# mem_arbiter

mem_arbiter, selected gate families:
The bar under the picture is 50 um long.
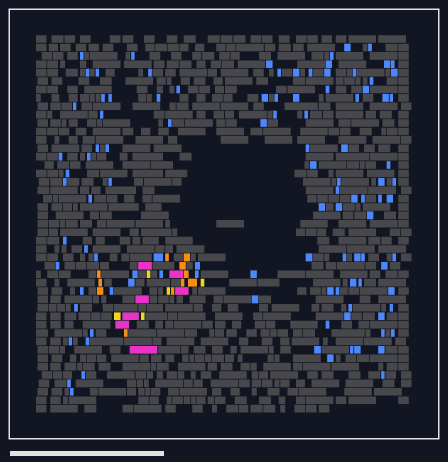

==> src/rtl/mem_arbiter.sv <==
// Arbitrates the single memory port between IFU fetches and LSU loads/stores, one request in flight.
// Define MEM_ARB_RR_EN for round-robin grant on simultaneous requests; default is fixed LSU > IFU.
module mem_arbiter #(
    parameter int unsigned LATENCY = 1
) (
    input  logic        clock,
    input  logic        reset,
    input  logic        ifu_req_valid,
    output logic        ifu_req_ready,
    input  logic [31:0] ifu_addr,
    output logic        ifu_resp_valid,
    input  logic        ifu_resp_ready,
    output logic [31:0] ifu_rdata,
    input  logic        lsu_req_valid,
    output logic        lsu_req_ready,
    input  logic [31:0] lsu_addr,
    input  logic        lsu_wen,
    input  logic [31:0] lsu_wdata,
    input  logic [3:0]  lsu_wmask,
    output logic        lsu_resp_valid,
    input  logic        lsu_resp_ready,
    output logic [31:0] lsu_rdata,
    output logic        mem_valid,
    output logic        mem_wen,
    output logic [31:0] mem_addr,
    output logic [31:0] mem_wdata,
    output logic [3:0]  mem_wmask,
    input  logic [31:0] mem_rdata
);

    typedef enum logic [1:0] {S_IDLE, S_WAIT, S_ACCESS, S_RESP} state_t;

    state_t      state_q, state_d;
    logic [3:0]  cnt_q, cnt_d;
    logic        owner_lsu_q, owner_lsu_d;
    logic [31:0] addr_q, addr_d;
    logic        wen_q, wen_d;
    logic [31:0] wdata_q, wdata_d;
    logic [3:0]  wmask_q, wmask_d;
    logic [31:0] ifu_rdata_q, ifu_rdata_d;
    logic [31:0] lsu_rdata_q, lsu_rdata_d;
`ifdef MEM_ARB_RR_EN
    logic        prefer_lsu_q, prefer_lsu_d;
`endif

    logic grant_lsu, grant_ifu, idle_ok, accept, access;

    always_comb begin
`ifdef MEM_ARB_RR_EN
        if (lsu_req_valid && ifu_req_valid) begin
            grant_lsu = prefer_lsu_q;
        end else begin
            grant_lsu = lsu_req_valid;
        end
`else
        grant_lsu = lsu_req_valid;
`endif
        grant_ifu = ifu_req_valid && !grant_lsu;
    end

    // Ready is gated by reset so that no requester sees ready while held in reset.
    assign idle_ok       = (state_q == S_IDLE) && reset;
    assign lsu_req_ready = idle_ok && grant_lsu;
    assign ifu_req_ready = idle_ok && grant_ifu;
    assign accept        = lsu_req_ready || ifu_req_ready;
    assign access        = (state_q == S_ACCESS);

    always_comb begin
        state_d     = state_q;
        cnt_d       = cnt_q;
        owner_lsu_d = owner_lsu_q;
        addr_d      = addr_q;
        wen_d       = wen_q;
        wdata_d     = wdata_q;
        wmask_d     = wmask_q;
        ifu_rdata_d = ifu_rdata_q;
        lsu_rdata_d = lsu_rdata_q;
`ifdef MEM_ARB_RR_EN
        prefer_lsu_d = prefer_lsu_q;
`endif
        unique case (state_q)
            S_IDLE: begin
                if (accept) begin
                    state_d     = S_WAIT;
                    cnt_d       = 4'(LATENCY);
                    owner_lsu_d = grant_lsu;
                    addr_d      = grant_lsu ? lsu_addr : ifu_addr;
                    wen_d       = grant_lsu && lsu_wen;
                    wdata_d     = grant_lsu ? lsu_wdata : '0;
                    wmask_d     = grant_lsu ? lsu_wmask : '0;
`ifdef MEM_ARB_RR_EN
                    prefer_lsu_d = !grant_lsu;
`endif
                end
            end
            S_WAIT: begin
                if (cnt_q <= 4'd1) begin
                    state_d = S_ACCESS;
                end else begin
                    cnt_d = cnt_q - 4'd1;
                end
            end
            S_ACCESS: begin
                state_d = S_RESP;
                if (owner_lsu_q) begin
                    lsu_rdata_d = wen_q ? '0 : mem_rdata;
                end else begin
                    ifu_rdata_d = mem_rdata;
                end
            end
            S_RESP: begin
                if (owner_lsu_q ? lsu_resp_ready : ifu_resp_ready) begin
                    state_d = S_IDLE;
                end
            end
            default: state_d = S_IDLE;
        endcase
    end

    always_ff @(posedge clock or negedge reset) begin
        if (!reset) begin
            state_q     <= S_IDLE;
            cnt_q       <= '0;
            owner_lsu_q <= 1'b0;
            addr_q      <= '0;
            wen_q       <= 1'b0;
            wdata_q     <= '0;
            wmask_q     <= '0;
            ifu_rdata_q <= '0;
            lsu_rdata_q <= '0;
`ifdef MEM_ARB_RR_EN
            prefer_lsu_q <= 1'b1;
`endif
        end else begin
            state_q     <= state_d;
            cnt_q       <= cnt_d;
            owner_lsu_q <= owner_lsu_d;
            addr_q      <= addr_d;
            wen_q       <= wen_d;
            wdata_q     <= wdata_d;
            wmask_q     <= wmask_d;
            ifu_rdata_q <= ifu_rdata_d;
            lsu_rdata_q <= lsu_rdata_d;
`ifdef MEM_ARB_RR_EN
            prefer_lsu_q <= prefer_lsu_d;
`endif
        end
    end

    // Memory strobes exist only in ACCESS, so a store produces exactly one write.
    assign mem_valid = access;
    assign mem_wen   = access && wen_q;
    assign mem_addr  = access ? addr_q  : '0;
    assign mem_wdata = access ? wdata_q : '0;
    assign mem_wmask = access ? wmask_q : '0;

    assign ifu_resp_valid = (state_q == S_RESP) && !owner_lsu_q;
    assign lsu_resp_valid = (state_q == S_RESP) && owner_lsu_q;
    assign ifu_rdata      = ifu_rdata_q;
    assign lsu_rdata      = lsu_rdata_q;

endmodule

==> config.mk <==
export PLATFORM = sky130hd
export DESIGN_NAME = mem_arbiter
export DESIGN_NICKNAME = d
export VERILOG_FILES = /design/src/rtl/mem_arbiter.sv
export SDC_FILE = /design/constraint.sdc
export NUM_CORES = 1
export LEC_CHECK = 0
export CAP_MARGIN = 20
export CORE_MARGIN = 8
export CORE_UTILIZATION = 42
export CTS_CLUSTER_DIAMETER = 200
export DETAILED_ROUTE_END_ITERATION = 8
export PLACE_DENSITY = 0.82
export SYNTH_ARGS = -nofsm -noshare
export SYNTH_HDL_FRONTEND = slang
export SYNTH_SLANG_ARGS = --single-unit
==> constraint.sdc <==
create_clock -name clock -period 2.2 [get_ports clock]
set_clock_uncertainty 0.05 [all_clocks]
set_input_delay 0.44 -clock clock [delete_from_list [all_inputs] [get_ports clock]]
set_output_delay 0.44 -clock clock [all_outputs]
set_load 0.01 [all_outputs]
# multicycle_control_fsm_flat

===== src/rtl/multicycle_control_fsm_if.sv =====
// Control bundle between the multicycle controller and the shared datapath.
// The controller (master) consumes opcode/funct/flags and drives the enables.
// Handshake: i_MemReady high in a cycle means the memory finishes the
// pending access on that rising edge; the controller stays in its
// memory state while it is low. There is no timeout.
`timescale 1ns/1ps
interface multicycle_control_fsm_if;
  logic [5:0] i_Op;
  logic [5:0] i_Funct;
  logic       i_Zero;
  logic       i_MemReady;
  logic       o_IorD;
  logic       o_MemWrite;
  logic       o_IRWrite;
  logic       o_PCWrite;
  logic       o_Branch;
  logic       o_PCEn;
  logic [1:0] o_PCSrc;
  logic       o_ALUSrcA;
  logic [1:0] o_ALUSrcB;
  logic [2:0] o_ALUControl;
  logic       o_RegDst;
  logic       o_MemtoReg;
  logic       o_RegWrite;
  logic       o_InstrDone;
  logic       o_Illegal;
  logic [3:0] o_State;

  modport master (
    input  i_Op, i_Funct, i_Zero, i_MemReady,
    output o_IorD, o_MemWrite, o_IRWrite, o_PCWrite, o_Branch, o_PCEn,
           o_PCSrc, o_ALUSrcA, o_ALUSrcB, o_ALUControl, o_RegDst,
           o_MemtoReg, o_RegWrite, o_InstrDone, o_Illegal, o_State
  );

  modport slave (
    output i_Op, i_Funct, i_Zero, i_MemReady,
    input  o_IorD, o_MemWrite, o_IRWrite, o_PCWrite, o_Branch, o_PCEn,
           o_PCSrc, o_ALUSrcA, o_ALUSrcB, o_ALUControl, o_RegDst,
           o_MemtoReg, o_RegWrite, o_InstrDone, o_Illegal, o_State
  );
endinterface


===== src/rtl/multicycle_control_fsm.sv =====
// Multicycle MIPS main controller: fetch, decode and per-instruction execute
// states, one per clock. Static per-state controls are registered from the
// next state; strobes that depend on i_MemReady, i_Zero or the opcode in
// DECODE are combined from registered qualifiers, and write strobes are
// masked while reset is asserted.
`timescale 1ns/1ps
module multicycle_control_fsm (
  input logic                    i_Clk,
  input logic                    i_Reset,
  multicycle_control_fsm_if.master bus
);
  typedef enum logic [3:0] {
    S_FETCH    = 4'd0,  S_DECODE   = 4'd1,  S_MEMADR  = 4'd2,
    S_MEMREAD  = 4'd3,  S_MEMWB    = 4'd4,  S_MEMWRITE = 4'd5,
    S_EXECUTE  = 4'd6,  S_ALUWB    = 4'd7,  S_BRANCH  = 4'd8,
    S_ADDIEXEC = 4'd9,  S_ADDIWB   = 4'd10, S_JUMP    = 4'd11
  } state_t;

  localparam logic [5:0] OP_RTYPE = 6'b000000;
  localparam logic [5:0] OP_LW    = 6'b100011;
  localparam logic [5:0] OP_SW    = 6'b101011;
  localparam logic [5:0] OP_BEQ   = 6'b000100;
  localparam logic [5:0] OP_ADDI  = 6'b001000;
  localparam logic [5:0] OP_J     = 6'b000010;

  // Registered per-state controls. fetch/decode/mw_wait mark the states
  // whose strobes are qualified combinationally.
  typedef struct packed {
    logic       iord;
    logic       memwrite;
    logic       pcwrite;
    logic       fetch;
    logic       decode;
    logic       mw_wait;
    logic       branch;
    logic [1:0] pcsrc;
    logic       srca;
    logic [1:0] srcb;
    logic [2:0] alu;
    logic       regdst;
    logic       memtoreg;
    logic       regwrite;
    logic       done;
  } ctl_t;

  state_t r_state;
  ctl_t   r_ctl;
  state_t w_next;
  logic   w_run;
  logic   w_illegal;
  logic   w_pcwrite;

  function automatic logic [2:0] f_alu_funct(input logic [5:0] funct);
    case (funct)
      6'b100010: return 3'b110;
      6'b100100: return 3'b000;
      6'b100101: return 3'b001;
      6'b101010: return 3'b111;
      default:   return 3'b010;
    endcase
  endfunction

  function automatic state_t f_next(input state_t s, input logic [5:0] op,
                                    input logic rdy);
    case (s)
      S_FETCH:    return rdy ? S_DECODE : S_FETCH;
      S_DECODE: begin
        case (op)
          OP_LW, OP_SW: return S_MEMADR;
          OP_RTYPE:     return S_EXECUTE;
          OP_BEQ:       return S_BRANCH;
          OP_ADDI:      return S_ADDIEXEC;
          OP_J:         return S_JUMP;
          default:      return S_FETCH;
        endcase
      end
      // Only lw/sw reach MEMADR; anything but sw is treated as a load.
      S_MEMADR:   return (op == OP_SW) ? S_MEMWRITE : S_MEMREAD;
      S_MEMREAD:  return rdy ? S_MEMWB : S_MEMREAD;
      S_MEMWRITE: return rdy ? S_FETCH : S_MEMWRITE;
      S_EXECUTE:  return S_ALUWB;
      S_ADDIEXEC: return S_ADDIWB;
      default:    return S_FETCH;
    endcase
  endfunction

  function automatic ctl_t f_ctl(input state_t s, input logic [5:0] funct);
    ctl_t c;
    c = '0;
    case (s)
      S_FETCH:    begin c.fetch = 1'b1; c.srcb = 2'b01; c.alu = 3'b010; end
      S_DECODE:   begin c.decode = 1'b1; c.srcb = 2'b11; c.alu = 3'b010; end
      S_MEMADR:   begin c.srca = 1'b1; c.srcb = 2'b10; c.alu = 3'b010; end
      S_MEMREAD:  c.iord = 1'b1;
      S_MEMWB:    begin c.memtoreg = 1'b1; c.regwrite = 1'b1; c.done = 1'b1; end
      S_MEMWRITE: begin c.iord = 1'b1; c.memwrite = 1'b1; c.mw_wait = 1'b1; end
      S_EXECUTE:  begin c.srca = 1'b1; c.alu = f_alu_funct(funct); end
      S_ALUWB:    begin c.regdst = 1'b1; c.regwrite = 1'b1; c.done = 1'b1; end
      S_BRANCH: begin
        c.srca = 1'b1; c.alu = 3'b110; c.pcsrc = 2'b01;
        c.branch = 1'b1; c.done = 1'b1;
      end
      S_ADDIEXEC: begin c.srca = 1'b1; c.srcb = 2'b10; c.alu = 3'b010; end
      S_ADDIWB:   begin c.regwrite = 1'b1; c.done = 1'b1; end
      S_JUMP:     begin c.pcsrc = 2'b10; c.pcwrite = 1'b1; c.done = 1'b1; end
      default:    c = '0;
    endcase
    return c;
  endfunction

  assign w_next = f_next(r_state, bus.i_Op, bus.i_MemReady);

  // State register plus controls registered from the state being entered.
  // Funct is sampled on the DECODE->EXECUTE edge, when the IR is stable.
  always_ff @(posedge i_Clk) begin
    if (i_Reset) begin
      r_state <= S_FETCH;
      r_ctl   <= f_ctl(S_FETCH, 6'd0);
    end else begin
      r_state <= w_next;
      r_ctl   <= f_ctl(w_next, bus.i_Funct);
    end
  end

  assign w_run     = ~i_Reset;
  assign w_illegal = r_ctl.decode &
                     !(bus.i_Op inside {OP_RTYPE, OP_LW, OP_SW, OP_BEQ, OP_ADDI, OP_J});
  assign w_pcwrite = w_run & (r_ctl.pcwrite | (r_ctl.fetch & bus.i_MemReady));

  assign bus.o_IorD       = r_ctl.iord;
  assign bus.o_MemWrite   = w_run & r_ctl.memwrite;
  assign bus.o_IRWrite    = w_run & r_ctl.fetch & bus.i_MemReady;
  assign bus.o_PCWrite    = w_pcwrite;
  assign bus.o_Branch     = r_ctl.branch;
  assign bus.o_PCEn       = w_run & (w_pcwrite | (r_ctl.branch & bus.i_Zero));
  assign bus.o_PCSrc      = r_ctl.pcsrc;
  assign bus.o_ALUSrcA    = r_ctl.srca;
  assign bus.o_ALUSrcB    = r_ctl.srcb;
  assign bus.o_ALUControl = r_ctl.alu;
  assign bus.o_RegDst     = r_ctl.regdst;
  assign bus.o_MemtoReg   = r_ctl.memtoreg;
  assign bus.o_RegWrite   = w_run & r_ctl.regwrite;
  assign bus.o_InstrDone  = w_run & (r_ctl.done | (r_ctl.mw_wait & bus.i_MemReady) | w_illegal);
  assign bus.o_Illegal    = w_run & w_illegal;
  assign bus.o_State      = r_state;
endmodule


===== src/flat_wrapper.sv =====
// flat-port wrapper written by rule: the top's interface ports become plain ports
module multicycle_control_fsm_flat 
  (i_Clk, i_Reset, bus_i_Op, bus_i_Funct, bus_i_Zero, bus_i_MemReady, bus_o_IorD, bus_o_MemWrite, bus_o_IRWrite, bus_o_PCWrite, bus_o_Branch, bus_o_PCEn, bus_o_PCSrc, bus_o_ALUSrcA, bus_o_ALUSrcB, bus_o_ALUControl, bus_o_RegDst, bus_o_MemtoReg, bus_o_RegWrite, bus_o_InstrDone, bus_o_Illegal, bus_o_State);
  multicycle_control_fsm_if bus_i ();
  input logic i_Clk;
  input logic i_Reset;
  input wire logic [$bits(bus_i.i_Op)-1:0] bus_i_Op;
  input wire logic [$bits(bus_i.i_Funct)-1:0] bus_i_Funct;
  input wire logic [$bits(bus_i.i_Zero)-1:0] bus_i_Zero;
  input wire logic [$bits(bus_i.i_MemReady)-1:0] bus_i_MemReady;
  output wire logic [$bits(bus_i.o_IorD)-1:0] bus_o_IorD;
  output wire logic [$bits(bus_i.o_MemWrite)-1:0] bus_o_MemWrite;
  output wire logic [$bits(bus_i.o_IRWrite)-1:0] bus_o_IRWrite;
  output wire logic [$bits(bus_i.o_PCWrite)-1:0] bus_o_PCWrite;
  output wire logic [$bits(bus_i.o_Branch)-1:0] bus_o_Branch;
  output wire logic [$bits(bus_i.o_PCEn)-1:0] bus_o_PCEn;
  output wire logic [$bits(bus_i.o_PCSrc)-1:0] bus_o_PCSrc;
  output wire logic [$bits(bus_i.o_ALUSrcA)-1:0] bus_o_ALUSrcA;
  output wire logic [$bits(bus_i.o_ALUSrcB)-1:0] bus_o_ALUSrcB;
  output wire logic [$bits(bus_i.o_ALUControl)-1:0] bus_o_ALUControl;
  output wire logic [$bits(bus_i.o_RegDst)-1:0] bus_o_RegDst;
  output wire logic [$bits(bus_i.o_MemtoReg)-1:0] bus_o_MemtoReg;
  output wire logic [$bits(bus_i.o_RegWrite)-1:0] bus_o_RegWrite;
  output wire logic [$bits(bus_i.o_InstrDone)-1:0] bus_o_InstrDone;
  output wire logic [$bits(bus_i.o_Illegal)-1:0] bus_o_Illegal;
  output wire logic [$bits(bus_i.o_State)-1:0] bus_o_State;
  assign bus_i.i_Op = bus_i_Op;
  assign bus_i.i_Funct = bus_i_Funct;
  assign bus_i.i_Zero = bus_i_Zero;
  assign bus_i.i_MemReady = bus_i_MemReady;
  assign bus_o_IorD = bus_i.o_IorD;
  assign bus_o_MemWrite = bus_i.o_MemWrite;
  assign bus_o_IRWrite = bus_i.o_IRWrite;
  assign bus_o_PCWrite = bus_i.o_PCWrite;
  assign bus_o_Branch = bus_i.o_Branch;
  assign bus_o_PCEn = bus_i.o_PCEn;
  assign bus_o_PCSrc = bus_i.o_PCSrc;
  assign bus_o_ALUSrcA = bus_i.o_ALUSrcA;
  assign bus_o_ALUSrcB = bus_i.o_ALUSrcB;
  assign bus_o_ALUControl = bus_i.o_ALUControl;
  assign bus_o_RegDst = bus_i.o_RegDst;
  assign bus_o_MemtoReg = bus_i.o_MemtoReg;
  assign bus_o_RegWrite = bus_i.o_RegWrite;
  assign bus_o_InstrDone = bus_i.o_InstrDone;
  assign bus_o_Illegal = bus_i.o_Illegal;
  assign bus_o_State = bus_i.o_State;
  multicycle_control_fsm u_core (.i_Clk(i_Clk), .i_Reset(i_Reset), .bus(bus_i));
endmodule

===== config.mk =====
export PLATFORM = sky130hd
export DESIGN_NAME = multicycle_control_fsm_flat
export DESIGN_NICKNAME = d
export VERILOG_FILES = /design/src/rtl/multicycle_control_fsm_if.sv /design/src/rtl/multicycle_control_fsm.sv /design/src/flat_wrapper.sv
export SDC_FILE = /design/constraint.sdc
export NUM_CORES = 1
export LEC_CHECK = 0
export CORE_MARGIN = 1
export CORE_UTILIZATION = 28
export CTS_CLUSTER_DIAMETER = 40
export DETAILED_ROUTE_END_ITERATION = 8
export PLACE_DENSITY = 0.61
export SYNTH_ARGS = -nofsm -noshare
export SYNTH_HDL_FRONTEND = slang
export SYNTH_SLANG_ARGS = --single-unit
export TNS_END_PERCENT = 10

===== constraint.sdc =====
create_clock -name i_Clk -period 3.2 [get_ports i_Clk]
set_input_delay 0.32 -clock i_Clk [delete_from_list [all_inputs] [get_ports i_Clk]]
set_output_delay 0.32 -clock i_Clk [all_outputs]
set_load 0.05 [all_outputs]

multicycle_control_fsm_flat, selected gate families:
The bar under the picture is 20 um long.
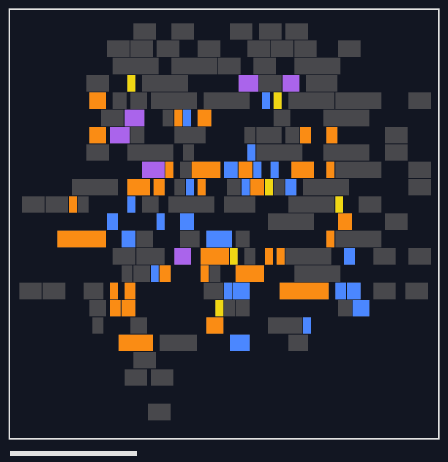
family	color	cells
nand cells	blue	24
non-inverting ao/oa cells	purple	6
inv cells	yellow	6
nor cells	orange	32

multicycle_control_fsm_flat, sizing map:
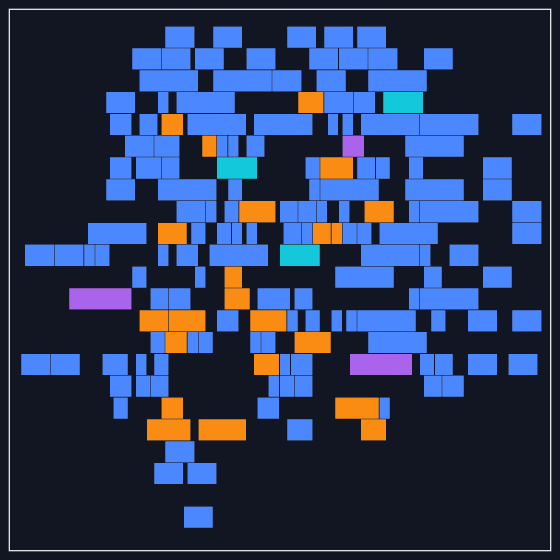
size	color	cells	share
x3 and x4	purple	3	1.8%
x2	orange	22	13%
x6 and larger	cyan	3	1.8%
x1 and smaller	blue	137	83%

==> reports/results.ini, multicycle_control_fsm_flat <==
[logic_synthesis]
ys_sh_simple=0.370
ys_sh_xor=0.0210
synth_dominant_cell_count=dfxtp_1
yosysWarnings=0
ys_ff=21
common_cells=dfxtp_1 (21), nand2_1 (12), nor2_1 (10), buf_4 (7), nor3_1 (6)
ys_sh_adder=0
synth-edff-count=0

[global_route]
grt_use_total=0.138
use_met3=0.0304
grt_pass1_wl_um=4700

[setup_path]
rr_startpoint=u_core.bus.o_State[0]
cpMostUsedCell=clkdlybuf4s50_1
r2r_cells=5
r2r_slack_ps=1260
critPathMaxStageDelay_ps=820
startpoint=bus_i_Op[2]
end_kind=output pin
slowest_stage=clkdlybuf4s50_1
worstPathRequired_ps=2880

[floorplan]
core_mm2=0.00406

[cells_and_area]
seq_share=0.263
clockNetworkAreaShare=0.0290

[clock_network]
htreeDepth=1
cts_buffer_depth=2
cts_tree=done
clk_latency_ps=260
cts_hold_repair.buffers=0
postCtsSetupRepairBufs=0

[route]
viasPerCell=4.95
drt-initial-drc-count=41
drt_wl_total_um=2830
vias=1065

[job]
warnings=26
max_cap_violations=0

[sta]
finalCritPeriodShare=0.871
finalSetupViolCount=0

[power]
ir_drop_mv=0.131

[status]
status=finished, final reports clean

[min_path]
hold_path.class=register to register

[multicycle_control_fsm_flat: power by group]
group / total (mW) / internal (mW) / leakage [nW] / switching (mW)
Clock: 0.169 / 0.0867 / 0.0255 / 0.0822
Combinational: 0.0994 / 0.0424 / 0.382 / 0.0570
Sequential: 0.268 / 0.265 / 0.170 / 0.00331
[multicycle_control_fsm_flat: through the flow]
stage / setup WS (ps) / std cells
after CTS: 396 / 215
after global routing: 253 / 215
after global placement: 478 / 211
after floorplan: 994 / 134
after detailed placement: 420 / 211
final: 411 / 215
mem_arbiter, routed clock nets over the placement:
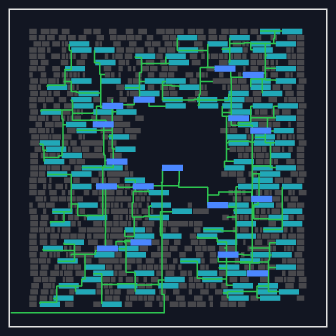
[flip-flops] cyan | count: 140
[clock-net drivers] blue | count: 17
[clock wires] green | length: 1770 um
routed clock nets	18
flops lie	spread over the die

mem_arbiter, metal 3:
Cells faint in the background.
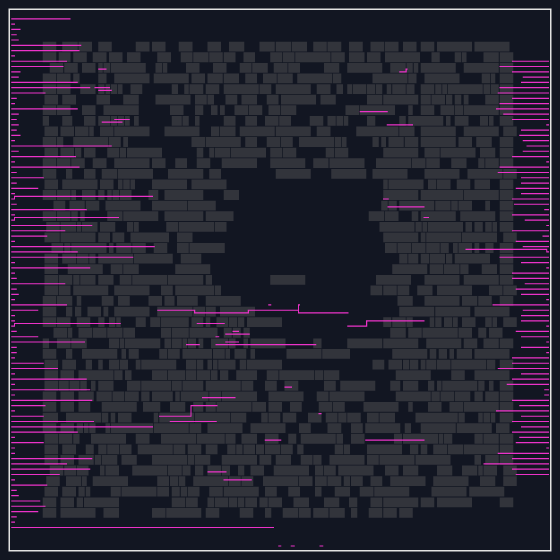
nets with wire on the layer	195
wire length on this layer	1780 um
main direction	horizontal
share of all routed wire	8.7%
longest straight run	67.2 um

Notes on 'selected gate families' of mem_arbiter above:
family	color	cells	most used
nand cells	blue	105	nand2_1
inv cells	yellow	5	inv_1
fa/ha/maj cells	magenta	7	ha_1
nor cells	orange	11	nor2_1

==> reports/results.ini, mem_arbiter <==
[power]
p_leak_nw=4.83
power_frac_comb=0.467
powerClk_mw=3.08
swShare=0.326

[sta]
finalSetupViolCount=51
finalCritPeriodShare=1.07
setup_ws_ps=-144

[logic_synthesis]
synth_top_flop_cell=dfrtp_1
synth_dominant_cell_count=dfrtp_1
ys_cells=565
ys_area_mm2=0.00631
area_leaders=dfrtp_1 (55%), and2_1 (6.9%), mux2_2 (5.7%)

[route]
drt_wl_total_um=20400
wl_met3_um=1780

[global_route]
grt_use_total=0.209
overflow=0
gr-usage-met1=0.250
grt_max_degree=65

[place]
io_buffers=276

[clock_network]
clkTransAtPathRegs_ps=60
cts_num_sinks=140
cts_hold_repair.buffers=0
postCtsSetupRepairBufs=11
cts-root-buf=clkbuf_16

[setup_path]
worstPathRequired_ps=1710
crit_buf_inv=7
rr_startpoint=state_q[0]
cpMostUsedCell=buf_6

[status]
status=complete, but fails checks
violations=negative setup slack

[cells_and_area]
final_area_mm2=0.0104
stdcell_count=1060

[job]
warnings=34

[min_path]
hold_path.class=input port to asynchronous set/reset pin

[floorplan]
die-area_mm2=0.0192
rows=45

## mem_arbiter: kinds of logic (layout without fill, tap and decap cells)
logic type / count (synthesis) / count (layout) / synth area share
AND-OR/OR-AND: 115 / 115 / 0.122
AND/OR/NAND/NOR: 190 / 190 / 0.160
adder cells (fa/ha/maj): 7 / 7 / 0.0139
multiplexers: 67 / 67 / 0.113
flip-flops: 140 / 140 / 0.555
buffers and inverters: 46 / 353 / 0.0363

## Gallery

Congestion heat map.
shot_01.png
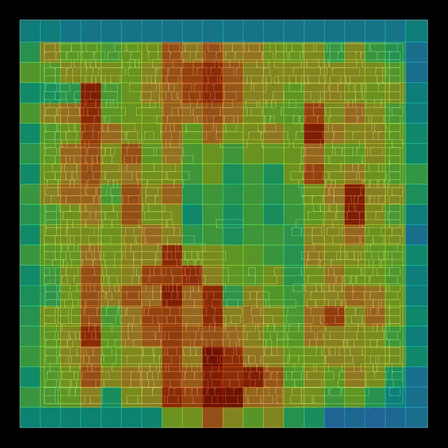
shot_02.png
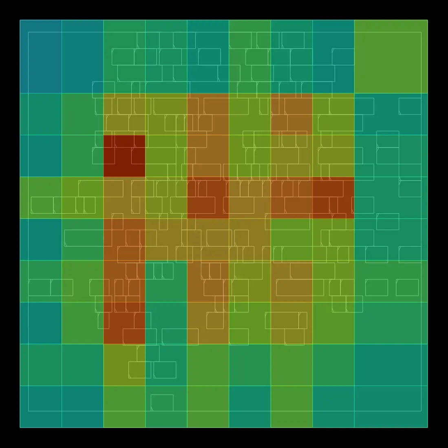
| picture | from |
|---|---|
| shot_02.png | multicycle_control_fsm_flat |
| shot_01.png | mem_arbiter |


# key_loader

key_loader, routed clock nets over the placement:
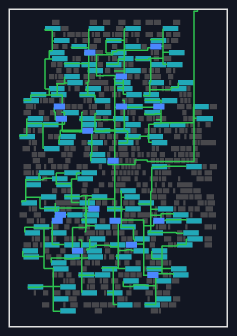

File: config.mk
export PLATFORM = sky130hd
export DESIGN_NAME = key_loader
export DESIGN_NICKNAME = d
export VERILOG_FILES = /design/src/rtl/key_loader_pkg.sv /design/src/rtl/key_shift_reg.sv /design/src/rtl/key_loader.sv
export SDC_FILE = /design/constraint.sdc
export NUM_CORES = 1
export LEC_CHECK = 0
export CAP_MARGIN = 20
export CORE_ASPECT_RATIO = 1.5
export CORE_MARGIN = 4
export CORE_UTILIZATION = 45
export CTS_BUF_LIST = sky130_fd_sc_hd__clkbuf_8
export CTS_CLUSTER_SIZE = 14
export DETAILED_ROUTE_END_ITERATION = 8
export PLACE_DENSITY = 0.68
export SLEW_MARGIN = 25
export SYNTH_ARGS = -nofsm -noshare
export SYNTH_HDL_FRONTEND = slang
export SYNTH_SLANG_ARGS = --single-unit
File: constraint.sdc
create_clock -name CLK -period 3 [get_ports CLK]
set_clock_uncertainty 0.15 [all_clocks]
set_input_delay 0.6 -clock CLK [delete_from_list [all_inputs] [get_ports CLK]]
set_output_delay 0.6 -clock CLK [all_outputs]
set_load 0.005 [all_outputs]
File: src/rtl/key_loader_pkg.sv
// Shared types and constants for the serial key loader.
package key_loader_pkg;

  typedef enum logic [2:0] {
    StIdle,
    StLoad,
    StCheck,
    StActive,
    StError,
    StLockout
  } state_e;

  // Even parity: XOR of every key bit plus the trailer must come out zero.
  localparam logic PARITY_GOOD = 1'b0;

endpackage

File: src/rtl/key_shift_reg.sv
// Indexed shadow store for incoming key bits plus a running-parity accumulator.
module key_shift_reg #(
  parameter int unsigned KEY_WIDTH = 64,
  parameter int unsigned IDX_W     = $clog2(KEY_WIDTH + 1)
) (
  input  logic                 CLK,
  input  logic                 RST,
  input  logic                 clr,
  input  logic                 load_en,
  input  logic [IDX_W-1:0]     idx,
  input  logic                 din,
  output logic [KEY_WIDTH-1:0] shadow,
  output logic                 parity
);

  logic [KEY_WIDTH-1:0] shadow_q, shadow_d;
  logic                 parity_q, parity_d;

  always_comb begin
    shadow_d = shadow_q;
    parity_d = parity_q;
    if (clr) begin
      shadow_d = '0;
      parity_d = 1'b0;
    end else if (load_en) begin
      parity_d = parity_q ^ din;
      // The trailer bit arrives at idx == KEY_WIDTH and only feeds parity.
      for (int unsigned i = 0; i < KEY_WIDTH; i++) begin
        if (idx == IDX_W'(i)) shadow_d[i] = din;
      end
    end
  end

  always_ff @(posedge CLK) begin
    if (RST) begin
      shadow_q <= '0;
      parity_q <= 1'b0;
    end else begin
      shadow_q <= shadow_d;
      parity_q <= parity_d;
    end
  end

  assign shadow = shadow_q;
  assign parity = parity_q;

endmodule

File: src/rtl/key_loader.sv
// Serial key loader: collects a parity-checked key and drives it to the locked netlist.
module key_loader
  import key_loader_pkg::*;
#(
  parameter int unsigned KEY_WIDTH = 64,
  parameter int unsigned MAX_FAIL  = 3
) (
  input  logic                 CLK,
  input  logic                 RST,
  input  logic                 start,
  input  logic                 clear,
  input  logic                 sin_data,
  input  logic                 sin_valid,
  output logic                 sin_ready,
  output logic [KEY_WIDTH-1:0] key_out,
  output logic                 key_valid,
  output logic                 busy,
  output logic                 err,
  output logic                 lockout
);

  localparam int unsigned CW = $clog2(KEY_WIDTH + 1);
  localparam int unsigned FW = $clog2(MAX_FAIL + 1);

  state_e               state_q, state_d;
  logic [CW-1:0]        cnt_q, cnt_d;
  logic [FW-1:0]        fail_q, fail_d;
  logic [KEY_WIDTH-1:0] key_q, key_d;
  logic                 sr_clr, sr_en;
  logic [KEY_WIDTH-1:0] shadow;
  logic                 parity;

  key_shift_reg #(
    .KEY_WIDTH(KEY_WIDTH),
    .IDX_W    (CW)
  ) u_shift (
    .CLK    (CLK),
    .RST    (RST),
    .clr    (sr_clr),
    .load_en(sr_en),
    .idx    (cnt_q),
    .din    (sin_data),
    .shadow (shadow),
    .parity (parity)
  );

  always_comb begin
    state_d = state_q;
    cnt_d   = cnt_q;
    fail_d  = fail_q;
    key_d   = key_q;
    sr_clr  = 1'b0;
    sr_en   = 1'b0;
    case (state_q)
      StIdle: begin
        if (start) begin
          state_d = StLoad;
          cnt_d   = '0;
          sr_clr  = 1'b1;
        end
      end
      StLoad: begin
        if (sin_valid) begin
          sr_en = 1'b1;
          if (cnt_q == CW'(KEY_WIDTH)) state_d = StCheck;
          else                         cnt_d   = cnt_q + CW'(1);
        end
      end
      StCheck: begin
        if (parity == PARITY_GOOD) begin
          state_d = StActive;
          key_d   = shadow;
          fail_d  = '0;
        end else begin
          fail_d  = (fail_q == FW'(MAX_FAIL)) ? fail_q : fail_q + FW'(1);
          state_d = (fail_d == FW'(MAX_FAIL)) ? StLockout : StError;
        end
      end
      StActive: begin
        if (clear) begin
          state_d = StIdle;
          key_d   = '0;
        end
      end
      StError: begin
        if (clear) state_d = StIdle;
      end
      StLockout: ;
      default: state_d = StIdle;
    endcase
  end

  always_ff @(posedge CLK) begin
    if (RST) begin
      state_q <= StIdle;
      cnt_q   <= '0;
      fail_q  <= '0;
      key_q   <= '0;
    end else begin
      state_q <= state_d;
      cnt_q   <= cnt_d;
      fail_q  <= fail_d;
      key_q   <= key_d;
    end
  end

  // key_q is only ever non-zero while ACTIVE, so it can drive the bus directly.
  assign key_out   = key_q;
  assign key_valid = (state_q == StActive);
  assign busy      = (state_q == StLoad) || (state_q == StCheck);
  assign err       = (state_q == StError);
  assign lockout   = (state_q == StLockout);
  assign sin_ready = (state_q == StLoad);

endmodule

# mem_access_stage

**src/rtl/mem_access_stage.sv**
```systemverilog
//==============================================================================
// Module      : mem_access_stage
// Description : MEM pipeline stage. Issues data-memory requests for loads and
//               stores, stalls the upstream pipe while an access is pending,
//               aborts an access after TIMEOUT cycles without acknowledge, and
//               registers the MEM/WB stage. The write-back value doubles as the
//               WB_WriteData forwarding source for EX.
//               Optional macro MEM_BYTE_LANES_EN enables byte/halfword
//               lane handling (lb/lh/lbu/lhu/sb/sh); without it every access
//               is a full word.
// Revision    : 1.0 - initial release
//==============================================================================
`timescale 1ns/1ps
`default_nettype none

module mem_access_stage #(
   parameter int TIMEOUT = 16
) (
   input  logic        clk_i,
   input  logic        rst_ni,
   // EX/MEM register contents
   input  logic [31:0] MEM_ALUOut_i,
   input  logic [31:0] MEM_RtData_i,
   input  logic [31:0] MEM_Instruction_i,
   input  logic [4:0]  MEM_DestReg_i,
   input  logic        MEM_RegWrite_i,
   input  logic        MEM_MemtoReg_i,
   input  logic        MEM_MemRead_i,
   input  logic        MEM_MemWrite_i,
   // Data-memory port
   output logic        DMem_Req_o,
   output logic        DMem_We_o,
   output logic [31:0] DMem_Addr_o,
   output logic [31:0] DMem_WData_o,
   output logic [3:0]  DMem_ByteEn_o,
   input  logic [31:0] DMem_RData_i,
   input  logic        DMem_Ack_i,
   // Pipeline control
   output logic        MEM_Stall_o,
   // MEM/WB register
   output logic [31:0] WB_WriteData_o,
   output logic [4:0]  WB_DestReg_o,
   output logic        WB_RegWrite_o,
   output logic [31:0] WB_Instruction_o,
   output logic        WB_MemErr_o
);

   // Wait counter is 8 bits wide; TIMEOUT is truncated to that width.
   localparam logic [7:0] TIMEOUT_C = 8'(TIMEOUT);

   typedef enum logic [0:0] {
      ST_IDLE = 1'b0,
      ST_BUSY = 1'b1
   } state_t;

   state_t      state_q;
   logic [7:0]  cnt_q;

   logic        w_mem_op;
   logic        w_is_write;
   logic        w_abort;
   logic        w_stall;
   logic [31:0] w_load_data;
   logic [31:0] w_wdata;
   logic [3:0]  w_byte_en;

   logic [31:0] wb_wdata_q,  wb_wdata_d;
   logic [4:0]  wb_dest_q,   wb_dest_d;
   logic        wb_regw_q,   wb_regw_d;
   logic [31:0] wb_instr_q,  wb_instr_d;
   logic        wb_memerr_q, wb_memerr_d;

   // A simultaneous read and write request is treated as a read.
   assign w_mem_op   = MEM_MemRead_i | MEM_MemWrite_i;
   assign w_is_write = MEM_MemWrite_i & ~MEM_MemRead_i;

   // Abort in the last permitted wait cycle; an acknowledge in that same cycle wins.
   assign w_abort = (state_q == ST_BUSY) & (cnt_q == TIMEOUT_C) & w_mem_op & ~DMem_Ack_i;

   // Stall is released in the completing (or aborting) cycle so EX/MEM and
   // MEM/WB advance together on the following edge.
   assign w_stall = w_mem_op & ~DMem_Ack_i & ~w_abort;

   // Request and stall are forced low while reset is held so a reset in the
   // middle of an access drops them immediately.
   assign DMem_Req_o  = w_mem_op & rst_ni;
   assign MEM_Stall_o = w_stall & rst_ni;
   assign DMem_We_o   = w_is_write;
   assign DMem_Addr_o = {MEM_ALUOut_i[31:2], 2'b00};

`ifdef MEM_BYTE_LANES_EN
   localparam logic [5:0] OP_LB  = 6'h20;
   localparam logic [5:0] OP_LH  = 6'h21;
   localparam logic [5:0] OP_LBU = 6'h24;
   localparam logic [5:0] OP_LHU = 6'h25;
   localparam logic [5:0] OP_SB  = 6'h28;
   localparam logic [5:0] OP_SH  = 6'h29;

   logic [5:0]  w_opcode;
   logic [1:0]  w_lane;
   logic [7:0]  w_rbyte;
   logic [15:0] w_rhalf;

   assign w_opcode = MEM_Instruction_i[31:26];
   assign w_lane   = MEM_ALUOut_i[1:0];

   // Store lane enables and replicated write data for sub-word stores.
   always_comb begin
      w_byte_en = 4'hF;
      w_wdata   = MEM_RtData_i;
      case (w_opcode)
         OP_SB: begin
            w_byte_en = 4'b0001 << w_lane;
            w_wdata   = {4{MEM_RtData_i[7:0]}};
         end
         OP_SH: begin
            w_byte_en = 4'b0011 << {w_lane[1], 1'b0};
            w_wdata   = {2{MEM_RtData_i[15:0]}};
         end
         default: begin
            w_byte_en = 4'hF;
            w_wdata   = MEM_RtData_i;
         end
      endcase
   end

   // Load lane extraction with sign or zero extension.
   always_comb begin
      w_rbyte = DMem_RData_i[7:0];
      case (w_lane)
         2'd0:    w_rbyte = DMem_RData_i[7:0];
         2'd1:    w_rbyte = DMem_RData_i[15:8];
         2'd2:    w_rbyte = DMem_RData_i[23:16];
         default: w_rbyte = DMem_RData_i[31:24];
      endcase
      w_rhalf = w_lane[1] ? DMem_RData_i[31:16] : DMem_RData_i[15:0];
      case (w_opcode)
         OP_LB:   w_load_data = {{24{w_rbyte[7]}}, w_rbyte};
         OP_LBU:  w_load_data = {24'h0, w_rbyte};
         OP_LH:   w_load_data = {{16{w_rhalf[15]}}, w_rhalf};
         OP_LHU:  w_load_data = {16'h0, w_rhalf};
         default: w_load_data = DMem_RData_i;
      endcase
   end
`else
   // Word-only accesses.
   assign w_byte_en   = 4'hF;
   assign w_wdata     = MEM_RtData_i;
   assign w_load_data = DMem_RData_i;
`endif

   assign DMem_ByteEn_o = w_byte_en;
   assign DMem_WData_o  = w_wdata;

   // Access FSM and wait counter.
   always_ff @(posedge clk_i or negedge rst_ni) begin
      if (!rst_ni) begin
         state_q <= ST_IDLE;
         cnt_q   <= 8'd0;
      end else begin
         case (state_q)
            ST_IDLE: begin
               if (w_mem_op && !DMem_Ack_i) begin
                  state_q <= ST_BUSY;
                  cnt_q   <= 8'd1;
               end
            end
            ST_BUSY: begin
               if (DMem_Ack_i || !w_mem_op || w_abort) begin
                  state_q <= ST_IDLE;
                  cnt_q   <= 8'd0;
               end else begin
                  cnt_q   <= cnt_q + 8'd1;
               end
            end
            default: begin
               state_q <= ST_IDLE;
               cnt_q   <= 8'd0;
            end
         endcase
      end
   end

   // MEM/WB next-state: hold while stalled, bubble with error flag on abort.
   always_comb begin
      wb_wdata_d  = wb_wdata_q;
      wb_dest_d   = wb_dest_q;
      wb_regw_d   = wb_regw_q;
      wb_instr_d  = wb_instr_q;
      wb_memerr_d = wb_memerr_q;
      if (!w_stall) begin
         if (w_abort) begin
            wb_wdata_d  = 32'h0;
            wb_dest_d   = 5'h0;
            wb_regw_d   = 1'b0;
            wb_instr_d  = 32'h0;
            wb_memerr_d = 1'b1;
         end else begin
            wb_wdata_d  = MEM_MemtoReg_i ? w_load_data : MEM_ALUOut_i;
            wb_dest_d   = MEM_DestReg_i;
            wb_regw_d   = MEM_RegWrite_i;
            wb_instr_d  = MEM_Instruction_i;
            wb_memerr_d = 1'b0;
         end
      end
   end

   // MEM/WB pipeline register.
   always_ff @(posedge clk_i or negedge rst_ni) begin
      if (!rst_ni) begin
         wb_wdata_q  <= 32'h0;
         wb_dest_q   <= 5'h0;
         wb_regw_q   <= 1'b0;
         wb_instr_q  <= 32'h0;
         wb_memerr_q <= 1'b0;
      end else begin
         wb_wdata_q  <= wb_wdata_d;
         wb_dest_q   <= wb_dest_d;
         wb_regw_q   <= wb_regw_d;
         wb_instr_q  <= wb_instr_d;
         wb_memerr_q <= wb_memerr_d;
      end
   end

   assign WB_WriteData_o   = wb_wdata_q;
   assign WB_DestReg_o     = wb_dest_q;
   assign WB_RegWrite_o    = wb_regw_q;
   assign WB_Instruction_o = wb_instr_q;
   assign WB_MemErr_o      = wb_memerr_q;

endmodule

`default_nettype wire

```
**config.mk**
```make
export PLATFORM = sky130hd
export DESIGN_NAME = mem_access_stage
export DESIGN_NICKNAME = d
export VERILOG_FILES = /design/src/rtl/mem_access_stage.sv
export SDC_FILE = /design/constraint.sdc
export NUM_CORES = 1
export LEC_CHECK = 0
export ABC_AREA = 1
export CORE_MARGIN = 2
export CORE_UTILIZATION = 35
export CTS_CLUSTER_DIAMETER = 40
export DETAILED_ROUTE_END_ITERATION = 8
export HOLD_SLACK_MARGIN = 0.08
export PLACE_DENSITY = 0.87
export SLEW_MARGIN = 20
export SYNTH_ARGS = -nofsm -noshare
export SYNTH_HDL_FRONTEND = slang
export SYNTH_SLANG_ARGS = --single-unit
```
**constraint.sdc**
```tcl
create_clock -name clk_i -period 1.93 [get_ports clk_i]
set_input_delay 0.386 -clock clk_i [delete_from_list [all_inputs] [get_ports clk_i]]
set_output_delay 0.386 -clock clk_i [all_outputs]
set_load 0.01 [all_outputs]
```
key_loader, selected gate families:
The bar under the picture is 20 um long.
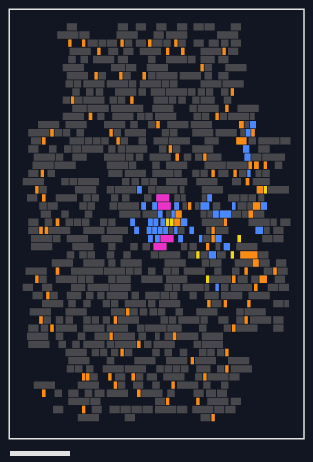
family	color	cells	most used
nor cells	orange	91	nor2_1
fa/ha/maj cells	magenta	4	ha_1
inv cells	yellow	7	inv_1
nand cells	blue	38	nand3_1

key_loader, congestion heat map:
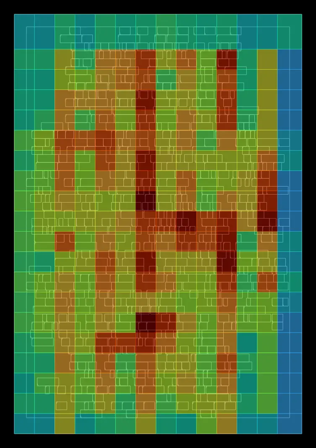
global-route usage over all layers: 0.218
most crowded layer after global routing: met2
M3 GR Usage: 0.0626
Core Util, Final: 0.563
wire per inst: 18.8 um

Notes on 'routed clock nets over the placement' of key_loader above:
[flip-flops] cyan | count: 141
[clock-net drivers] blue | count: 17
[clock wires] green | length: 1560 um
routed clock nets	18

==> reports/results.ini, key_loader <==
[status]
status=finished, final reports clean

[setup_path]
arrival_ps=2030
r2r_cells=6
cpLargestDelayFamily=buffers and inverters
reg2reg_to=u_shift.shadow[39]
cp.depth=3
r2r_slack_ps=650
crit_buf_inv=2
critPathMaxStageDelay_ps=530
worstPathCellList=or3b_4 -> clkinv_1 -> clkdlybuf4s50_1

[clock_network]
cts_buffers=17
htreeDepth=4
cts_num_sinks=141

[sta]
tns_ps=0
setup_ws_ps=219
finalCritPeriodShare=0.927
rsz0062_at_grt=no

[logic_synthesis]
synth_area_mm2=0.00547
synth_top_flop_cell=dfxtp_1
common_cells=dfxtp_1 (141), nor2_1 (80), a22oi_1 (64), o211ai_1 (61), o31ai_1 (61)
ys_cells=573
ys_seq_frac=0.516
top_logic_kind=AND-OR/OR-AND gates
avgSynthCellArea_um2=9.54

[global_route]
grt_max_degree=67

[power]
p_int_mw=2.90
seq-power_mw=1.90

[floorplan]
die-area_mm2=0.0140
rows=49
chipWidth_um=98

[cells_and_area]
drive_gt1_frac=0.0839

[place]
place_area_mm2=0.00631

[route]
dr_wl_met2_um=7370
dr.max_layer_used=met4
vias=4723

## key_loader: cell type report
cell class | instances | area (um2) | area share
Sequential cell | 141 | 2820 | 0.420
Multi-Input combinational cell | 368 | 2410 | 0.359
Timing Repair Buffer | 85 | 856 | 0.127
Clock buffer | 22 | 303 | 0.0450
Tap cell | 153 | 191 | 0.0285
Clock inverter | 9 | 110 | 0.0164
Inverter | 7 | 26.3 | 0.00391
## key_loader: state kept, by name, indices dropped and copies added (netlist names)
| register | cells |
|---|---|
| fail_q | 2 |
| u_shift.shadow | 64 |
| cnt_q | 7 |
| u_shift.parity | 1 |
| state_q | 3 |
| key_out | 64 |
mem_access_stage, sizing map:
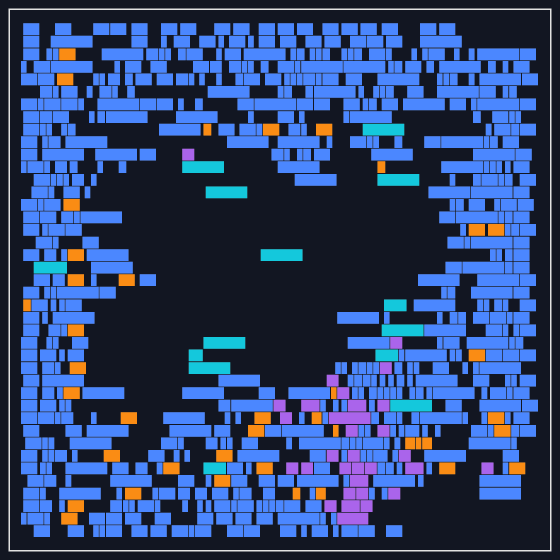
size	color	cells	share
x3 and x4	purple	31	4.5%
x1 and smaller	blue	607	88%
x6 and larger	cyan	14	2.0%
x2	orange	40	5.8%

==> reports/results.ini, mem_access_stage <==
[logic_synthesis]
ys_sh_simple=0.281
synth_area_mm2=0.00447
top_area_cell=dfrtp_1
top_logic_kind=simple AND/OR/NAND/NOR gates
ys_types=22
synth-edff-count=0
mux_share=0

[route]
final_antenna_net_count=0
viasPerCell=4.55
drt_wl_total_um=11800

[cells_and_area]
final_cell_mix=clkdlybuf4s50_1 (206), nand2_1 (170), dfrtp_1 (80), nand3_1 (46), inv_1 (42)
area_growth_pct=48.2
nClkBuffers=12
flop_area_mm2=0.00200
n_fill_cell=1133

[global_route]
gr-usage-met1=0.201
antenna_found_initial=0

[power]
swShare=0.266
p_sw_mw=1.27
clock_power_share=0.343
p_int_mw=3.51
top_power_group=registers

[setup_path]
worstPathRequired_ps=1540
critPathMaxStageDelay_ps=530
slowest_stage=clkdlybuf4s50_1
r2r_cells=11
arrival_ps=1520

[sta]
max_freq_ghz=0.525
skew_ps=7.83
finalCritPeriodShare=0.987
setup_ws_ps=24.5

[clock_network]
clk_latency_ps=330
htreeDepth=3

[status]
status=finished, final reports clean

[floorplan]
rows=41

[job]
warnings=28

## mem_access_stage: stage by stage
stage / std cells / area [um2] / hold slack [ps]
floorplan: 540 / 4490 / 90.4
global placement: 844 / 6270 / 448
detailed placement: 844 / 6270 / 461
CTS: 861 / 6590 / 103
global route: 864 / 6630 / 124
finish: 864 / 6630 / 87.3
## mem_access_stage: timing repair
action / CTS / global route
setup endpoints to repair: 3 / 2
gates resized: 13 / 7
pin swaps: 1 / 3
hold buffers: 0 / 0
buffers inserted: 1 / 3

# multicycle_control

multicycle_control, metal 3:
Cells faint in the background.
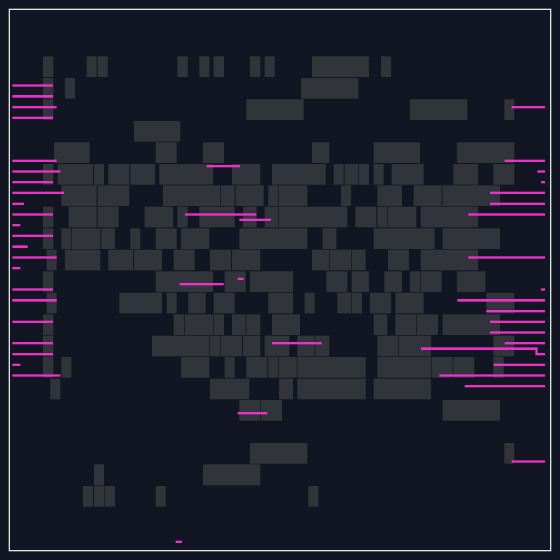

File: config.mk
export PLATFORM = sky130hd
export DESIGN_NAME = multicycle_control
export DESIGN_NICKNAME = d
export VERILOG_FILES = /design/src/rtl/mc_ctrl_pkg.sv /design/src/rtl/mc_main_decoder.sv /design/src/rtl/multicycle_control.sv
export SDC_FILE = /design/constraint.sdc
export NUM_CORES = 1
export LEC_CHECK = 0
export CORE_MARGIN = 4
export CORE_UTILIZATION = 26
export CTS_BUF_LIST = sky130_fd_sc_hd__clkbuf_4
export CTS_CLUSTER_SIZE = 28
export DETAILED_ROUTE_END_ITERATION = 8
export GPL_ROUTABILITY_DRIVEN = 0
export MAX_ROUTING_LAYER = met4
export RECOVER_POWER = 25
export SLEW_MARGIN = 10
export SYNTH_ARGS = -nofsm -noshare
export SYNTH_HDL_FRONTEND = slang
export SYNTH_HIERARCHICAL = 1
export SYNTH_SLANG_ARGS = --single-unit
File: constraint.sdc
create_clock -name clk -period 2 [get_ports clk]
set_input_delay 0.4 -clock clk [delete_from_list [all_inputs] [get_ports clk]]
set_output_delay 0.4 -clock clk [all_outputs]
set_load 0.05 [all_outputs]
File: src/rtl/mc_ctrl_pkg.sv
// rtl/mc_ctrl_pkg.sv - shared states, opcodes, ALU/select encodings and instruction classes
package mc_ctrl_pkg;

  typedef enum logic [3:0] {
    IDLE     = 4'd0,
    FETCH    = 4'd1,
    DECODE   = 4'd2,
    EXEC_R   = 4'd3,
    EXEC_I   = 4'd4,
    MEM_ADDR = 4'd5,
    MEM_RD   = 4'd6,
    MEM_WR   = 4'd7,
    WB_ALU   = 4'd8,
    WB_MEM   = 4'd9,
    TRAP     = 4'd10
  } state_e;

  localparam int OP_RTYPE = 4;
  localparam int OP_ADDIU = 12;
  localparam int OP_SUBIU = 13;
  localparam int OP_SW    = 16;
  localparam int OP_LW    = 17;

  localparam logic [1:0] ALU_SUB   = 2'b00;
  localparam logic [1:0] ALU_ADD   = 2'b01;
  localparam logic [1:0] ALU_FUNCT = 2'b10;

  localparam logic [1:0] SRCB_RT   = 2'b00;
  localparam logic [1:0] SRCB_FOUR = 2'b01;
  localparam logic [1:0] SRCB_IMM  = 2'b10;

  typedef enum logic [2:0] {
    CLS_NONE  = 3'd0,
    CLS_RTYPE = 3'd1,
    CLS_ADDIU = 3'd2,
    CLS_SUBIU = 3'd3,
    CLS_LW    = 3'd4,
    CLS_SW    = 3'd5
  } instrClass_e;

endpackage

File: src/rtl/mc_main_decoder.sv
// rtl/mc_main_decoder.sv - combinational opcode to instruction class, flags unknown opcodes
module mc_main_decoder
  import mc_ctrl_pkg::*;
#(
  parameter int OP_W = 6
) (
  input  logic [OP_W-1:0] op,
  output logic [2:0]      opClass,
  output logic            illegal
);

  always_comb begin
    opClass = CLS_NONE;
    illegal = 1'b0;
    if (op == OP_W'(OP_RTYPE))      opClass = CLS_RTYPE;
    else if (op == OP_W'(OP_ADDIU)) opClass = CLS_ADDIU;
    else if (op == OP_W'(OP_SUBIU)) opClass = CLS_SUBIU;
    else if (op == OP_W'(OP_LW))    opClass = CLS_LW;
    else if (op == OP_W'(OP_SW))    opClass = CLS_SW;
    else                            illegal = 1'b1;
  end

endmodule

File: src/rtl/multicycle_control.sv
// rtl/multicycle_control.sv - multicycle MIPS-style control FSM; MC_CTRL_PERF_EN adds a retired-instruction counter
module multicycle_control
  import mc_ctrl_pkg::*;
#(
  parameter int OP_W    = 6,
  parameter int ALUOP_W = 2,
  parameter int CNT_W   = 32
) (
  input  logic               clk,
  input  logic               rst,
  input  logic               run,
  input  logic [OP_W-1:0]    op,
  input  logic               mem_ready,
  output logic               pc_write,
  output logic               ir_write,
  output logic               i_or_d,
  output logic               mem_read,
  output logic               mem_write,
  output logic               mem_to_reg,
  output logic               reg_dst,
  output logic               reg_write,
  output logic               alu_src_a,
  output logic [1:0]         alu_src_b,
  output logic [ALUOP_W-1:0] alu_op,
  output logic               instr_done,
  output logic               illegal_op,
  output logic [3:0]         state,
  output logic [CNT_W-1:0]   retired
);

  state_e      cur;
  instrClass_e cls;
  logic [2:0]  decClass;
  logic        decIllegal;
  logic [1:0]  aluOpCode;

  mc_main_decoder #(.OP_W(OP_W)) uDecoder (
    .op      (op),
    .opClass (decClass),
    .illegal (decIllegal)
  );

  always_ff @(posedge clk) begin
    if (rst) begin
      cur <= IDLE;
      cls <= CLS_NONE;
    end else begin
      case (cur)
        IDLE:     if (run) cur <= FETCH;
        FETCH:    if (mem_ready) cur <= DECODE;
        DECODE: begin
          cls <= instrClass_e'(decClass);
          if (decIllegal) cur <= TRAP;
          else begin
            case (instrClass_e'(decClass))
              CLS_RTYPE:            cur <= EXEC_R;
              CLS_ADDIU, CLS_SUBIU: cur <= EXEC_I;
              default:              cur <= MEM_ADDR;
            endcase
          end
        end
        EXEC_R, EXEC_I: cur <= WB_ALU;
        MEM_ADDR: cur <= (cls == CLS_LW) ? MEM_RD : MEM_WR;
        MEM_RD:   if (mem_ready) cur <= WB_MEM;
        MEM_WR:   if (mem_ready) cur <= run ? FETCH : IDLE;
        WB_ALU, WB_MEM: cur <= run ? FETCH : IDLE;
        TRAP:     cur <= TRAP;
        default:  cur <= IDLE;
      endcase
    end
  end

  // Moore decode of the registered state; only the handshake-completing strobes see mem_ready
  always_comb begin
    pc_write   = 1'b0;
    ir_write   = 1'b0;
    i_or_d     = 1'b0;
    mem_read   = 1'b0;
    mem_write  = 1'b0;
    mem_to_reg = 1'b0;
    reg_dst    = 1'b0;
    reg_write  = 1'b0;
    alu_src_a  = 1'b0;
    alu_src_b  = SRCB_RT;
    aluOpCode  = ALU_SUB;
    instr_done = 1'b0;
    illegal_op = 1'b0;
    case (cur)
      FETCH: begin
        mem_read  = 1'b1;
        alu_src_b = SRCB_FOUR;
        aluOpCode = ALU_ADD;
        ir_write  = mem_ready;
        pc_write  = mem_ready;
      end
      EXEC_R: begin
        alu_src_a = 1'b1;
        aluOpCode = ALU_FUNCT;
      end
      EXEC_I: begin
        alu_src_a = 1'b1;
        alu_src_b = SRCB_IMM;
        aluOpCode = (cls == CLS_SUBIU) ? ALU_SUB : ALU_ADD;
      end
      MEM_ADDR: begin
        alu_src_a = 1'b1;
        alu_src_b = SRCB_IMM;
        aluOpCode = ALU_ADD;
      end
      MEM_RD: begin
        mem_read = 1'b1;
        i_or_d   = 1'b1;
      end
      MEM_WR: begin
        mem_write  = 1'b1;
        i_or_d     = 1'b1;
        instr_done = mem_ready;
      end
      WB_ALU: begin
        reg_write  = 1'b1;
        reg_dst    = (cls == CLS_RTYPE);
        instr_done = 1'b1;
      end
      WB_MEM: begin
        reg_write  = 1'b1;
        mem_to_reg = 1'b1;
        instr_done = 1'b1;
      end
      TRAP:    illegal_op = 1'b1;
      default: ;
    endcase
  end

  assign alu_op = ALUOP_W'(aluOpCode);
  assign state  = cur;

`ifdef MC_CTRL_PERF_EN
  logic [CNT_W-1:0] retCnt;

  always_ff @(posedge clk) begin
    if (rst)             retCnt <= '0;
    else if (instr_done) retCnt <= retCnt + CNT_W'(1);
  end

  assign retired = retCnt;
`else
  assign retired = '0;
`endif

endmodule

# temporizador_bcd

==> src/rtl/temporizador_bcd.sv <==
// Two-digit BCD countdown timer: loads a tens/units duration and decrements it once per second.
// Optional 7-segment outputs hex_dez/hex_uni are built only when TEMPORIZADOR_SEG_EN is defined.
module temporizador_bcd #(
  parameter int TICKS_PER_SEC = 50_000_000
) (
  input  logic       clk,
  input  logic       rst_n,
  input  logic       load,
  input  logic       pause,
  input  logic [3:0] dez_in,
  input  logic [3:0] uni_in,
  output logic [3:0] dez_out,
  output logic [3:0] uni_out,
  output logic       running,
`ifdef TEMPORIZADOR_SEG_EN
  output logic [6:0] hex_dez,
  output logic [6:0] hex_uni,
`endif
  output logic       done
);

  localparam int PW = (TICKS_PER_SEC > 2) ? $clog2(TICKS_PER_SEC) : 1;
  localparam logic [PW-1:0] PRESC_LAST = PW'(TICKS_PER_SEC - 1);

  typedef enum logic {IDLE, RUN} state_t;

  state_t        state;
  logic [PW-1:0] presc;
  logic [3:0]    dez_ld;
  logic [3:0]    uni_ld;

  function automatic logic [3:0] clamp9(input logic [3:0] d);
    return (d > 4'd9) ? 4'd9 : d;
  endfunction

  assign dez_ld  = clamp9(dez_in);
  assign uni_ld  = clamp9(uni_in);
  assign running = (state == RUN);

  always_ff @(posedge clk or negedge rst_n) begin
    if (!rst_n) begin
      state   <= IDLE;
      presc   <= '0;
      dez_out <= 4'd0;
      uni_out <= 4'd0;
      done    <= 1'b0;
    end else if (load) begin
      // A load overrides any tick due this cycle, so the old count never reports done.
      dez_out <= dez_ld;
      uni_out <= uni_ld;
      presc   <= '0;
      if (dez_ld == 4'd0 && uni_ld == 4'd0) begin
        state <= IDLE;
        done  <= 1'b1;
      end else begin
        state <= RUN;
        done  <= 1'b0;
      end
    end else begin
      done <= 1'b0;
      case (state)
        IDLE: presc <= '0;
        RUN: begin
          if (!pause) begin
            if (presc == PRESC_LAST) begin
              presc <= '0;
              if (uni_out != 4'd0) begin
                uni_out <= uni_out - 4'd1;
              end else begin
                uni_out <= 4'd9;
                dez_out <= dez_out - 4'd1;
              end
              if (dez_out == 4'd0 && uni_out == 4'd1) begin
                state <= IDLE;
                done  <= 1'b1;
              end
            end else begin
              presc <= presc + PW'(1);
            end
          end
        end
        default: state <= IDLE;
      endcase
    end
  end

`ifdef TEMPORIZADOR_SEG_EN
  // Active-low segments, bit order {g,f,e,d,c,b,a}.
  function automatic logic [6:0] seg7(input logic [3:0] d);
    case (d)
      4'd0:    return 7'b1000000;
      4'd1:    return 7'b1111001;
      4'd2:    return 7'b0100100;
      4'd3:    return 7'b0110000;
      4'd4:    return 7'b0011001;
      4'd5:    return 7'b0010010;
      4'd6:    return 7'b0000010;
      4'd7:    return 7'b1111000;
      4'd8:    return 7'b0000000;
      4'd9:    return 7'b0010000;
      default: return 7'b1111111;
    endcase
  endfunction

  assign hex_dez = seg7(dez_out);
  assign hex_uni = seg7(uni_out);
`endif

endmodule

==> config.mk <==
export PLATFORM = sky130hd
export DESIGN_NAME = temporizador_bcd
export DESIGN_NICKNAME = d
export VERILOG_FILES = /design/src/rtl/temporizador_bcd.sv
export SDC_FILE = /design/constraint.sdc
export NUM_CORES = 1
export LEC_CHECK = 0
export CAP_MARGIN = 15
export CORE_ASPECT_RATIO = 1.2
export CORE_MARGIN = 3
export CORE_UTILIZATION = 45
export CTS_BUF_LIST = sky130_fd_sc_hd__clkbuf_8 sky130_fd_sc_hd__clkbuf_16
export DETAILED_ROUTE_END_ITERATION = 6
export PLACE_DENSITY = 0.69
export SYNTH_ARGS = -nofsm -noshare
export SYNTH_HDL_FRONTEND = slang
export SYNTH_SLANG_ARGS = --single-unit
==> constraint.sdc <==
create_clock -name clk -period 2.1 [get_ports clk]
set_clock_uncertainty 0.1 [all_clocks]
set_input_delay 0.42 -clock clk [delete_from_list [all_inputs] [get_ports clk]]
set_output_delay 0.42 -clock clk [all_outputs]
set_load 0.02 [all_outputs]
# sd_cmd_ctrl_flat

File: config.mk
export PLATFORM = sky130hd
export DESIGN_NAME = sd_cmd_ctrl_flat
export DESIGN_NICKNAME = d
export VERILOG_FILES = /design/src/rtl/sd_cmd_ctrl_if.sv /design/src/rtl/sd_cmd_ctrl.sv /design/src/flat_wrapper.sv
export SDC_FILE = /design/constraint.sdc
export NUM_CORES = 1
export LEC_CHECK = 0
export ABC_AREA = 1
export CORE_AREA = 10 10 128 130
export DETAILED_ROUTE_END_ITERATION = 7
export DIE_AREA = 0 0 138 140
export DONT_BUFFER_PORTS = 1
export PLACE_DENSITY = 0.74
export SLEW_MARGIN = 20
export SYNTH_ARGS = -nofsm -noshare
export SYNTH_HDL_FRONTEND = slang
export SYNTH_SLANG_ARGS = --single-unit
export TNS_END_PERCENT = 10
File: constraint.sdc
create_clock -name clock -period 2 [get_ports clock]
set_input_delay 0.3 -clock clock [delete_from_list [all_inputs] [get_ports clock]]
set_output_delay 0.3 -clock clock [all_outputs]
set_load 0.05 [all_outputs]
File: src/rtl/sd_cmd_ctrl_if.sv
// Bus bundle between the SD host register block, the command controller and the CMD line block.
// The controller uses the slave modport. The register/CMD side uses the master modport.
interface sd_cmd_ctrl_if;
  // CPU register side
  logic         cmd_write;
  logic [5:0]   cmd_index_in;
  logic [31:0]  cmd_argument_in;
  logic [1:0]   response_type_in;
  logic         index_check_en_in;
  logic [2:0]   int_clear;
  logic [127:0] response_out;
  logic         resp_wr;
  logic         cmd_inhibit;
  logic [2:0]   int_status;
  // CMD line block side
  logic         new_command;
  logic [5:0]   cmd_index;
  logic [31:0]  cmd_argument;
  logic         timeout_enable;
  logic         command_complete;
  logic         command_index_error;
  logic         enable_response;
  logic [127:0] response_in;
  logic         ack_response;

  modport slave (
    input  cmd_write, cmd_index_in, cmd_argument_in, response_type_in, index_check_en_in,
    input  int_clear, command_complete, command_index_error, enable_response, response_in,
    output response_out, resp_wr, cmd_inhibit, int_status,
    output new_command, cmd_index, cmd_argument, timeout_enable, ack_response
  );

  modport master (
    output cmd_write, cmd_index_in, cmd_argument_in, response_type_in, index_check_en_in,
    output int_clear, command_complete, command_index_error, enable_response, response_in,
    input  response_out, resp_wr, cmd_inhibit, int_status,
    input  new_command, cmd_index, cmd_argument, timeout_enable, ack_response
  );
endinterface

File: src/rtl/sd_cmd_ctrl.sv
// SD host command sequencer: latches a CPU command, launches it on the CMD block,
// waits for completion or timeout, captures the response and keeps sticky status flags.
module sd_cmd_ctrl #(
  parameter logic [15:0] TIMEOUT_CYCLES = 16'd1000
) (
  input  logic         clock,
  input  logic         reset,
  sd_cmd_ctrl_if.slave bus
);

  typedef enum logic [2:0] {
    S_IDLE,
    S_ISSUE,
    S_WAIT_RESP,
    S_LATCH,
    S_DONE
  } state_e;

  state_e         state_q, state_d;
  logic [5:0]     idx_q, idx_d;
  logic [31:0]    arg_q, arg_d;
  logic [1:0]     rtype_q, rtype_d;
  logic           chk_q, chk_d;
  logic [15:0]    cnt_q, cnt_d;
  logic           tout_q, tout_d;
  logic           newcmd_q, newcmd_d;
  logic           stb_q, stb_d;
  logic [127:0]   resp_q, resp_d;
  logic [2:0]     ist_q, ist_d;
  logic [2:0]     ist_set;

  always_ff @(posedge clock or negedge reset) begin
    if (!reset) begin
      state_q  <= S_IDLE;
      idx_q    <= '0;
      arg_q    <= '0;
      rtype_q  <= '0;
      chk_q    <= 1'b0;
      cnt_q    <= '0;
      tout_q   <= 1'b0;
      newcmd_q <= 1'b0;
      stb_q    <= 1'b0;
      resp_q   <= '0;
      ist_q    <= '0;
    end else begin
      state_q  <= state_d;
      idx_q    <= idx_d;
      arg_q    <= arg_d;
      rtype_q  <= rtype_d;
      chk_q    <= chk_d;
      cnt_q    <= cnt_d;
      tout_q   <= tout_d;
      newcmd_q <= newcmd_d;
      stb_q    <= stb_d;
      resp_q   <= resp_d;
      ist_q    <= ist_d;
    end
  end

  always_comb begin
    state_d  = state_q;
    idx_d    = idx_q;
    arg_d    = arg_q;
    rtype_d  = rtype_q;
    chk_d    = chk_q;
    cnt_d    = cnt_q;
    tout_d   = tout_q;
    newcmd_d = 1'b0;
    stb_d    = 1'b0;
    resp_d   = resp_q;
    ist_set  = 3'b000;

    case (state_q)
      S_IDLE: begin
        if (bus.cmd_write) begin
          idx_d   = bus.cmd_index_in;
          arg_d   = bus.cmd_argument_in;
          rtype_d = bus.response_type_in;
          chk_d   = bus.index_check_en_in;
          cnt_d   = '0;
          tout_d  = 1'b0;
          state_d = S_ISSUE;
        end
      end
      S_ISSUE: begin
        // new_command is registered, so it is seen in the first WAIT_RESP cycle
        newcmd_d = 1'b1;
        cnt_d    = '0;
        state_d  = S_WAIT_RESP;
      end
      S_WAIT_RESP: begin
        // Completion has priority over a timeout expiring in the same cycle
        if (bus.command_complete) begin
          if (chk_q && bus.command_index_error) ist_set[2] = 1'b1;
          state_d = (rtype_q != 2'b00) ? S_LATCH : S_DONE;
        end else if (cnt_q == TIMEOUT_CYCLES - 16'd1) begin
          ist_set[1] = 1'b1;
          tout_d     = 1'b1;
          state_d    = S_DONE;
        end else begin
          cnt_d = cnt_q + 16'd1;
        end
      end
      S_LATCH: begin
        if (bus.enable_response) begin
          stb_d   = 1'b1;
          resp_d  = (rtype_q == 2'b01) ? bus.response_in : {80'd0, bus.response_in[47:0]};
          state_d = S_DONE;
        end
      end
      S_DONE: begin
        if (!tout_q) ist_set[0] = 1'b1;
        state_d = S_IDLE;
      end
      default: state_d = S_IDLE;
    endcase

    // A set wins over a clear of the same bit
    ist_d = (ist_q & ~bus.int_clear) | ist_set;
  end

  assign bus.new_command    = newcmd_q;
  assign bus.cmd_index      = idx_q;
  assign bus.cmd_argument   = arg_q;
  assign bus.timeout_enable = (state_q == S_WAIT_RESP);
  assign bus.ack_response   = stb_q;
  assign bus.resp_wr        = stb_q;
  assign bus.response_out   = resp_q;
  assign bus.cmd_inhibit    = (state_q != S_IDLE);
  assign bus.int_status     = ist_q;

endmodule

File: src/flat_wrapper.sv
// flat-port wrapper written by rule: the top's interface ports become plain ports
module sd_cmd_ctrl_flat 
#(
  parameter logic [15:0] TIMEOUT_CYCLES = 16'd1000
)
  (clock, reset, bus_cmd_write, bus_cmd_index_in, bus_cmd_argument_in, bus_response_type_in, bus_index_check_en_in, bus_int_clear, bus_command_complete, bus_command_index_error, bus_enable_response, bus_response_in, bus_response_out, bus_resp_wr, bus_cmd_inhibit, bus_int_status, bus_new_command, bus_cmd_index, bus_cmd_argument, bus_timeout_enable, bus_ack_response);
  sd_cmd_ctrl_if bus_i ();
  input  logic clock;
  input  logic reset;
  input wire logic [$bits(bus_i.cmd_write)-1:0] bus_cmd_write;
  input wire logic [$bits(bus_i.cmd_index_in)-1:0] bus_cmd_index_in;
  input wire logic [$bits(bus_i.cmd_argument_in)-1:0] bus_cmd_argument_in;
  input wire logic [$bits(bus_i.response_type_in)-1:0] bus_response_type_in;
  input wire logic [$bits(bus_i.index_check_en_in)-1:0] bus_index_check_en_in;
  input wire logic [$bits(bus_i.int_clear)-1:0] bus_int_clear;
  input wire logic [$bits(bus_i.command_complete)-1:0] bus_command_complete;
  input wire logic [$bits(bus_i.command_index_error)-1:0] bus_command_index_error;
  input wire logic [$bits(bus_i.enable_response)-1:0] bus_enable_response;
  input wire logic [$bits(bus_i.response_in)-1:0] bus_response_in;
  output wire logic [$bits(bus_i.response_out)-1:0] bus_response_out;
  output wire logic [$bits(bus_i.resp_wr)-1:0] bus_resp_wr;
  output wire logic [$bits(bus_i.cmd_inhibit)-1:0] bus_cmd_inhibit;
  output wire logic [$bits(bus_i.int_status)-1:0] bus_int_status;
  output wire logic [$bits(bus_i.new_command)-1:0] bus_new_command;
  output wire logic [$bits(bus_i.cmd_index)-1:0] bus_cmd_index;
  output wire logic [$bits(bus_i.cmd_argument)-1:0] bus_cmd_argument;
  output wire logic [$bits(bus_i.timeout_enable)-1:0] bus_timeout_enable;
  output wire logic [$bits(bus_i.ack_response)-1:0] bus_ack_response;
  assign bus_i.cmd_write = bus_cmd_write;
  assign bus_i.cmd_index_in = bus_cmd_index_in;
  assign bus_i.cmd_argument_in = bus_cmd_argument_in;
  assign bus_i.response_type_in = bus_response_type_in;
  assign bus_i.index_check_en_in = bus_index_check_en_in;
  assign bus_i.int_clear = bus_int_clear;
  assign bus_i.command_complete = bus_command_complete;
  assign bus_i.command_index_error = bus_command_index_error;
  assign bus_i.enable_response = bus_enable_response;
  assign bus_i.response_in = bus_response_in;
  assign bus_response_out = bus_i.response_out;
  assign bus_resp_wr = bus_i.resp_wr;
  assign bus_cmd_inhibit = bus_i.cmd_inhibit;
  assign bus_int_status = bus_i.int_status;
  assign bus_new_command = bus_i.new_command;
  assign bus_cmd_index = bus_i.cmd_index;
  assign bus_cmd_argument = bus_i.cmd_argument;
  assign bus_timeout_enable = bus_i.timeout_enable;
  assign bus_ack_response = bus_i.ack_response;
  sd_cmd_ctrl #(.TIMEOUT_CYCLES(TIMEOUT_CYCLES)) u_core (.clock(clock), .reset(reset), .bus(bus_i));
endmodule
# mem_client

$ cat config.mk
export PLATFORM = sky130hd
export DESIGN_NAME = mem_client
export DESIGN_NICKNAME = d
export VERILOG_FILES = /design/src/rtl/mem_pkg.sv /design/src/rtl/mem_cmd_fifo.sv /design/src/rtl/mem_client.sv
export SDC_FILE = /design/constraint.sdc
export NUM_CORES = 1
export LEC_CHECK = 0
export CORE_MARGIN = 2
export CORE_UTILIZATION = 50
export CTS_CLUSTER_SIZE = 30
export DETAILED_ROUTE_END_ITERATION = 10
export GPL_TIMING_DRIVEN = 0
export PLACE_DENSITY_LB_ADDON = 0.1
export RECOVER_POWER = 25
export SLEW_MARGIN = 40
export SYNTH_ARGS = -nofsm -noshare
export SYNTH_HDL_FRONTEND = slang
export SYNTH_HIERARCHICAL = 1
export SYNTH_SLANG_ARGS = --single-unit
$ cat constraint.sdc
create_clock -name clk -period 3.8 [get_ports clk]
set_input_delay 0.76 -clock clk [delete_from_list [all_inputs] [get_ports clk]]
set_output_delay 0.76 -clock clk [all_outputs]
set_load 0.02 [all_outputs]
$ cat src/rtl/mem_pkg.sv
// mem_pkg: shared definitions for the memory-bus client.
// Provides bus widths, command op codes, client FSM state encoding,
// the queued command record and a small op-classification helper.
package mem_pkg;

    localparam int ADDR_W = 8;
    localparam int DATA_W = 8;

    localparam logic [1:0] OP_READ  = 2'b00;
    localparam logic [1:0] OP_WRITE = 2'b01;
    localparam logic [1:0] OP_INC   = 2'b10;
    localparam logic [1:0] OP_DEC   = 2'b11;

    typedef enum logic [1:0] {
        ST_IDLE = 2'd0,
        ST_REQ  = 2'd1,
        ST_REL  = 2'd2
    } state_t;

    typedef struct packed {
        logic [1:0]        op;
        logic [ADDR_W-1:0] addr;
        logic [DATA_W-1:0] data;
    } cmd_t;

    // INC/DEC are read-modify-write: a read access followed by a write.
    function automatic logic is_rmw(input logic [1:0] op);
        return (op == OP_INC) || (op == OP_DEC);
    endfunction

endpackage

$ cat src/rtl/mem_cmd_fifo.sv
// mem_cmd_fifo: DEPTH-entry command queue in front of the bus FSM.
// Ports:
//   clk, rst         clock, synchronous active-high reset (empties the queue)
//   push, wr_cmd     enqueue wr_cmd (ignored when full)
//   pop, rd_cmd      dequeue; rd_cmd always shows the head entry
//   full, empty      occupancy flags
// DEPTH must be a power of two so the pointers wrap by plain overflow.
module mem_cmd_fifo
    import mem_pkg::*;
#(
    parameter int DEPTH = 2
) (
    input  logic clk,
    input  logic rst,
    input  logic push,
    input  cmd_t wr_cmd,
    input  logic pop,
    output cmd_t rd_cmd,
    output logic full,
    output logic empty
);

    localparam int PTR_W = $clog2(DEPTH);
    localparam logic [PTR_W:0] FULL_CNT = (PTR_W + 1)'(DEPTH);

    cmd_t             slots [DEPTH];
    logic [PTR_W-1:0] wr_ptr;
    logic [PTR_W-1:0] rd_ptr;
    logic [PTR_W:0]   count;
    logic             do_push;
    logic             do_pop;

    assign full    = (count == FULL_CNT);
    assign empty   = (count == '0);
    assign do_push = push && !full;
    assign do_pop  = pop && !empty;
    assign rd_cmd  = slots[rd_ptr];

    always_ff @(posedge clk) begin
        if (do_push) begin
            slots[wr_ptr] <= wr_cmd;
        end
    end

    always_ff @(posedge clk) begin
        if (rst) begin
            wr_ptr <= '0;
            rd_ptr <= '0;
            count  <= '0;
        end else begin
            if (do_push) begin
                wr_ptr <= wr_ptr + PTR_W'(1);
            end
            if (do_pop) begin
                rd_ptr <= rd_ptr + PTR_W'(1);
            end
            // Simultaneous push and pop leave the count unchanged.
            if (do_push && !do_pop) begin
                count <= count + (PTR_W + 1)'(1);
            end else if (do_pop && !do_push) begin
                count <= count - (PTR_W + 1)'(1);
            end
        end
    end

endmodule

$ cat src/rtl/mem_client.sv
// mem_client: initiator-side adapter between a pipeline stage and the
// shared 8-bit memory bus arbiter. Queues READ/WRITE/INC/DEC commands,
// runs the request/ready handshake (two accesses for INC/DEC) and returns
// one response pulse per command.
// Ports:
//   clk, rst                     clock, synchronous active-high reset
//   cmd_valid/cmd_ready          command handshake; cmd_op/cmd_addr/cmd_data payload
//   rsp_valid/rsp_data           one-cycle completion pulse and result byte
//   request/addr/we/data_out     bus request and access attributes
//   ready/data_in                arbiter completion and read data
//
// state   | meaning
// ST_IDLE | nothing in flight; waiting for a command and for ready low
// ST_REQ  | request high, addr/we/data_out held until ready
// ST_REL  | request dropped, waiting for ready to fall before next access
module mem_client
    import mem_pkg::*;
#(
    parameter int DEPTH = 2
) (
    input  logic              clk,
    input  logic              rst,
    input  logic              cmd_valid,
    output logic              cmd_ready,
    input  logic [1:0]        cmd_op,
    input  logic [ADDR_W-1:0] cmd_addr,
    input  logic [DATA_W-1:0] cmd_data,
    output logic              rsp_valid,
    output logic [DATA_W-1:0] rsp_data,
    output logic              request,
    output logic [ADDR_W-1:0] addr,
    output logic              we,
    output logic [DATA_W-1:0] data_out,
    input  logic              ready,
    input  logic [DATA_W-1:0] data_in
);

    state_t            state;
    cmd_t              head;
    logic              full;
    logic              empty;
    logic              push;
    logic              pop;
    logic [1:0]        cur_op;
    logic              rmw_wr;
    logic              rmw_pending;
    logic [DATA_W-1:0] rdata;

    assign cmd_ready = !full;
    assign push      = cmd_valid && !full;

    // Read half of an INC/DEC is done but its write has not been issued.
    assign rmw_pending = is_rmw(cur_op) && !rmw_wr;

    // A stale ready (still high from the previous grant) blocks any new issue.
    assign pop = !ready && !empty &&
                 ((state == ST_IDLE) || ((state == ST_REL) && !rmw_pending));

    mem_cmd_fifo #(.DEPTH(DEPTH)) u_fifo (
        .clk    (clk),
        .rst    (rst),
        .push   (push),
        .wr_cmd ('{op: cmd_op, addr: cmd_addr, data: cmd_data}),
        .pop    (pop),
        .rd_cmd (head),
        .full   (full),
        .empty  (empty)
    );

    always_ff @(posedge clk) begin
        if (rst) begin
            state     <= ST_IDLE;
            request   <= 1'b0;
            addr      <= '0;
            we        <= 1'b0;
            data_out  <= '0;
            rsp_valid <= 1'b0;
            rsp_data  <= '0;
            cur_op    <= OP_READ;
            rmw_wr    <= 1'b0;
            rdata     <= '0;
        end else begin
            rsp_valid <= 1'b0;
            case (state)
                ST_REQ: begin
                    if (ready) begin
                        rdata   <= data_in;
                        request <= 1'b0;
                        state   <= ST_REL;
                        if (!rmw_pending) begin
                            rsp_valid <= 1'b1;
                            // WRITE and the RMW write both report the byte driven on the bus.
                            rsp_data  <= (cur_op == OP_READ) ? data_in : data_out;
                        end
                    end
                end
                ST_REL: begin
                    if (!ready) begin
                        if (rmw_pending) begin
                            rmw_wr   <= 1'b1;
                            we       <= 1'b1;
                            data_out <= (cur_op == OP_INC) ? rdata + 8'd1 : rdata - 8'd1;
                            request  <= 1'b1;
                            state    <= ST_REQ;
                        end else if (empty) begin
                            we    <= 1'b0;
                            state <= ST_IDLE;
                        end
                    end
                end
                default: begin
                    state <= ST_IDLE;
                end
            endcase

            // Loading the next command overrides the IDLE/REL hold paths above.
            if (pop) begin
                cur_op   <= head.op;
                addr     <= head.addr;
                we       <= (head.op == OP_WRITE);
                data_out <= head.data;
                rmw_wr   <= 1'b0;
                request  <= 1'b1;
                state    <= ST_REQ;
            end
        end
    end

endmodule

mem_client, routed clock nets over the placement:
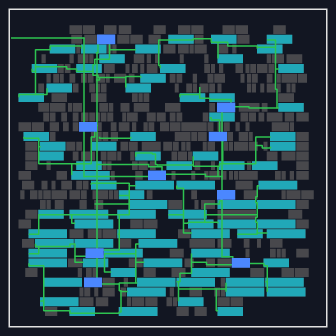
[flip-flops] cyan | count: 81
[clock-net drivers] blue | count: 9
[clock wires] green | length: 950 um
flops lie	spread over the die
routed clock nets	10

==> reports/results.ini, mem_client <==
[status]
status=finished, final reports clean

[setup_path]
arrival_ps=3060

[floorplan]
io_pins=58
fp_util=0.522

[route]
dr.max_layer_used=met4
dr_wl_met2_um=3530

[sta]
hold_ws_ps=458
relSlewSlack=0.469

[cells_and_area]
lay_top_count=nand2_1
flop_area_mm2=0.00198

[power]
p_leak_nw=1.57
pwr_density_cell_mw_per_mm2=628
clock_power_share=0.228

[logic_synthesis]
ys_sh_simple=0.151
area_leaders=edfxtp_1 (30%), dfxtp_1 (25%), mux2_2 (5.7%)

[clock_network]
postCtsSetupRepairBufs=0

==> mem_client: path summary, 6_finish.rpt <==
| check | slack (ps) | from | end | cells after the start |
|---|---|---|---|---|
| max reg2reg | 1020 | state[1] | u_fifo/count[1] | 12 |
| min reg2reg | 460 | addr[1] | addr[1] | 2 |
| min | 460 | addr[1] | addr[1] | 2 |
| max | 1020 | state[1] | u_fifo/count[1] | 12 |
==> mem_client: worst min-delay path: cells and delay by family (launching register included) <==
| family | cells | cell delay [ps] |
|---|---|---|
| AND-OR/OR-AND | 1 | 50 |
| flip-flops | 1 | 310 |
| AND/OR/NAND/NOR | 1 | 50 |
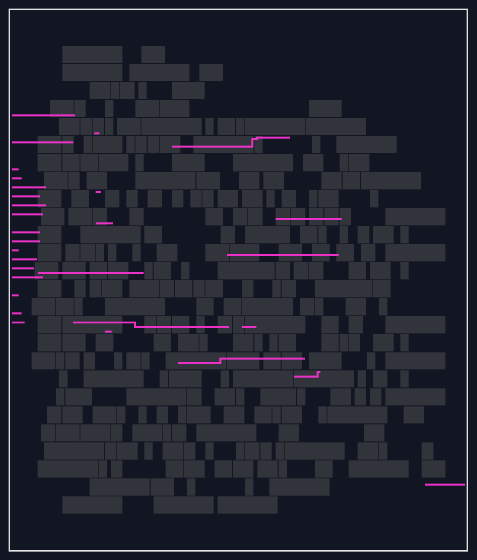
temporizador_bcd: metal 3
Cells faint in the background.
share of all routed wire	3.6%
wire length on this layer	180 um
longest straight run	16.6 um
main direction	horizontal
nets with wire on the layer	26

==> reports/results.ini, temporizador_bcd <==
[power]
power.total_mw=1.43
seq-power_uw=731
p_seq_frac=0.512
comb_power_uw=178
p_sw_uw=370
swShare=0.260

[logic_synthesis]
synthAoiAreaFrac=0.0544
synth_top_flop_cell=dfrtp_1
synthesis.nets=241
ys_sh_simple=0.342
top_logic_kind=simple AND/OR/NAND/NOR gates
ys_area_mm2=0.00214
synth_dominant_cell_count=dfrtp_1
ys_ff=36
synth_cells=226

[status]
status=finished, final reports clean

[sta]
tightest_slew_ps=481
relSlewSlack=0.679
max_freq_ghz=0.517

[setup_path]
crit_buf_inv=1
arrival_ps=1420

[clock_network]
cts_buffer_depth=2
cts_buffers=5

[cells_and_area]
stdcell_count=330
nFlopsAndLatches=36
comb_area_frac=0.442
lay_top_count=dfrtp_1
final_area_mm2=0.00267

[global_route]
met2_usage=0.350
overflow=0

[floorplan]
fp_util=0.483

[job]
warnings=27
max_cap_violations=0

[place]
place_ws_ps=-170

[route]
drt-pass1-iter-count=4
dr.max_layer_used=met4
vias=1811

temporizador_bcd: timing repair:
action                                 in CTS  in global routing
gates resized                               0                  3
hold buffers                                1                  0
setup endpoints to repair                   0                 14
endpoints found under the hold margin      19                  0
buffers inserted                            0                  1
temporizador_bcd: worst paths after layout:
path	to	from	depth (start not counted)	slack, ps
max	uni_out[0]	uni_out[0]	1	160
min	presc[6]	presc[6]	2	450
max reg2reg	uni_out[3]	presc[18]	5	160
min reg2reg	presc[6]	presc[6]	2	450
max in group asynchronous	presc[5]	rst_n	3	870
min in group asynchronous	presc[12]	rst_n	2	520
multicycle_control, congestion heat map:
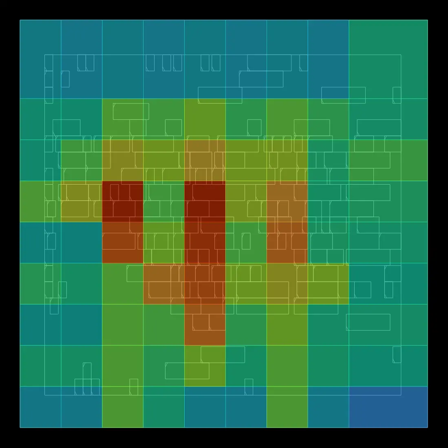
Core Util, Final: 0.430
wire per inst: 11.1 um

Notes on 'metal 3' of multicycle_control above:
wire length on this layer	251 um
longest straight run	14.5 um

==> reports/results.ini, multicycle_control <==
[route]
wl_met3_um=250
final_antenna_net_count=0
vias=906
drt-pass1-iter-count=4
dr.max_layer_used=met4

[logic_synthesis]
ys_ff=7
synth_top_flop_cell=dfxtp_1
ys_sh_simple=0.309
ys_sh_adder=0

[clock_network]
cts_hold_repair.buffers=0
clk_latency_ps=260
cts-root-buf=clkbuf_4
clkTransAtPathRegs_ps=60

[sta]
skew_ps=3.32
timing.final.hold_violations=0
tns_ps=0
relSlewSlack=0.588
finalSetupViolCount=0
layout_min_cycle_time_ps=1910
hold_ws_ps=538

[global_route]
grt_pass1_wl_um=3390
grt_use_total=0.0978
met2_usage=0.155
use_met3=0.0131

[floorplan]
core_mm2=0.00342
chipWidth_um=68.4
fp_util=0.278

[cells_and_area]
largestClassByArea=logic gates
antenna_cells=0
comb_cells=107
largest_reg_flops=4
seq_share=0.106
lay_top_count=conb_1

[setup_path]
r2r_cells=4
reg2reg_to=cls[1]
r2r_slack_ps=360
rr_startpoint=state[1]
worstPathRequired_ps=2180

[power]
power.total_mw=1.55
ir_drop_mv=0.277

[min_path]
hold_path.class=register to register
holdPathStages=2
min_to=cls[2]

[status]
status=finished, final reports clean

==> multicycle_control: worst max-delay path: stages <==
cell and delay [ps]:
dlymetal6s2s_1 130, or3b_4 420, a2bb2oi_2 150, nor3_2 190, nor3b_4 260, nor3_2 70
o32a_1 320, nor3_1 150
==> multicycle_control: report_power, final <==
group          switching [mW]  internal [mW]
clock                  0.0591         0.0901
sequential              0.119          0.174
combinational           0.675          0.434
total                   0.853          0.699
==> multicycle_control: repair_timing <==
item / 4_1_cts / 5_1_grt
pin swaps: 3 / 7
setup endpoints to repair: 2 / 6
resized: 2 / 9
setup buffers: 0 / 3
sd_cmd_ctrl_flat, metal 3:
Cells faint in the background.
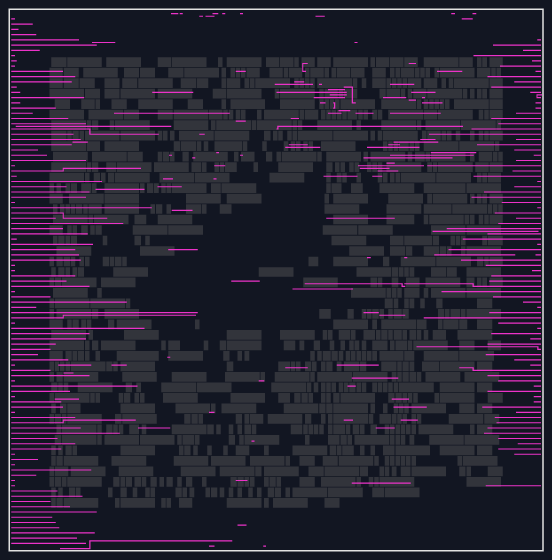
longest straight run	48.1 um
share of all routed wire	12%
main direction	horizontal
wire length on this layer	2990 um

==> reports/results.ini, sd_cmd_ctrl_flat <==
[route]
remaining_drc_errors=0

[sta]
timing.final.hold_violations=194
hold_ws_ps=-424
tns_ps=0

[floorplan]
core_mm2=0.0138

[logic_synthesis]
synth_cells=852

[power]
swShare=0.528

[status]
status=complete, but fails checks
violations=negative hold slack

[setup_path]
start_kind=register
slowest_stage=dfrtp_1
startpoint=u_core.state_q[2]

[clock_network]
clk_latency_ps=430

[cells_and_area]
stdcell_count=1099
final_area_mm2=0.00939

[job]
max_cap_violations=0

sd_cmd_ctrl_flat: per-layer routing:
layer | part of all wire | vias to the layer above | GRT usage
met5 | 0 | - | 0
met4 | 0.035 | 0 | 0.113
met3 | 0.12 | 54 | 0.121
met2 | 0.51 | 361 | 0.410
met1 | 0.33 | 2898 | 0.237
li1 | - | 2822 | -
sd_cmd_ctrl_flat: metrics by stage:
| stage | hold slack, ps | worst slack (ps) |
|---|---|---|
| floorplan | 4.41 | 514 |
| global placement | 10.6 | 397 |
| detailed placement | 10.3 | 309 |
| CTS | -448 | 111 |
| global route | -454 | 35.2 |
| finish | -424 | 141 |

# pc_sequencer

pc_sequencer, congestion heat map:
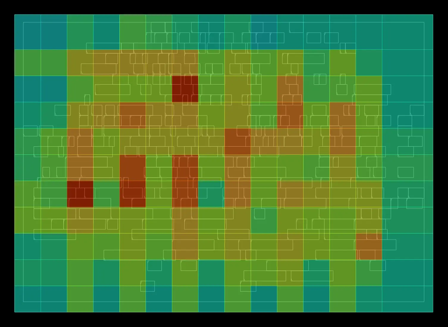

==> config.mk <==
export PLATFORM = sky130hd
export DESIGN_NAME = pc_sequencer
export DESIGN_NICKNAME = d
export VERILOG_FILES = /design/src/rtl/pc_sequencer.sv
export SDC_FILE = /design/constraint.sdc
export NUM_CORES = 1
export LEC_CHECK = 0
export CAP_MARGIN = 10
export CORE_ASPECT_RATIO = 0.7
export CORE_MARGIN = 2
export CORE_UTILIZATION = 30
export DETAILED_ROUTE_END_ITERATION = 8
export PLACE_DENSITY = 0.52
export SLEW_MARGIN = 20
export SYNTH_ARGS = -nofsm -noshare
export SYNTH_HDL_FRONTEND = slang
export SYNTH_SLANG_ARGS = --single-unit
==> constraint.sdc <==
create_clock -name clk -period 1.9 [get_ports clk]
set_input_delay 0.57 -clock clk [delete_from_list [all_inputs] [get_ports clk]]
set_output_delay 0.57 -clock clk [all_outputs]
set_load 0.005 [all_outputs]
==> src/rtl/pc_sequencer.sv <==
// Program-counter sequencer with a hardware return-address stack for the fetch stage.
// Build option PC_SEQ_RAS_WRAP_EN: a call on a full stack overwrites the oldest entry.
module pc_sequencer #(
  parameter int unsigned AW        = 8,
  parameter int unsigned RAS_DEPTH = 4,
  parameter logic [AW-1:0] RESET_VEC = '0
) (
  input  logic          clk,
  input  logic          rst,
  input  logic          en,
  input  logic          br_take,
  input  logic          call,
  input  logic          ret,
  input  logic [AW-1:0] br_target,
  output logic [AW-1:0] pc,
  output logic [AW-1:0] link_top,
  output logic          ras_empty,
  output logic          ras_full,
  output logic          ras_err
);

  localparam int unsigned IW = (RAS_DEPTH > 1) ? $clog2(RAS_DEPTH) : 1;
  localparam int unsigned CW = $clog2(RAS_DEPTH + 1);
  localparam logic [IW-1:0] LastIdx = IW'(RAS_DEPTH - 1);
  localparam logic [CW-1:0] FullCnt = CW'(RAS_DEPTH);

  logic [AW-1:0] r_pc;
  logic [IW-1:0] r_top;
  logic [CW-1:0] r_cnt;
  logic          r_err;
  logic [AW-1:0] r_stack [RAS_DEPTH];

  logic [AW-1:0] w_pc_d;
  logic [AW-1:0] w_pc_inc;
  logic [IW-1:0] w_top_d;
  logic [IW-1:0] w_top_up;
  logic [IW-1:0] w_top_dn;
  logic [CW-1:0] w_cnt_d;
  logic          w_err_d;
  logic          w_push;
  logic          w_empty;
  logic          w_full;

  assign w_pc_inc = r_pc + AW'(1);
  assign w_top_up = (r_top == LastIdx) ? '0 : r_top + IW'(1);
  assign w_top_dn = (r_top == '0) ? LastIdx : r_top - IW'(1);
  assign w_empty  = (r_cnt == '0);
  assign w_full   = (r_cnt == FullCnt);

  always_comb begin
    w_pc_d  = r_pc;
    w_top_d = r_top;
    w_cnt_d = r_cnt;
    w_err_d = r_err;
    w_push  = 1'b0;
    if (en) begin
      if (ret) begin
        // A simultaneous call is dropped and flagged.
        if (call) w_err_d = 1'b1;
        if (w_empty) begin
          w_pc_d  = w_pc_inc;
          w_err_d = 1'b1;
        end else begin
          w_pc_d  = r_stack[r_top];
          w_top_d = w_top_dn;
          w_cnt_d = r_cnt - CW'(1);
        end
      end else if (call) begin
        w_pc_d = br_target;
        if (!w_full) begin
          w_push  = 1'b1;
          w_top_d = w_top_up;
          w_cnt_d = r_cnt + CW'(1);
        end else begin
`ifdef PC_SEQ_RAS_WRAP_EN
          // Circular overwrite: the slot after top holds the oldest entry.
          w_push  = 1'b1;
          w_top_d = w_top_up;
`else
          w_err_d = 1'b1;
`endif
        end
      end else if (br_take) begin
        w_pc_d = br_target;
      end else begin
        w_pc_d = w_pc_inc;
      end
    end
  end

  always_ff @(posedge clk or posedge rst) begin
    if (rst) begin
      r_pc  <= RESET_VEC;
      r_top <= '0;
      r_cnt <= '0;
      r_err <= 1'b0;
    end else begin
      r_pc  <= w_pc_d;
      r_top <= w_top_d;
      r_cnt <= w_cnt_d;
      r_err <= w_err_d;
    end
  end

  // Stack contents need no reset; count gates every read.
  always_ff @(posedge clk) begin
    if (w_push) r_stack[w_top_up] <= w_pc_inc;
  end

  assign pc        = r_pc;
  assign link_top  = w_empty ? '0 : r_stack[r_top];
  assign ras_empty = w_empty;
  assign ras_full  = w_full;
  assign ras_err   = r_err;

endmodule

# hazard_unit_mc

## config.mk

```make
export PLATFORM = sky130hd
export DESIGN_NAME = hazard_unit_mc
export DESIGN_NICKNAME = d
export VERILOG_FILES = /design/src/rtl/hazard_unit_mc.sv
export SDC_FILE = /design/constraint.sdc
export NUM_CORES = 1
export LEC_CHECK = 0
export ABC_CLOCK_PERIOD_IN_PS = 3300
export CAP_MARGIN = 0
export CORE_ASPECT_RATIO = 0.9
export CORE_MARGIN = 1.5
export CORE_UTILIZATION = 50
export DETAILED_ROUTE_END_ITERATION = 12
export HOLD_SLACK_MARGIN = 0.15
export PLACE_DENSITY = 0.94
export SYNTH_ARGS = -nofsm -noshare
export SYNTH_HDL_FRONTEND = slang
export SYNTH_SLANG_ARGS = --single-unit
export TNS_END_PERCENT = 50
```

## constraint.sdc

```tcl
create_clock -name clk -period 3.3 [get_ports clk]
set_input_delay 0.66 -clock clk [delete_from_list [all_inputs] [get_ports clk]]
set_output_delay 0.66 -clock clk [all_outputs]
set_load 0.05 [all_outputs]
```

## src/rtl/hazard_unit_mc.sv

```systemverilog
// Pipeline hazard unit: N-port forwarding, load-use detection, internal mul/div
// multi-cycle sequencer and saturating stall/flush performance counters.
module hazard_unit_mc #(
  parameter int          RF_WIDTH    = 5,
  parameter int          NUM_SRC     = 2,
  parameter int          MUL_LATENCY = 1,
  parameter int          DIV_LATENCY = 32,
  parameter logic [1:0]  LOAD_SEL    = 2'b01,
  parameter int          PERF_WIDTH  = 32
) (
  input  logic                         clk,
  input  logic                         rst_n,
  input  logic [NUM_SRC*RF_WIDTH-1:0]  srcAddrD,
  input  logic [NUM_SRC-1:0]           srcUsedD,
  input  logic [NUM_SRC*RF_WIDTH-1:0]  srcAddrE,
  input  logic [RF_WIDTH-1:0]          regAddr3E,
  input  logic [RF_WIDTH-1:0]          regAddr3M,
  input  logic [RF_WIDTH-1:0]          regAddr3W,
  input  logic                         regWriteE,
  input  logic                         regWriteM,
  input  logic                         regWriteW,
  input  logic [1:0]                   resultSelE,
  input  logic [1:0]                   pcSelE,
  input  logic                         isMulE,
  input  logic                         isDivE,
  input  logic                         mdAbort,
  output logic                         stallF,
  output logic                         stallD,
  output logic                         stallE,
  output logic                         stallM,
  output logic                         stallW,
  output logic                         flushD,
  output logic                         flushE,
  output logic [2*NUM_SRC-1:0]         forwardE,
  output logic                         mdBusy,
  output logic                         mdDone,
  output logic [PERF_WIDTH-1:0]        stallCount,
  output logic [PERF_WIDTH-1:0]        flushCount
);

  localparam int MAX_LAT = (DIV_LATENCY > MUL_LATENCY) ? DIV_LATENCY : MUL_LATENCY;
  localparam int CNT_W   = (MAX_LAT > 1) ? $clog2(MAX_LAT + 1) : 1;

  localparam logic [0:0] S_IDLE = 1'b0;
  localparam logic [0:0] S_BUSY = 1'b1;

  localparam logic [CNT_W-1:0] DIV_LAT_C = CNT_W'(DIV_LATENCY);
  localparam logic [CNT_W-1:0] MUL_LAT_C = CNT_W'(MUL_LATENCY);
  localparam logic [CNT_W-1:0] CNT_ZERO  = {CNT_W{1'b0}};
  localparam logic [CNT_W-1:0] CNT_ONE   = CNT_W'(1);

  logic [0:0]            r_state;
  logic [0:0]            w_state_nxt;
  logic [CNT_W-1:0]      r_cnt;
  logic [CNT_W-1:0]      w_cnt_nxt;
  logic [CNT_W-1:0]      w_lat;
  logic                  w_md_req;
  logic                  w_md_stall;
  logic                  w_md_done;
  logic                  w_lu_hit;
  logic                  w_load_use;
  logic                  w_flush_d;
  logic [2*NUM_SRC-1:0]  w_fwd;
  logic [PERF_WIDTH-1:0] r_stall_cnt;
  logic [PERF_WIDTH-1:0] r_flush_cnt;

  // Divide takes precedence when both op flags are raised.
  assign w_md_req = isDivE | isMulE;
  assign w_lat    = isDivE ? DIV_LAT_C : MUL_LAT_C;

  // Mul/div sequencer: stall LAT cycles, then one done cycle with E released.
  always_comb begin
    w_state_nxt = r_state;
    w_cnt_nxt   = r_cnt;
    w_md_stall  = 1'b0;
    w_md_done   = 1'b0;
    if (mdAbort) begin
      w_state_nxt = S_IDLE;
      w_cnt_nxt   = CNT_ZERO;
    end else begin
      case (r_state)
        S_IDLE: begin
          if (w_md_req && (w_lat != CNT_ZERO)) begin
            w_md_stall  = 1'b1;
            w_cnt_nxt   = w_lat - CNT_ONE;
            w_state_nxt = S_BUSY;
          end else begin
            w_cnt_nxt   = CNT_ZERO;
          end
        end
        S_BUSY: begin
          if (r_cnt != CNT_ZERO) begin
            w_md_stall = 1'b1;
            w_cnt_nxt  = r_cnt - CNT_ONE;
          end else begin
            w_md_done   = 1'b1;
            w_state_nxt = S_IDLE;
          end
        end
        default: begin
          w_state_nxt = S_IDLE;
          w_cnt_nxt   = CNT_ZERO;
        end
      endcase
    end
  end

  // Sequencer state and countdown register.
  always_ff @(posedge clk or negedge rst_n) begin
    if (!rst_n) begin
      r_state <= S_IDLE;
      r_cnt   <= CNT_ZERO;
    end else begin
      r_state <= w_state_nxt;
      r_cnt   <= w_cnt_nxt;
    end
  end

  // Any used decode source matching the E destination.
  always_comb begin
    w_lu_hit = 1'b0;
    for (int i = 0; i < NUM_SRC; i++) begin
      if (srcUsedD[i] && (srcAddrD[i*RF_WIDTH +: RF_WIDTH] == regAddr3E)) begin
        w_lu_hit = 1'b1;
      end else begin
        w_lu_hit = w_lu_hit;
      end
    end
  end

  assign w_load_use = w_lu_hit & regWriteE & (regAddr3E != {RF_WIDTH{1'b0}})
                    & (resultSelE == LOAD_SEL);

  // Per-port forward select; M beats W and x0 never forwards.
  always_comb begin
    w_fwd = {(2*NUM_SRC){1'b0}};
    for (int i = 0; i < NUM_SRC; i++) begin
      if (regWriteM && (srcAddrE[i*RF_WIDTH +: RF_WIDTH] == regAddr3M)
          && (srcAddrE[i*RF_WIDTH +: RF_WIDTH] != {RF_WIDTH{1'b0}})) begin
        w_fwd[2*i +: 2] = 2'b10;
      end else if (regWriteW && (srcAddrE[i*RF_WIDTH +: RF_WIDTH] == regAddr3W)
          && (srcAddrE[i*RF_WIDTH +: RF_WIDTH] != {RF_WIDTH{1'b0}})) begin
        w_fwd[2*i +: 2] = 2'b01;
      end else begin
        w_fwd[2*i +: 2] = 2'b00;
      end
    end
  end

  // Outputs are held quiet for the whole time reset is asserted.
  assign w_flush_d = (pcSelE != 2'b00) & ~w_md_stall;
  assign stallE    = rst_n & w_md_stall;
  assign stallM    = rst_n & w_md_stall;
  assign stallF    = rst_n & (w_load_use | w_md_stall);
  assign stallD    = rst_n & (w_load_use | w_md_stall);
  assign stallW    = 1'b0;
  assign flushD    = rst_n & w_flush_d;
  assign flushE    = rst_n & (w_flush_d | w_load_use) & ~w_md_stall;
  assign forwardE  = rst_n ? w_fwd : {(2*NUM_SRC){1'b0}};
  assign mdBusy    = rst_n & (r_state == S_BUSY);
  assign mdDone    = rst_n & w_md_done;

  // Saturating performance counters.
  always_ff @(posedge clk or negedge rst_n) begin
    if (!rst_n) begin
      r_stall_cnt <= {PERF_WIDTH{1'b0}};
      r_flush_cnt <= {PERF_WIDTH{1'b0}};
    end else begin
      if (stallF && (r_stall_cnt != {PERF_WIDTH{1'b1}})) begin
        r_stall_cnt <= r_stall_cnt + {{(PERF_WIDTH-1){1'b0}}, 1'b1};
      end else begin
        r_stall_cnt <= r_stall_cnt;
      end
      if (flushD && (r_flush_cnt != {PERF_WIDTH{1'b1}})) begin
        r_flush_cnt <= r_flush_cnt + {{(PERF_WIDTH-1){1'b0}}, 1'b1};
      end else begin
        r_flush_cnt <= r_flush_cnt;
      end
    end
  end

  assign stallCount = r_stall_cnt;
  assign flushCount = r_flush_cnt;

endmodule

```

# conv_5_feeder

`src/rtl/conv_5_feeder.sv`:
```
// Streams a 5x5 kernel and then an image from a single-port pixel RAM into the
// convolution engine as 5-pixel columns, tagging each captured window.
module conv_5_feeder #(
    parameter int DATA_WIDTH  = 16,
    parameter int KERNEL_SIZE = 5,
    parameter int IMG_WIDTH   = 32,
    parameter int IMG_HEIGHT  = 32,
    parameter int ADDR_WIDTH  = 12,
    parameter int KERNEL_BASE = 0,
    parameter int IMAGE_BASE  = 32
) (
    input  logic                  clk,
    input  logic                  rst,
    input  logic                  start,
    output logic                  busy,
    output logic                  done,
    output logic                  rd_en,
    output logic [ADDR_WIDTH-1:0] rd_addr,
    input  logic [DATA_WIDTH-1:0] rd_data,
    output logic [DATA_WIDTH-1:0] conv_data0,
    output logic [DATA_WIDTH-1:0] conv_data1,
    output logic [DATA_WIDTH-1:0] conv_data2,
    output logic [DATA_WIDTH-1:0] conv_data3,
    output logic [DATA_WIDTH-1:0] conv_data4,
    output logic                  conv_valid_in,
    output logic                  conv_kernel_load,
    output logic                  conv_valid_out,
    output logic [$clog2(IMG_HEIGHT-KERNEL_SIZE+1)-1:0] out_row,
    output logic [$clog2(IMG_WIDTH-KERNEL_SIZE+1)-1:0]  out_col
);

    localparam int OR_W = $clog2(IMG_HEIGHT - KERNEL_SIZE + 1);
    localparam int OC_W = $clog2(IMG_WIDTH - KERNEL_SIZE + 1);
    localparam int C_W  = $clog2(IMG_WIDTH);
    localparam logic [2:0] LAST_ROW = 3'(KERNEL_SIZE - 1);
    localparam logic [2:0] PUSH_PH  = 3'(KERNEL_SIZE);
    localparam logic [ADDR_WIDTH-1:0] KB     = ADDR_WIDTH'(KERNEL_BASE);
    localparam logic [ADDR_WIDTH-1:0] IB     = ADDR_WIDTH'(IMAGE_BASE);
    localparam logic [ADDR_WIDTH-1:0] K_STEP = ADDR_WIDTH'(KERNEL_SIZE);
    localparam logic [ADDR_WIDTH-1:0] I_STEP = ADDR_WIDTH'(IMG_WIDTH);

    typedef enum logic [2:0] {
        S_IDLE, S_KERNEL, S_IMAGE, S_FLUSH, S_DONE
    } state_t;

    state_t                 state;
    logic [2:0]             ph;
    logic [2:0]             kc;
    logic [C_W-1:0]         ci;
    logic [OR_W-1:0]        band;
    logic [ADDR_WIDTH-1:0]  col_base;
    logic [DATA_WIDTH-1:0]  col    [KERNEL_SIZE];
    logic [DATA_WIDTH-1:0]  merged [KERNEL_SIZE];
    logic [DATA_WIDTH-1:0]  push_d [KERNEL_SIZE];
    logic                   pend;
    logic [2:0]             pend_row;
    logic                   win_ok, cap_pend;
    logic [OR_W-1:0]        win_row, cap_row;
    logic [OC_W-1:0]        win_col, cap_col;
    logic                   last_k, last_c, last_b, win_full;

    assign last_k   = (kc == LAST_ROW);
    assign last_c   = (ci == C_W'(IMG_WIDTH - 1));
    assign last_b   = (band == OR_W'(IMG_HEIGHT - KERNEL_SIZE));
    assign win_full = (ci >= C_W'(KERNEL_SIZE - 1));

    assign conv_data0 = push_d[0];
    assign conv_data1 = push_d[1];
    assign conv_data2 = push_d[2];
    assign conv_data3 = push_d[3];
    assign conv_data4 = push_d[4];

    // Bottom row returns in the push cycle itself, so bypass it into the push
    always_comb begin
        for (int i = 0; i < KERNEL_SIZE; i++) begin
            merged[i] = (pend && pend_row == 3'(i)) ? rd_data : col[i];
        end
    end

    always_ff @(posedge clk or posedge rst) begin
        if (rst) begin
            state            <= S_IDLE;
            ph               <= '0;
            kc               <= '0;
            ci               <= '0;
            band             <= '0;
            col_base         <= '0;
            busy             <= 1'b0;
            done             <= 1'b0;
            rd_en            <= 1'b0;
            rd_addr          <= '0;
            pend             <= 1'b0;
            pend_row         <= '0;
            conv_valid_in    <= 1'b0;
            conv_kernel_load <= 1'b0;
            conv_valid_out   <= 1'b0;
            out_row          <= '0;
            out_col          <= '0;
            win_ok           <= 1'b0;
            win_row          <= '0;
            win_col          <= '0;
            cap_pend         <= 1'b0;
            cap_row          <= '0;
            cap_col          <= '0;
            for (int i = 0; i < KERNEL_SIZE; i++) begin
                col[i]    <= '0;
                push_d[i] <= '0;
            end
        end else begin
            done             <= 1'b0;
            rd_en            <= 1'b0;
            conv_valid_in    <= 1'b0;
            conv_kernel_load <= 1'b0;
            cap_pend         <= 1'b0;
            pend             <= rd_en;
            pend_row         <= ph;
            for (int i = 0; i < KERNEL_SIZE; i++) begin
                push_d[i] <= '0;
                if (pend && pend_row == 3'(i)) col[i] <= rd_data;
            end
            conv_valid_out <= cap_pend;
            if (cap_pend) begin
                out_row <= cap_row;
                out_col <= cap_col;
            end

            unique case (state)
                S_IDLE: begin
                    if (start) begin
                        state    <= S_KERNEL;
                        busy     <= 1'b1;
                        ph       <= '0;
                        kc       <= '0;
                        ci       <= '0;
                        band     <= '0;
                        col_base <= KB;
                        rd_en    <= 1'b1;
                        rd_addr  <= KB;
                    end
                end
                S_KERNEL, S_IMAGE, S_FLUSH: begin
                    ph <= (ph == PUSH_PH) ? 3'd0 : ph + 3'd1;
                    if (state != S_FLUSH && ph < LAST_ROW) begin
                        rd_en   <= 1'b1;
                        rd_addr <= rd_addr + ((state == S_KERNEL) ? K_STEP : I_STEP);
                    end
                    if (ph == PUSH_PH) begin
                        conv_valid_in    <= 1'b1;
                        conv_kernel_load <= (state == S_KERNEL);
                        if (state != S_FLUSH) begin
                            for (int i = 0; i < KERNEL_SIZE; i++) push_d[i] <= merged[i];
                        end
                        // Engine captures the window that ended at the previous column
                        cap_pend <= win_ok && (state != S_KERNEL);
                        cap_row  <= win_row;
                        cap_col  <= win_col;
                        win_ok   <= (state == S_IMAGE) && win_full;
                        win_row  <= band;
                        win_col  <= OC_W'(ci - C_W'(KERNEL_SIZE - 1));
                        if (state == S_KERNEL) begin
                            rd_en <= 1'b1;
                            if (last_k) begin
                                state    <= S_IMAGE;
                                col_base <= IB;
                                rd_addr  <= IB;
                            end else begin
                                kc       <= kc + 3'd1;
                                col_base <= col_base + ADDR_WIDTH'(1);
                                rd_addr  <= col_base + ADDR_WIDTH'(1);
                            end
                        end else if (state == S_IMAGE) begin
                            col_base <= col_base + ADDR_WIDTH'(1);
                            rd_addr  <= col_base + ADDR_WIDTH'(1);
                            if (last_c) begin
                                ci <= '0;
                                if (last_b) begin
                                    state <= S_FLUSH;
                                end else begin
                                    band  <= band + OR_W'(1);
                                    rd_en <= 1'b1;
                                end
                            end else begin
                                ci    <= ci + C_W'(1);
                                rd_en <= 1'b1;
                            end
                        end else begin
                            state <= S_DONE;
                            ph    <= '0;
                        end
                    end
                end
                S_DONE: begin
                    ph <= ph + 3'd1;
                    if (ph == 3'd1) begin
                        done <= 1'b1;
                        busy <= 1'b0;
                    end
                    if (ph == 3'd2) state <= S_IDLE;
                end
                default: state <= S_IDLE;
            endcase
        end
    end

endmodule

```
`config.mk`:
```
export PLATFORM = sky130hd
export DESIGN_NAME = conv_5_feeder
export DESIGN_NICKNAME = d
export VERILOG_FILES = /design/src/rtl/conv_5_feeder.sv
export SDC_FILE = /design/constraint.sdc
export NUM_CORES = 1
export LEC_CHECK = 0
export ABC_AREA = 1
export CAP_MARGIN = 10
export CORE_ASPECT_RATIO = 1.2
export CORE_UTILIZATION = 57
export CTS_BUF_LIST = sky130_fd_sc_hd__clkbuf_4 sky130_fd_sc_hd__clkbuf_8
export DETAILED_ROUTE_END_ITERATION = 8
export GPL_ROUTABILITY_DRIVEN = 0
export PLACE_DENSITY_LB_ADDON = 0.25
export SYNTH_ARGS = -nofsm -noshare
export SYNTH_HDL_FRONTEND = slang
export SYNTH_SLANG_ARGS = --single-unit
```
`constraint.sdc`:
```
create_clock -name clk -period 11.8 [get_ports clk]
set_clock_uncertainty 0.2 [all_clocks]
set_input_delay 2.36 -clock clk [delete_from_list [all_inputs] [get_ports clk]]
set_output_delay 2.36 -clock clk [all_outputs]
set_load 0.005 [all_outputs]
```
hazard_unit_mc, congestion heat map:
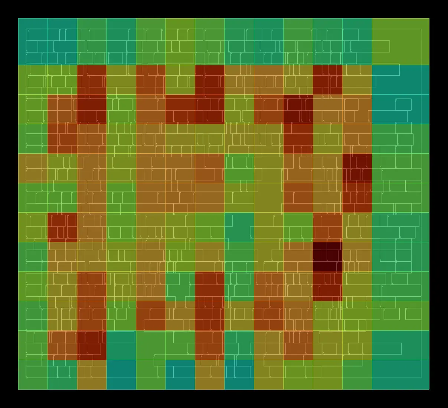
M3 GR Usage: 0.0628
met2 Use GR: 0.454

hazard_unit_mc, selected gate families:
The bar under the picture is 20 um long.
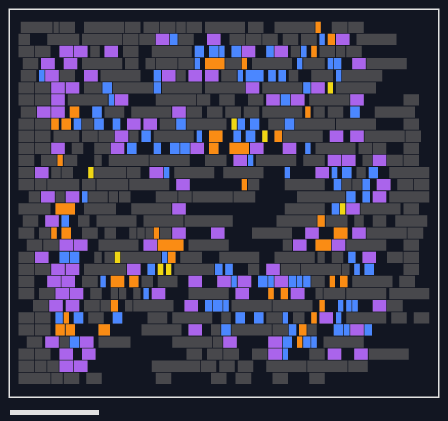
family	color	cells	most used
nand cells	blue	95	nand2_1
inv cells	yellow	8	inv_1
xor and xnor cells	purple	97	xnor2_1
nor cells	orange	39	nor2_1

==> reports/results.ini, hazard_unit_mc <==
[status]
status=finished, final reports clean

[global_route]
grt_pass1_wl_um=16700

[setup_path]
rr_startpoint=r_cnt[0]
worstPathRequired_ps=2640
critPathMaxStageDelay_ps=470
cp_max_fo=4

[cells_and_area]
nClkBuffers=10
flop_area_mm2=0.00178
final_area_mm2=0.00563

[power]
p_leak_nw=2.27

[sta]
tns_ps=0
relSlewSlack=0.455

[route]
dr.max_layer_used=met4
dr_wl_met2_um=5220
drt_wl_total_um=10200

[place]
hpwlAfterDp_um=7920

[clock_network]
cts_buffers=9

[job]
warnings=28

hazard_unit_mc: power by group through the flow:
stage          sequential, mW  combinational, mW  clock [mW]
6_report                 1.03              0.740       0.849
5_1_grt                  1.05              0.791       0.892
4_1_cts                  1.03              0.742       0.858
3_5_place_dp             1.05              0.737           0
3_3_place_gp             1.05              0.714           0
2_1_floorplan            1.23              0.249           0
hazard_unit_mc: worst min-delay path by stage:
stage	endpoint	slack, ps
after CTS	stallCount[17]	500
final	stallCount[17]	500
after detailed placement	stallCount[17]	490
after global placement	stallCount[9]	480
after floorplan	flushCount[0]	360
after global routing	stallCount[17]	510
pc_sequencer, sizing map:
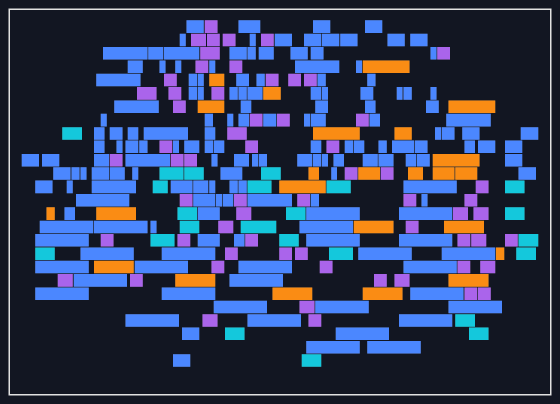
size	color	cells	share
x1 and smaller	blue	164	60%
x2	orange	24	8.8%
x3 and x4	purple	62	23%
x6 and larger	cyan	23	8.4%

## Picture notes: 'congestion heat map' of pc_sequencer
Core Util, Final: 0.435
global-route usage over all layers: 0.145
M3 GR Usage: 0.0365
most crowded layer after global routing: met1

==> reports/results.ini, pc_sequencer <==
[power]
p_sw_mw=1.61
p_leak_nw=1.34
power.total_mw=4.77
ir_drop_mv=0.510
comb_power_mw=2.62

[logic_synthesis]
ys_ff=46
ys_seq_frac=0.556
ys_area_mm2=0.00236
ys_sh_simple=0.136
synth_top_flop_cell=edfxtp_1

[sta]
tns_ps=-2820
setup_ws_ps=-360
finalSetupViolCount=9

[global_route]
grt_pass1_wl_um=9250
overflow=0

[setup_path]
critPathMaxStageDelay_ps=510
setup.worst_path.class=register to output pin
worstPathCellList=buf_6 -> buf_6 -> mux4_2 -> and2_1 -> buf_2

[route]
wl_per_cell_um=15.8
drt_wl_total_um=5890
viasPerCell=4.65

[min_path]
hold_path.class=register to register

[status]
status=complete, but fails checks
violations=negative setup slack

[clock_network]
cts_buffer_depth=2

[cells_and_area]
final_cell_mix=buf_4 (47), edfxtp_1 (32), clkdlybuf4s50_1 (21), buf_6 (16), nand2_1 (13)

[place]
dp.cells=349

[pc_sequencer: area by class of cell]
type / count / area (um2)
fillers: 748 / 4370
well taps: 101 / 126
inverters: 10 / 42.5
multi-input cells: 120 / 993
repair buffers: 89 / 796
clock buffers: 5 / 68.8
flip-flops and latches: 46 / 1320
clock inverters: 3 / 20.0
[pc_sequencer: state kept, by name, summed over array words and instances, names as in the netlist]
name,cells
pc,8
r_top,2
ras_err,1
r_stack,32
r_cnt,3
[pc_sequencer: routing by layer]
metal	share of wire	track usage
met1	0.50	0.218
met2	0.44	0.211
met5	0	0
met4	0.0042	0.0291
met3	0.051	0.0365
conv_5_feeder, routed clock nets over the placement:
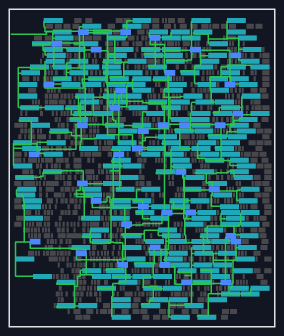
[clock wires] green | length: 2790 um
[flip-flops] cyan | count: 245
[clock-net drivers] blue | count: 38
routed clock nets	39

==> reports/results.ini, conv_5_feeder <==
[route]
viasPerCell=5.11
wl_per_cell_um=14.2
drt_wl_total_um=20900
drt-pass1-iter-count=5

[power]
comb_power_uw=964
p_int_mw=1.82
p_leak_nw=6.42
seq-power_mw=1.22
clock_power_share=0.234

[min_path]
holdPathStages=0
min_to=pend_row[0]

[clock_network]
cts-root-buf=clkbuf_8
postCtsSetupRepairBufs=0
clk_latency_ps=500
clkTransAtPathRegs_ps=60

[logic_synthesis]
avgSynthCellArea_um2=9.15
ys_sh_simple=0.170
synth_area_mm2=0.0101
synth_dominant_cell_count=dfrtp_1
mux_share=0.0112
ys_types=40

[sta]
tns_ps=0
relSlewSlack=0.216
finalCritPeriodShare=0.341
tightest_slew_ps=1170
timing.final.hold_violations=0

[place]
place_area_mm2=0.0115
hpwlAfterDp_um=13900

[setup_path]
startpoint=rd_addr[6]
slowest_stage=clkdlybuf4s50_1
worstPathCellList=clkdlybuf4s50_1
reg2reg_to=rd_addr[2]
setup.worst_path.class=register to output pin

[cells_and_area]
final-nonclk-buf-share=0.106
largestClassByArea=registers
seq_share=0.502
stdcell_count=1476

[status]
status=finished, final reports clean

[global_route]
grt_max_degree=94
overflow=0

[floorplan]
core_mm2=0.0171
n_tap_cell=216
die-area_mm2=0.0182

conv_5_feeder: state kept, by name, indices dropped and copies added (netlist names), 12 cells and up:
signal,count
col_base,12
conv_data1,16
conv_data4,16
col,80
conv_data2,16
conv_data3,16
conv_data0,16
rd_addr,12
conv_5_feeder: metal layers:
layer | routed length, um | GRT usage
met1 | 8800 | 0.320
met3 | 1040 | 0.0405
met5 | 0 | 0
met4 | 439 | 0.0807
met2 | 10600 | 0.409


## Gallery

Metal 3.
Cells faint in the background.
(a)
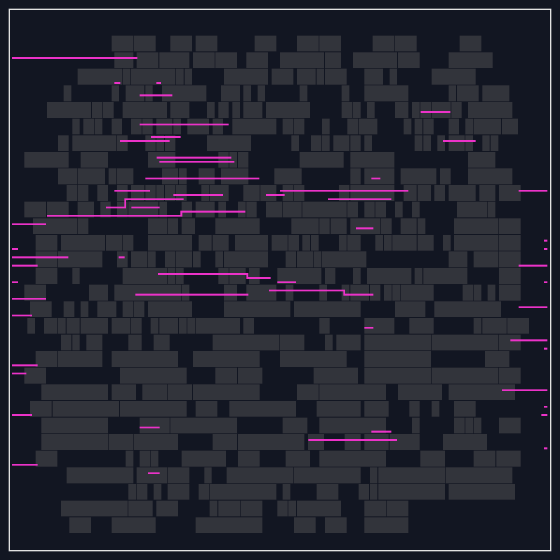
(b)
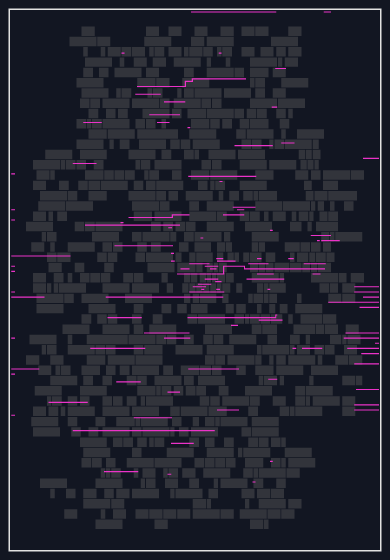
(c)
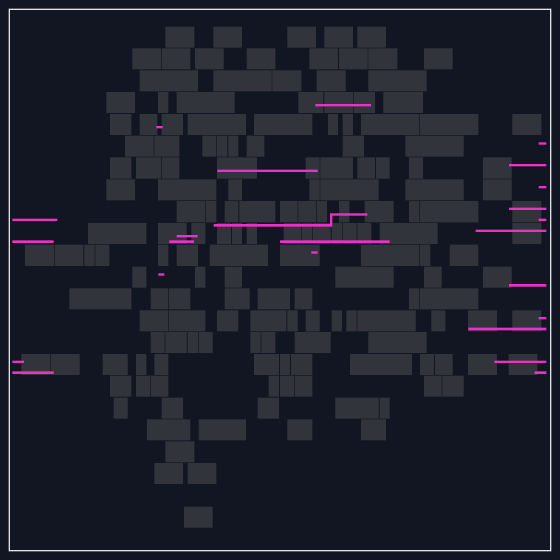
(d)
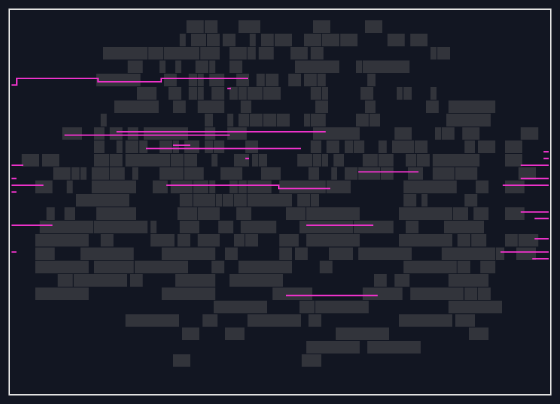
(e)
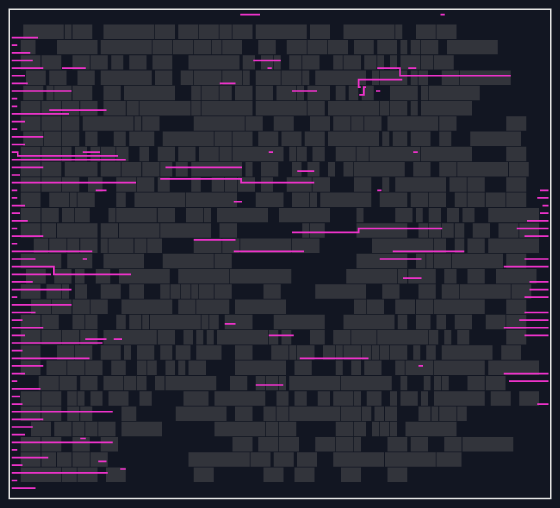
(f)
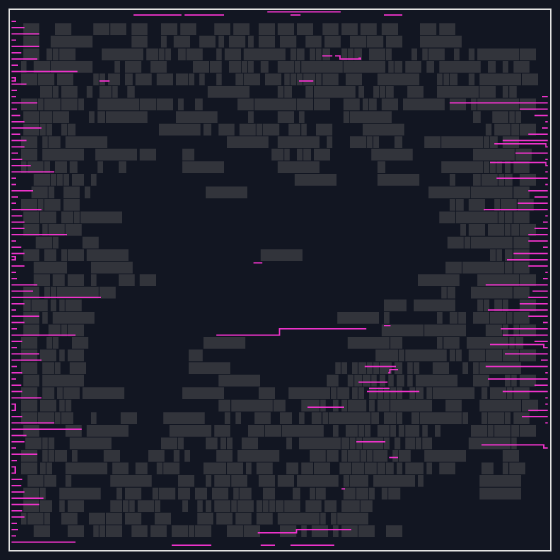
mem_access_stage: (f)
mem_client: (a)
hazard_unit_mc: (e)
key_loader: (b)
multicycle_control_fsm_flat: (c)
pc_sequencer: (d)


==> screenshots <==
Congestion heat map.
Plate I
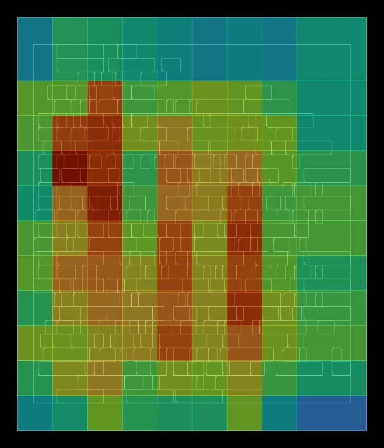
Plate II
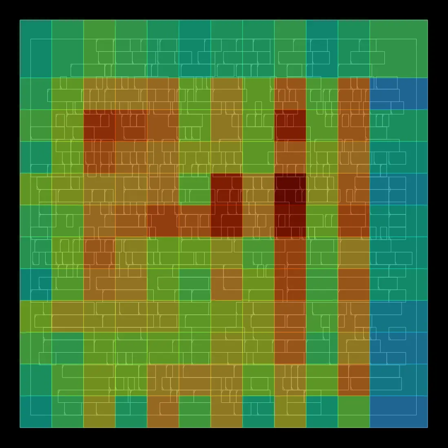
Plate III
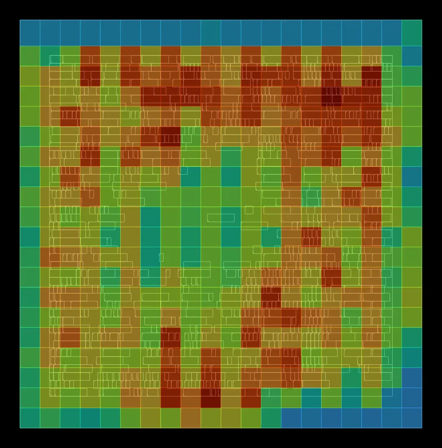
Plate IV
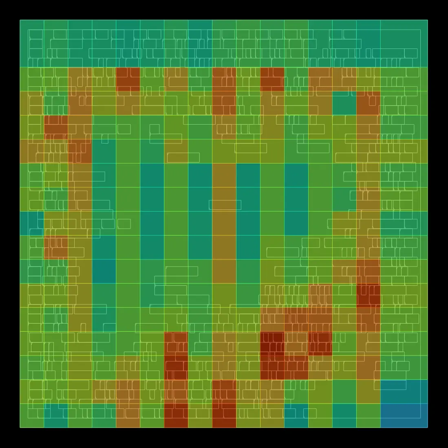
Plate V
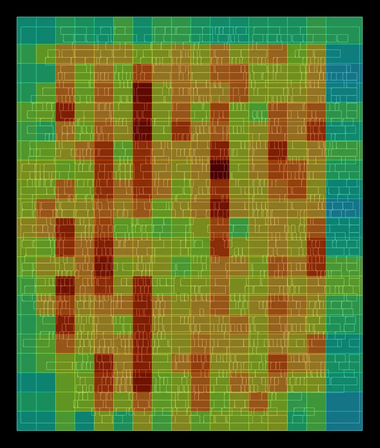
temporizador_bcd -> Plate I
sd_cmd_ctrl_flat -> Plate III
mem_client -> Plate II
mem_access_stage -> Plate IV
conv_5_feeder -> Plate V
- lowest track usage: Plate IV

Power is estimated from default activity; no workload was simulated.
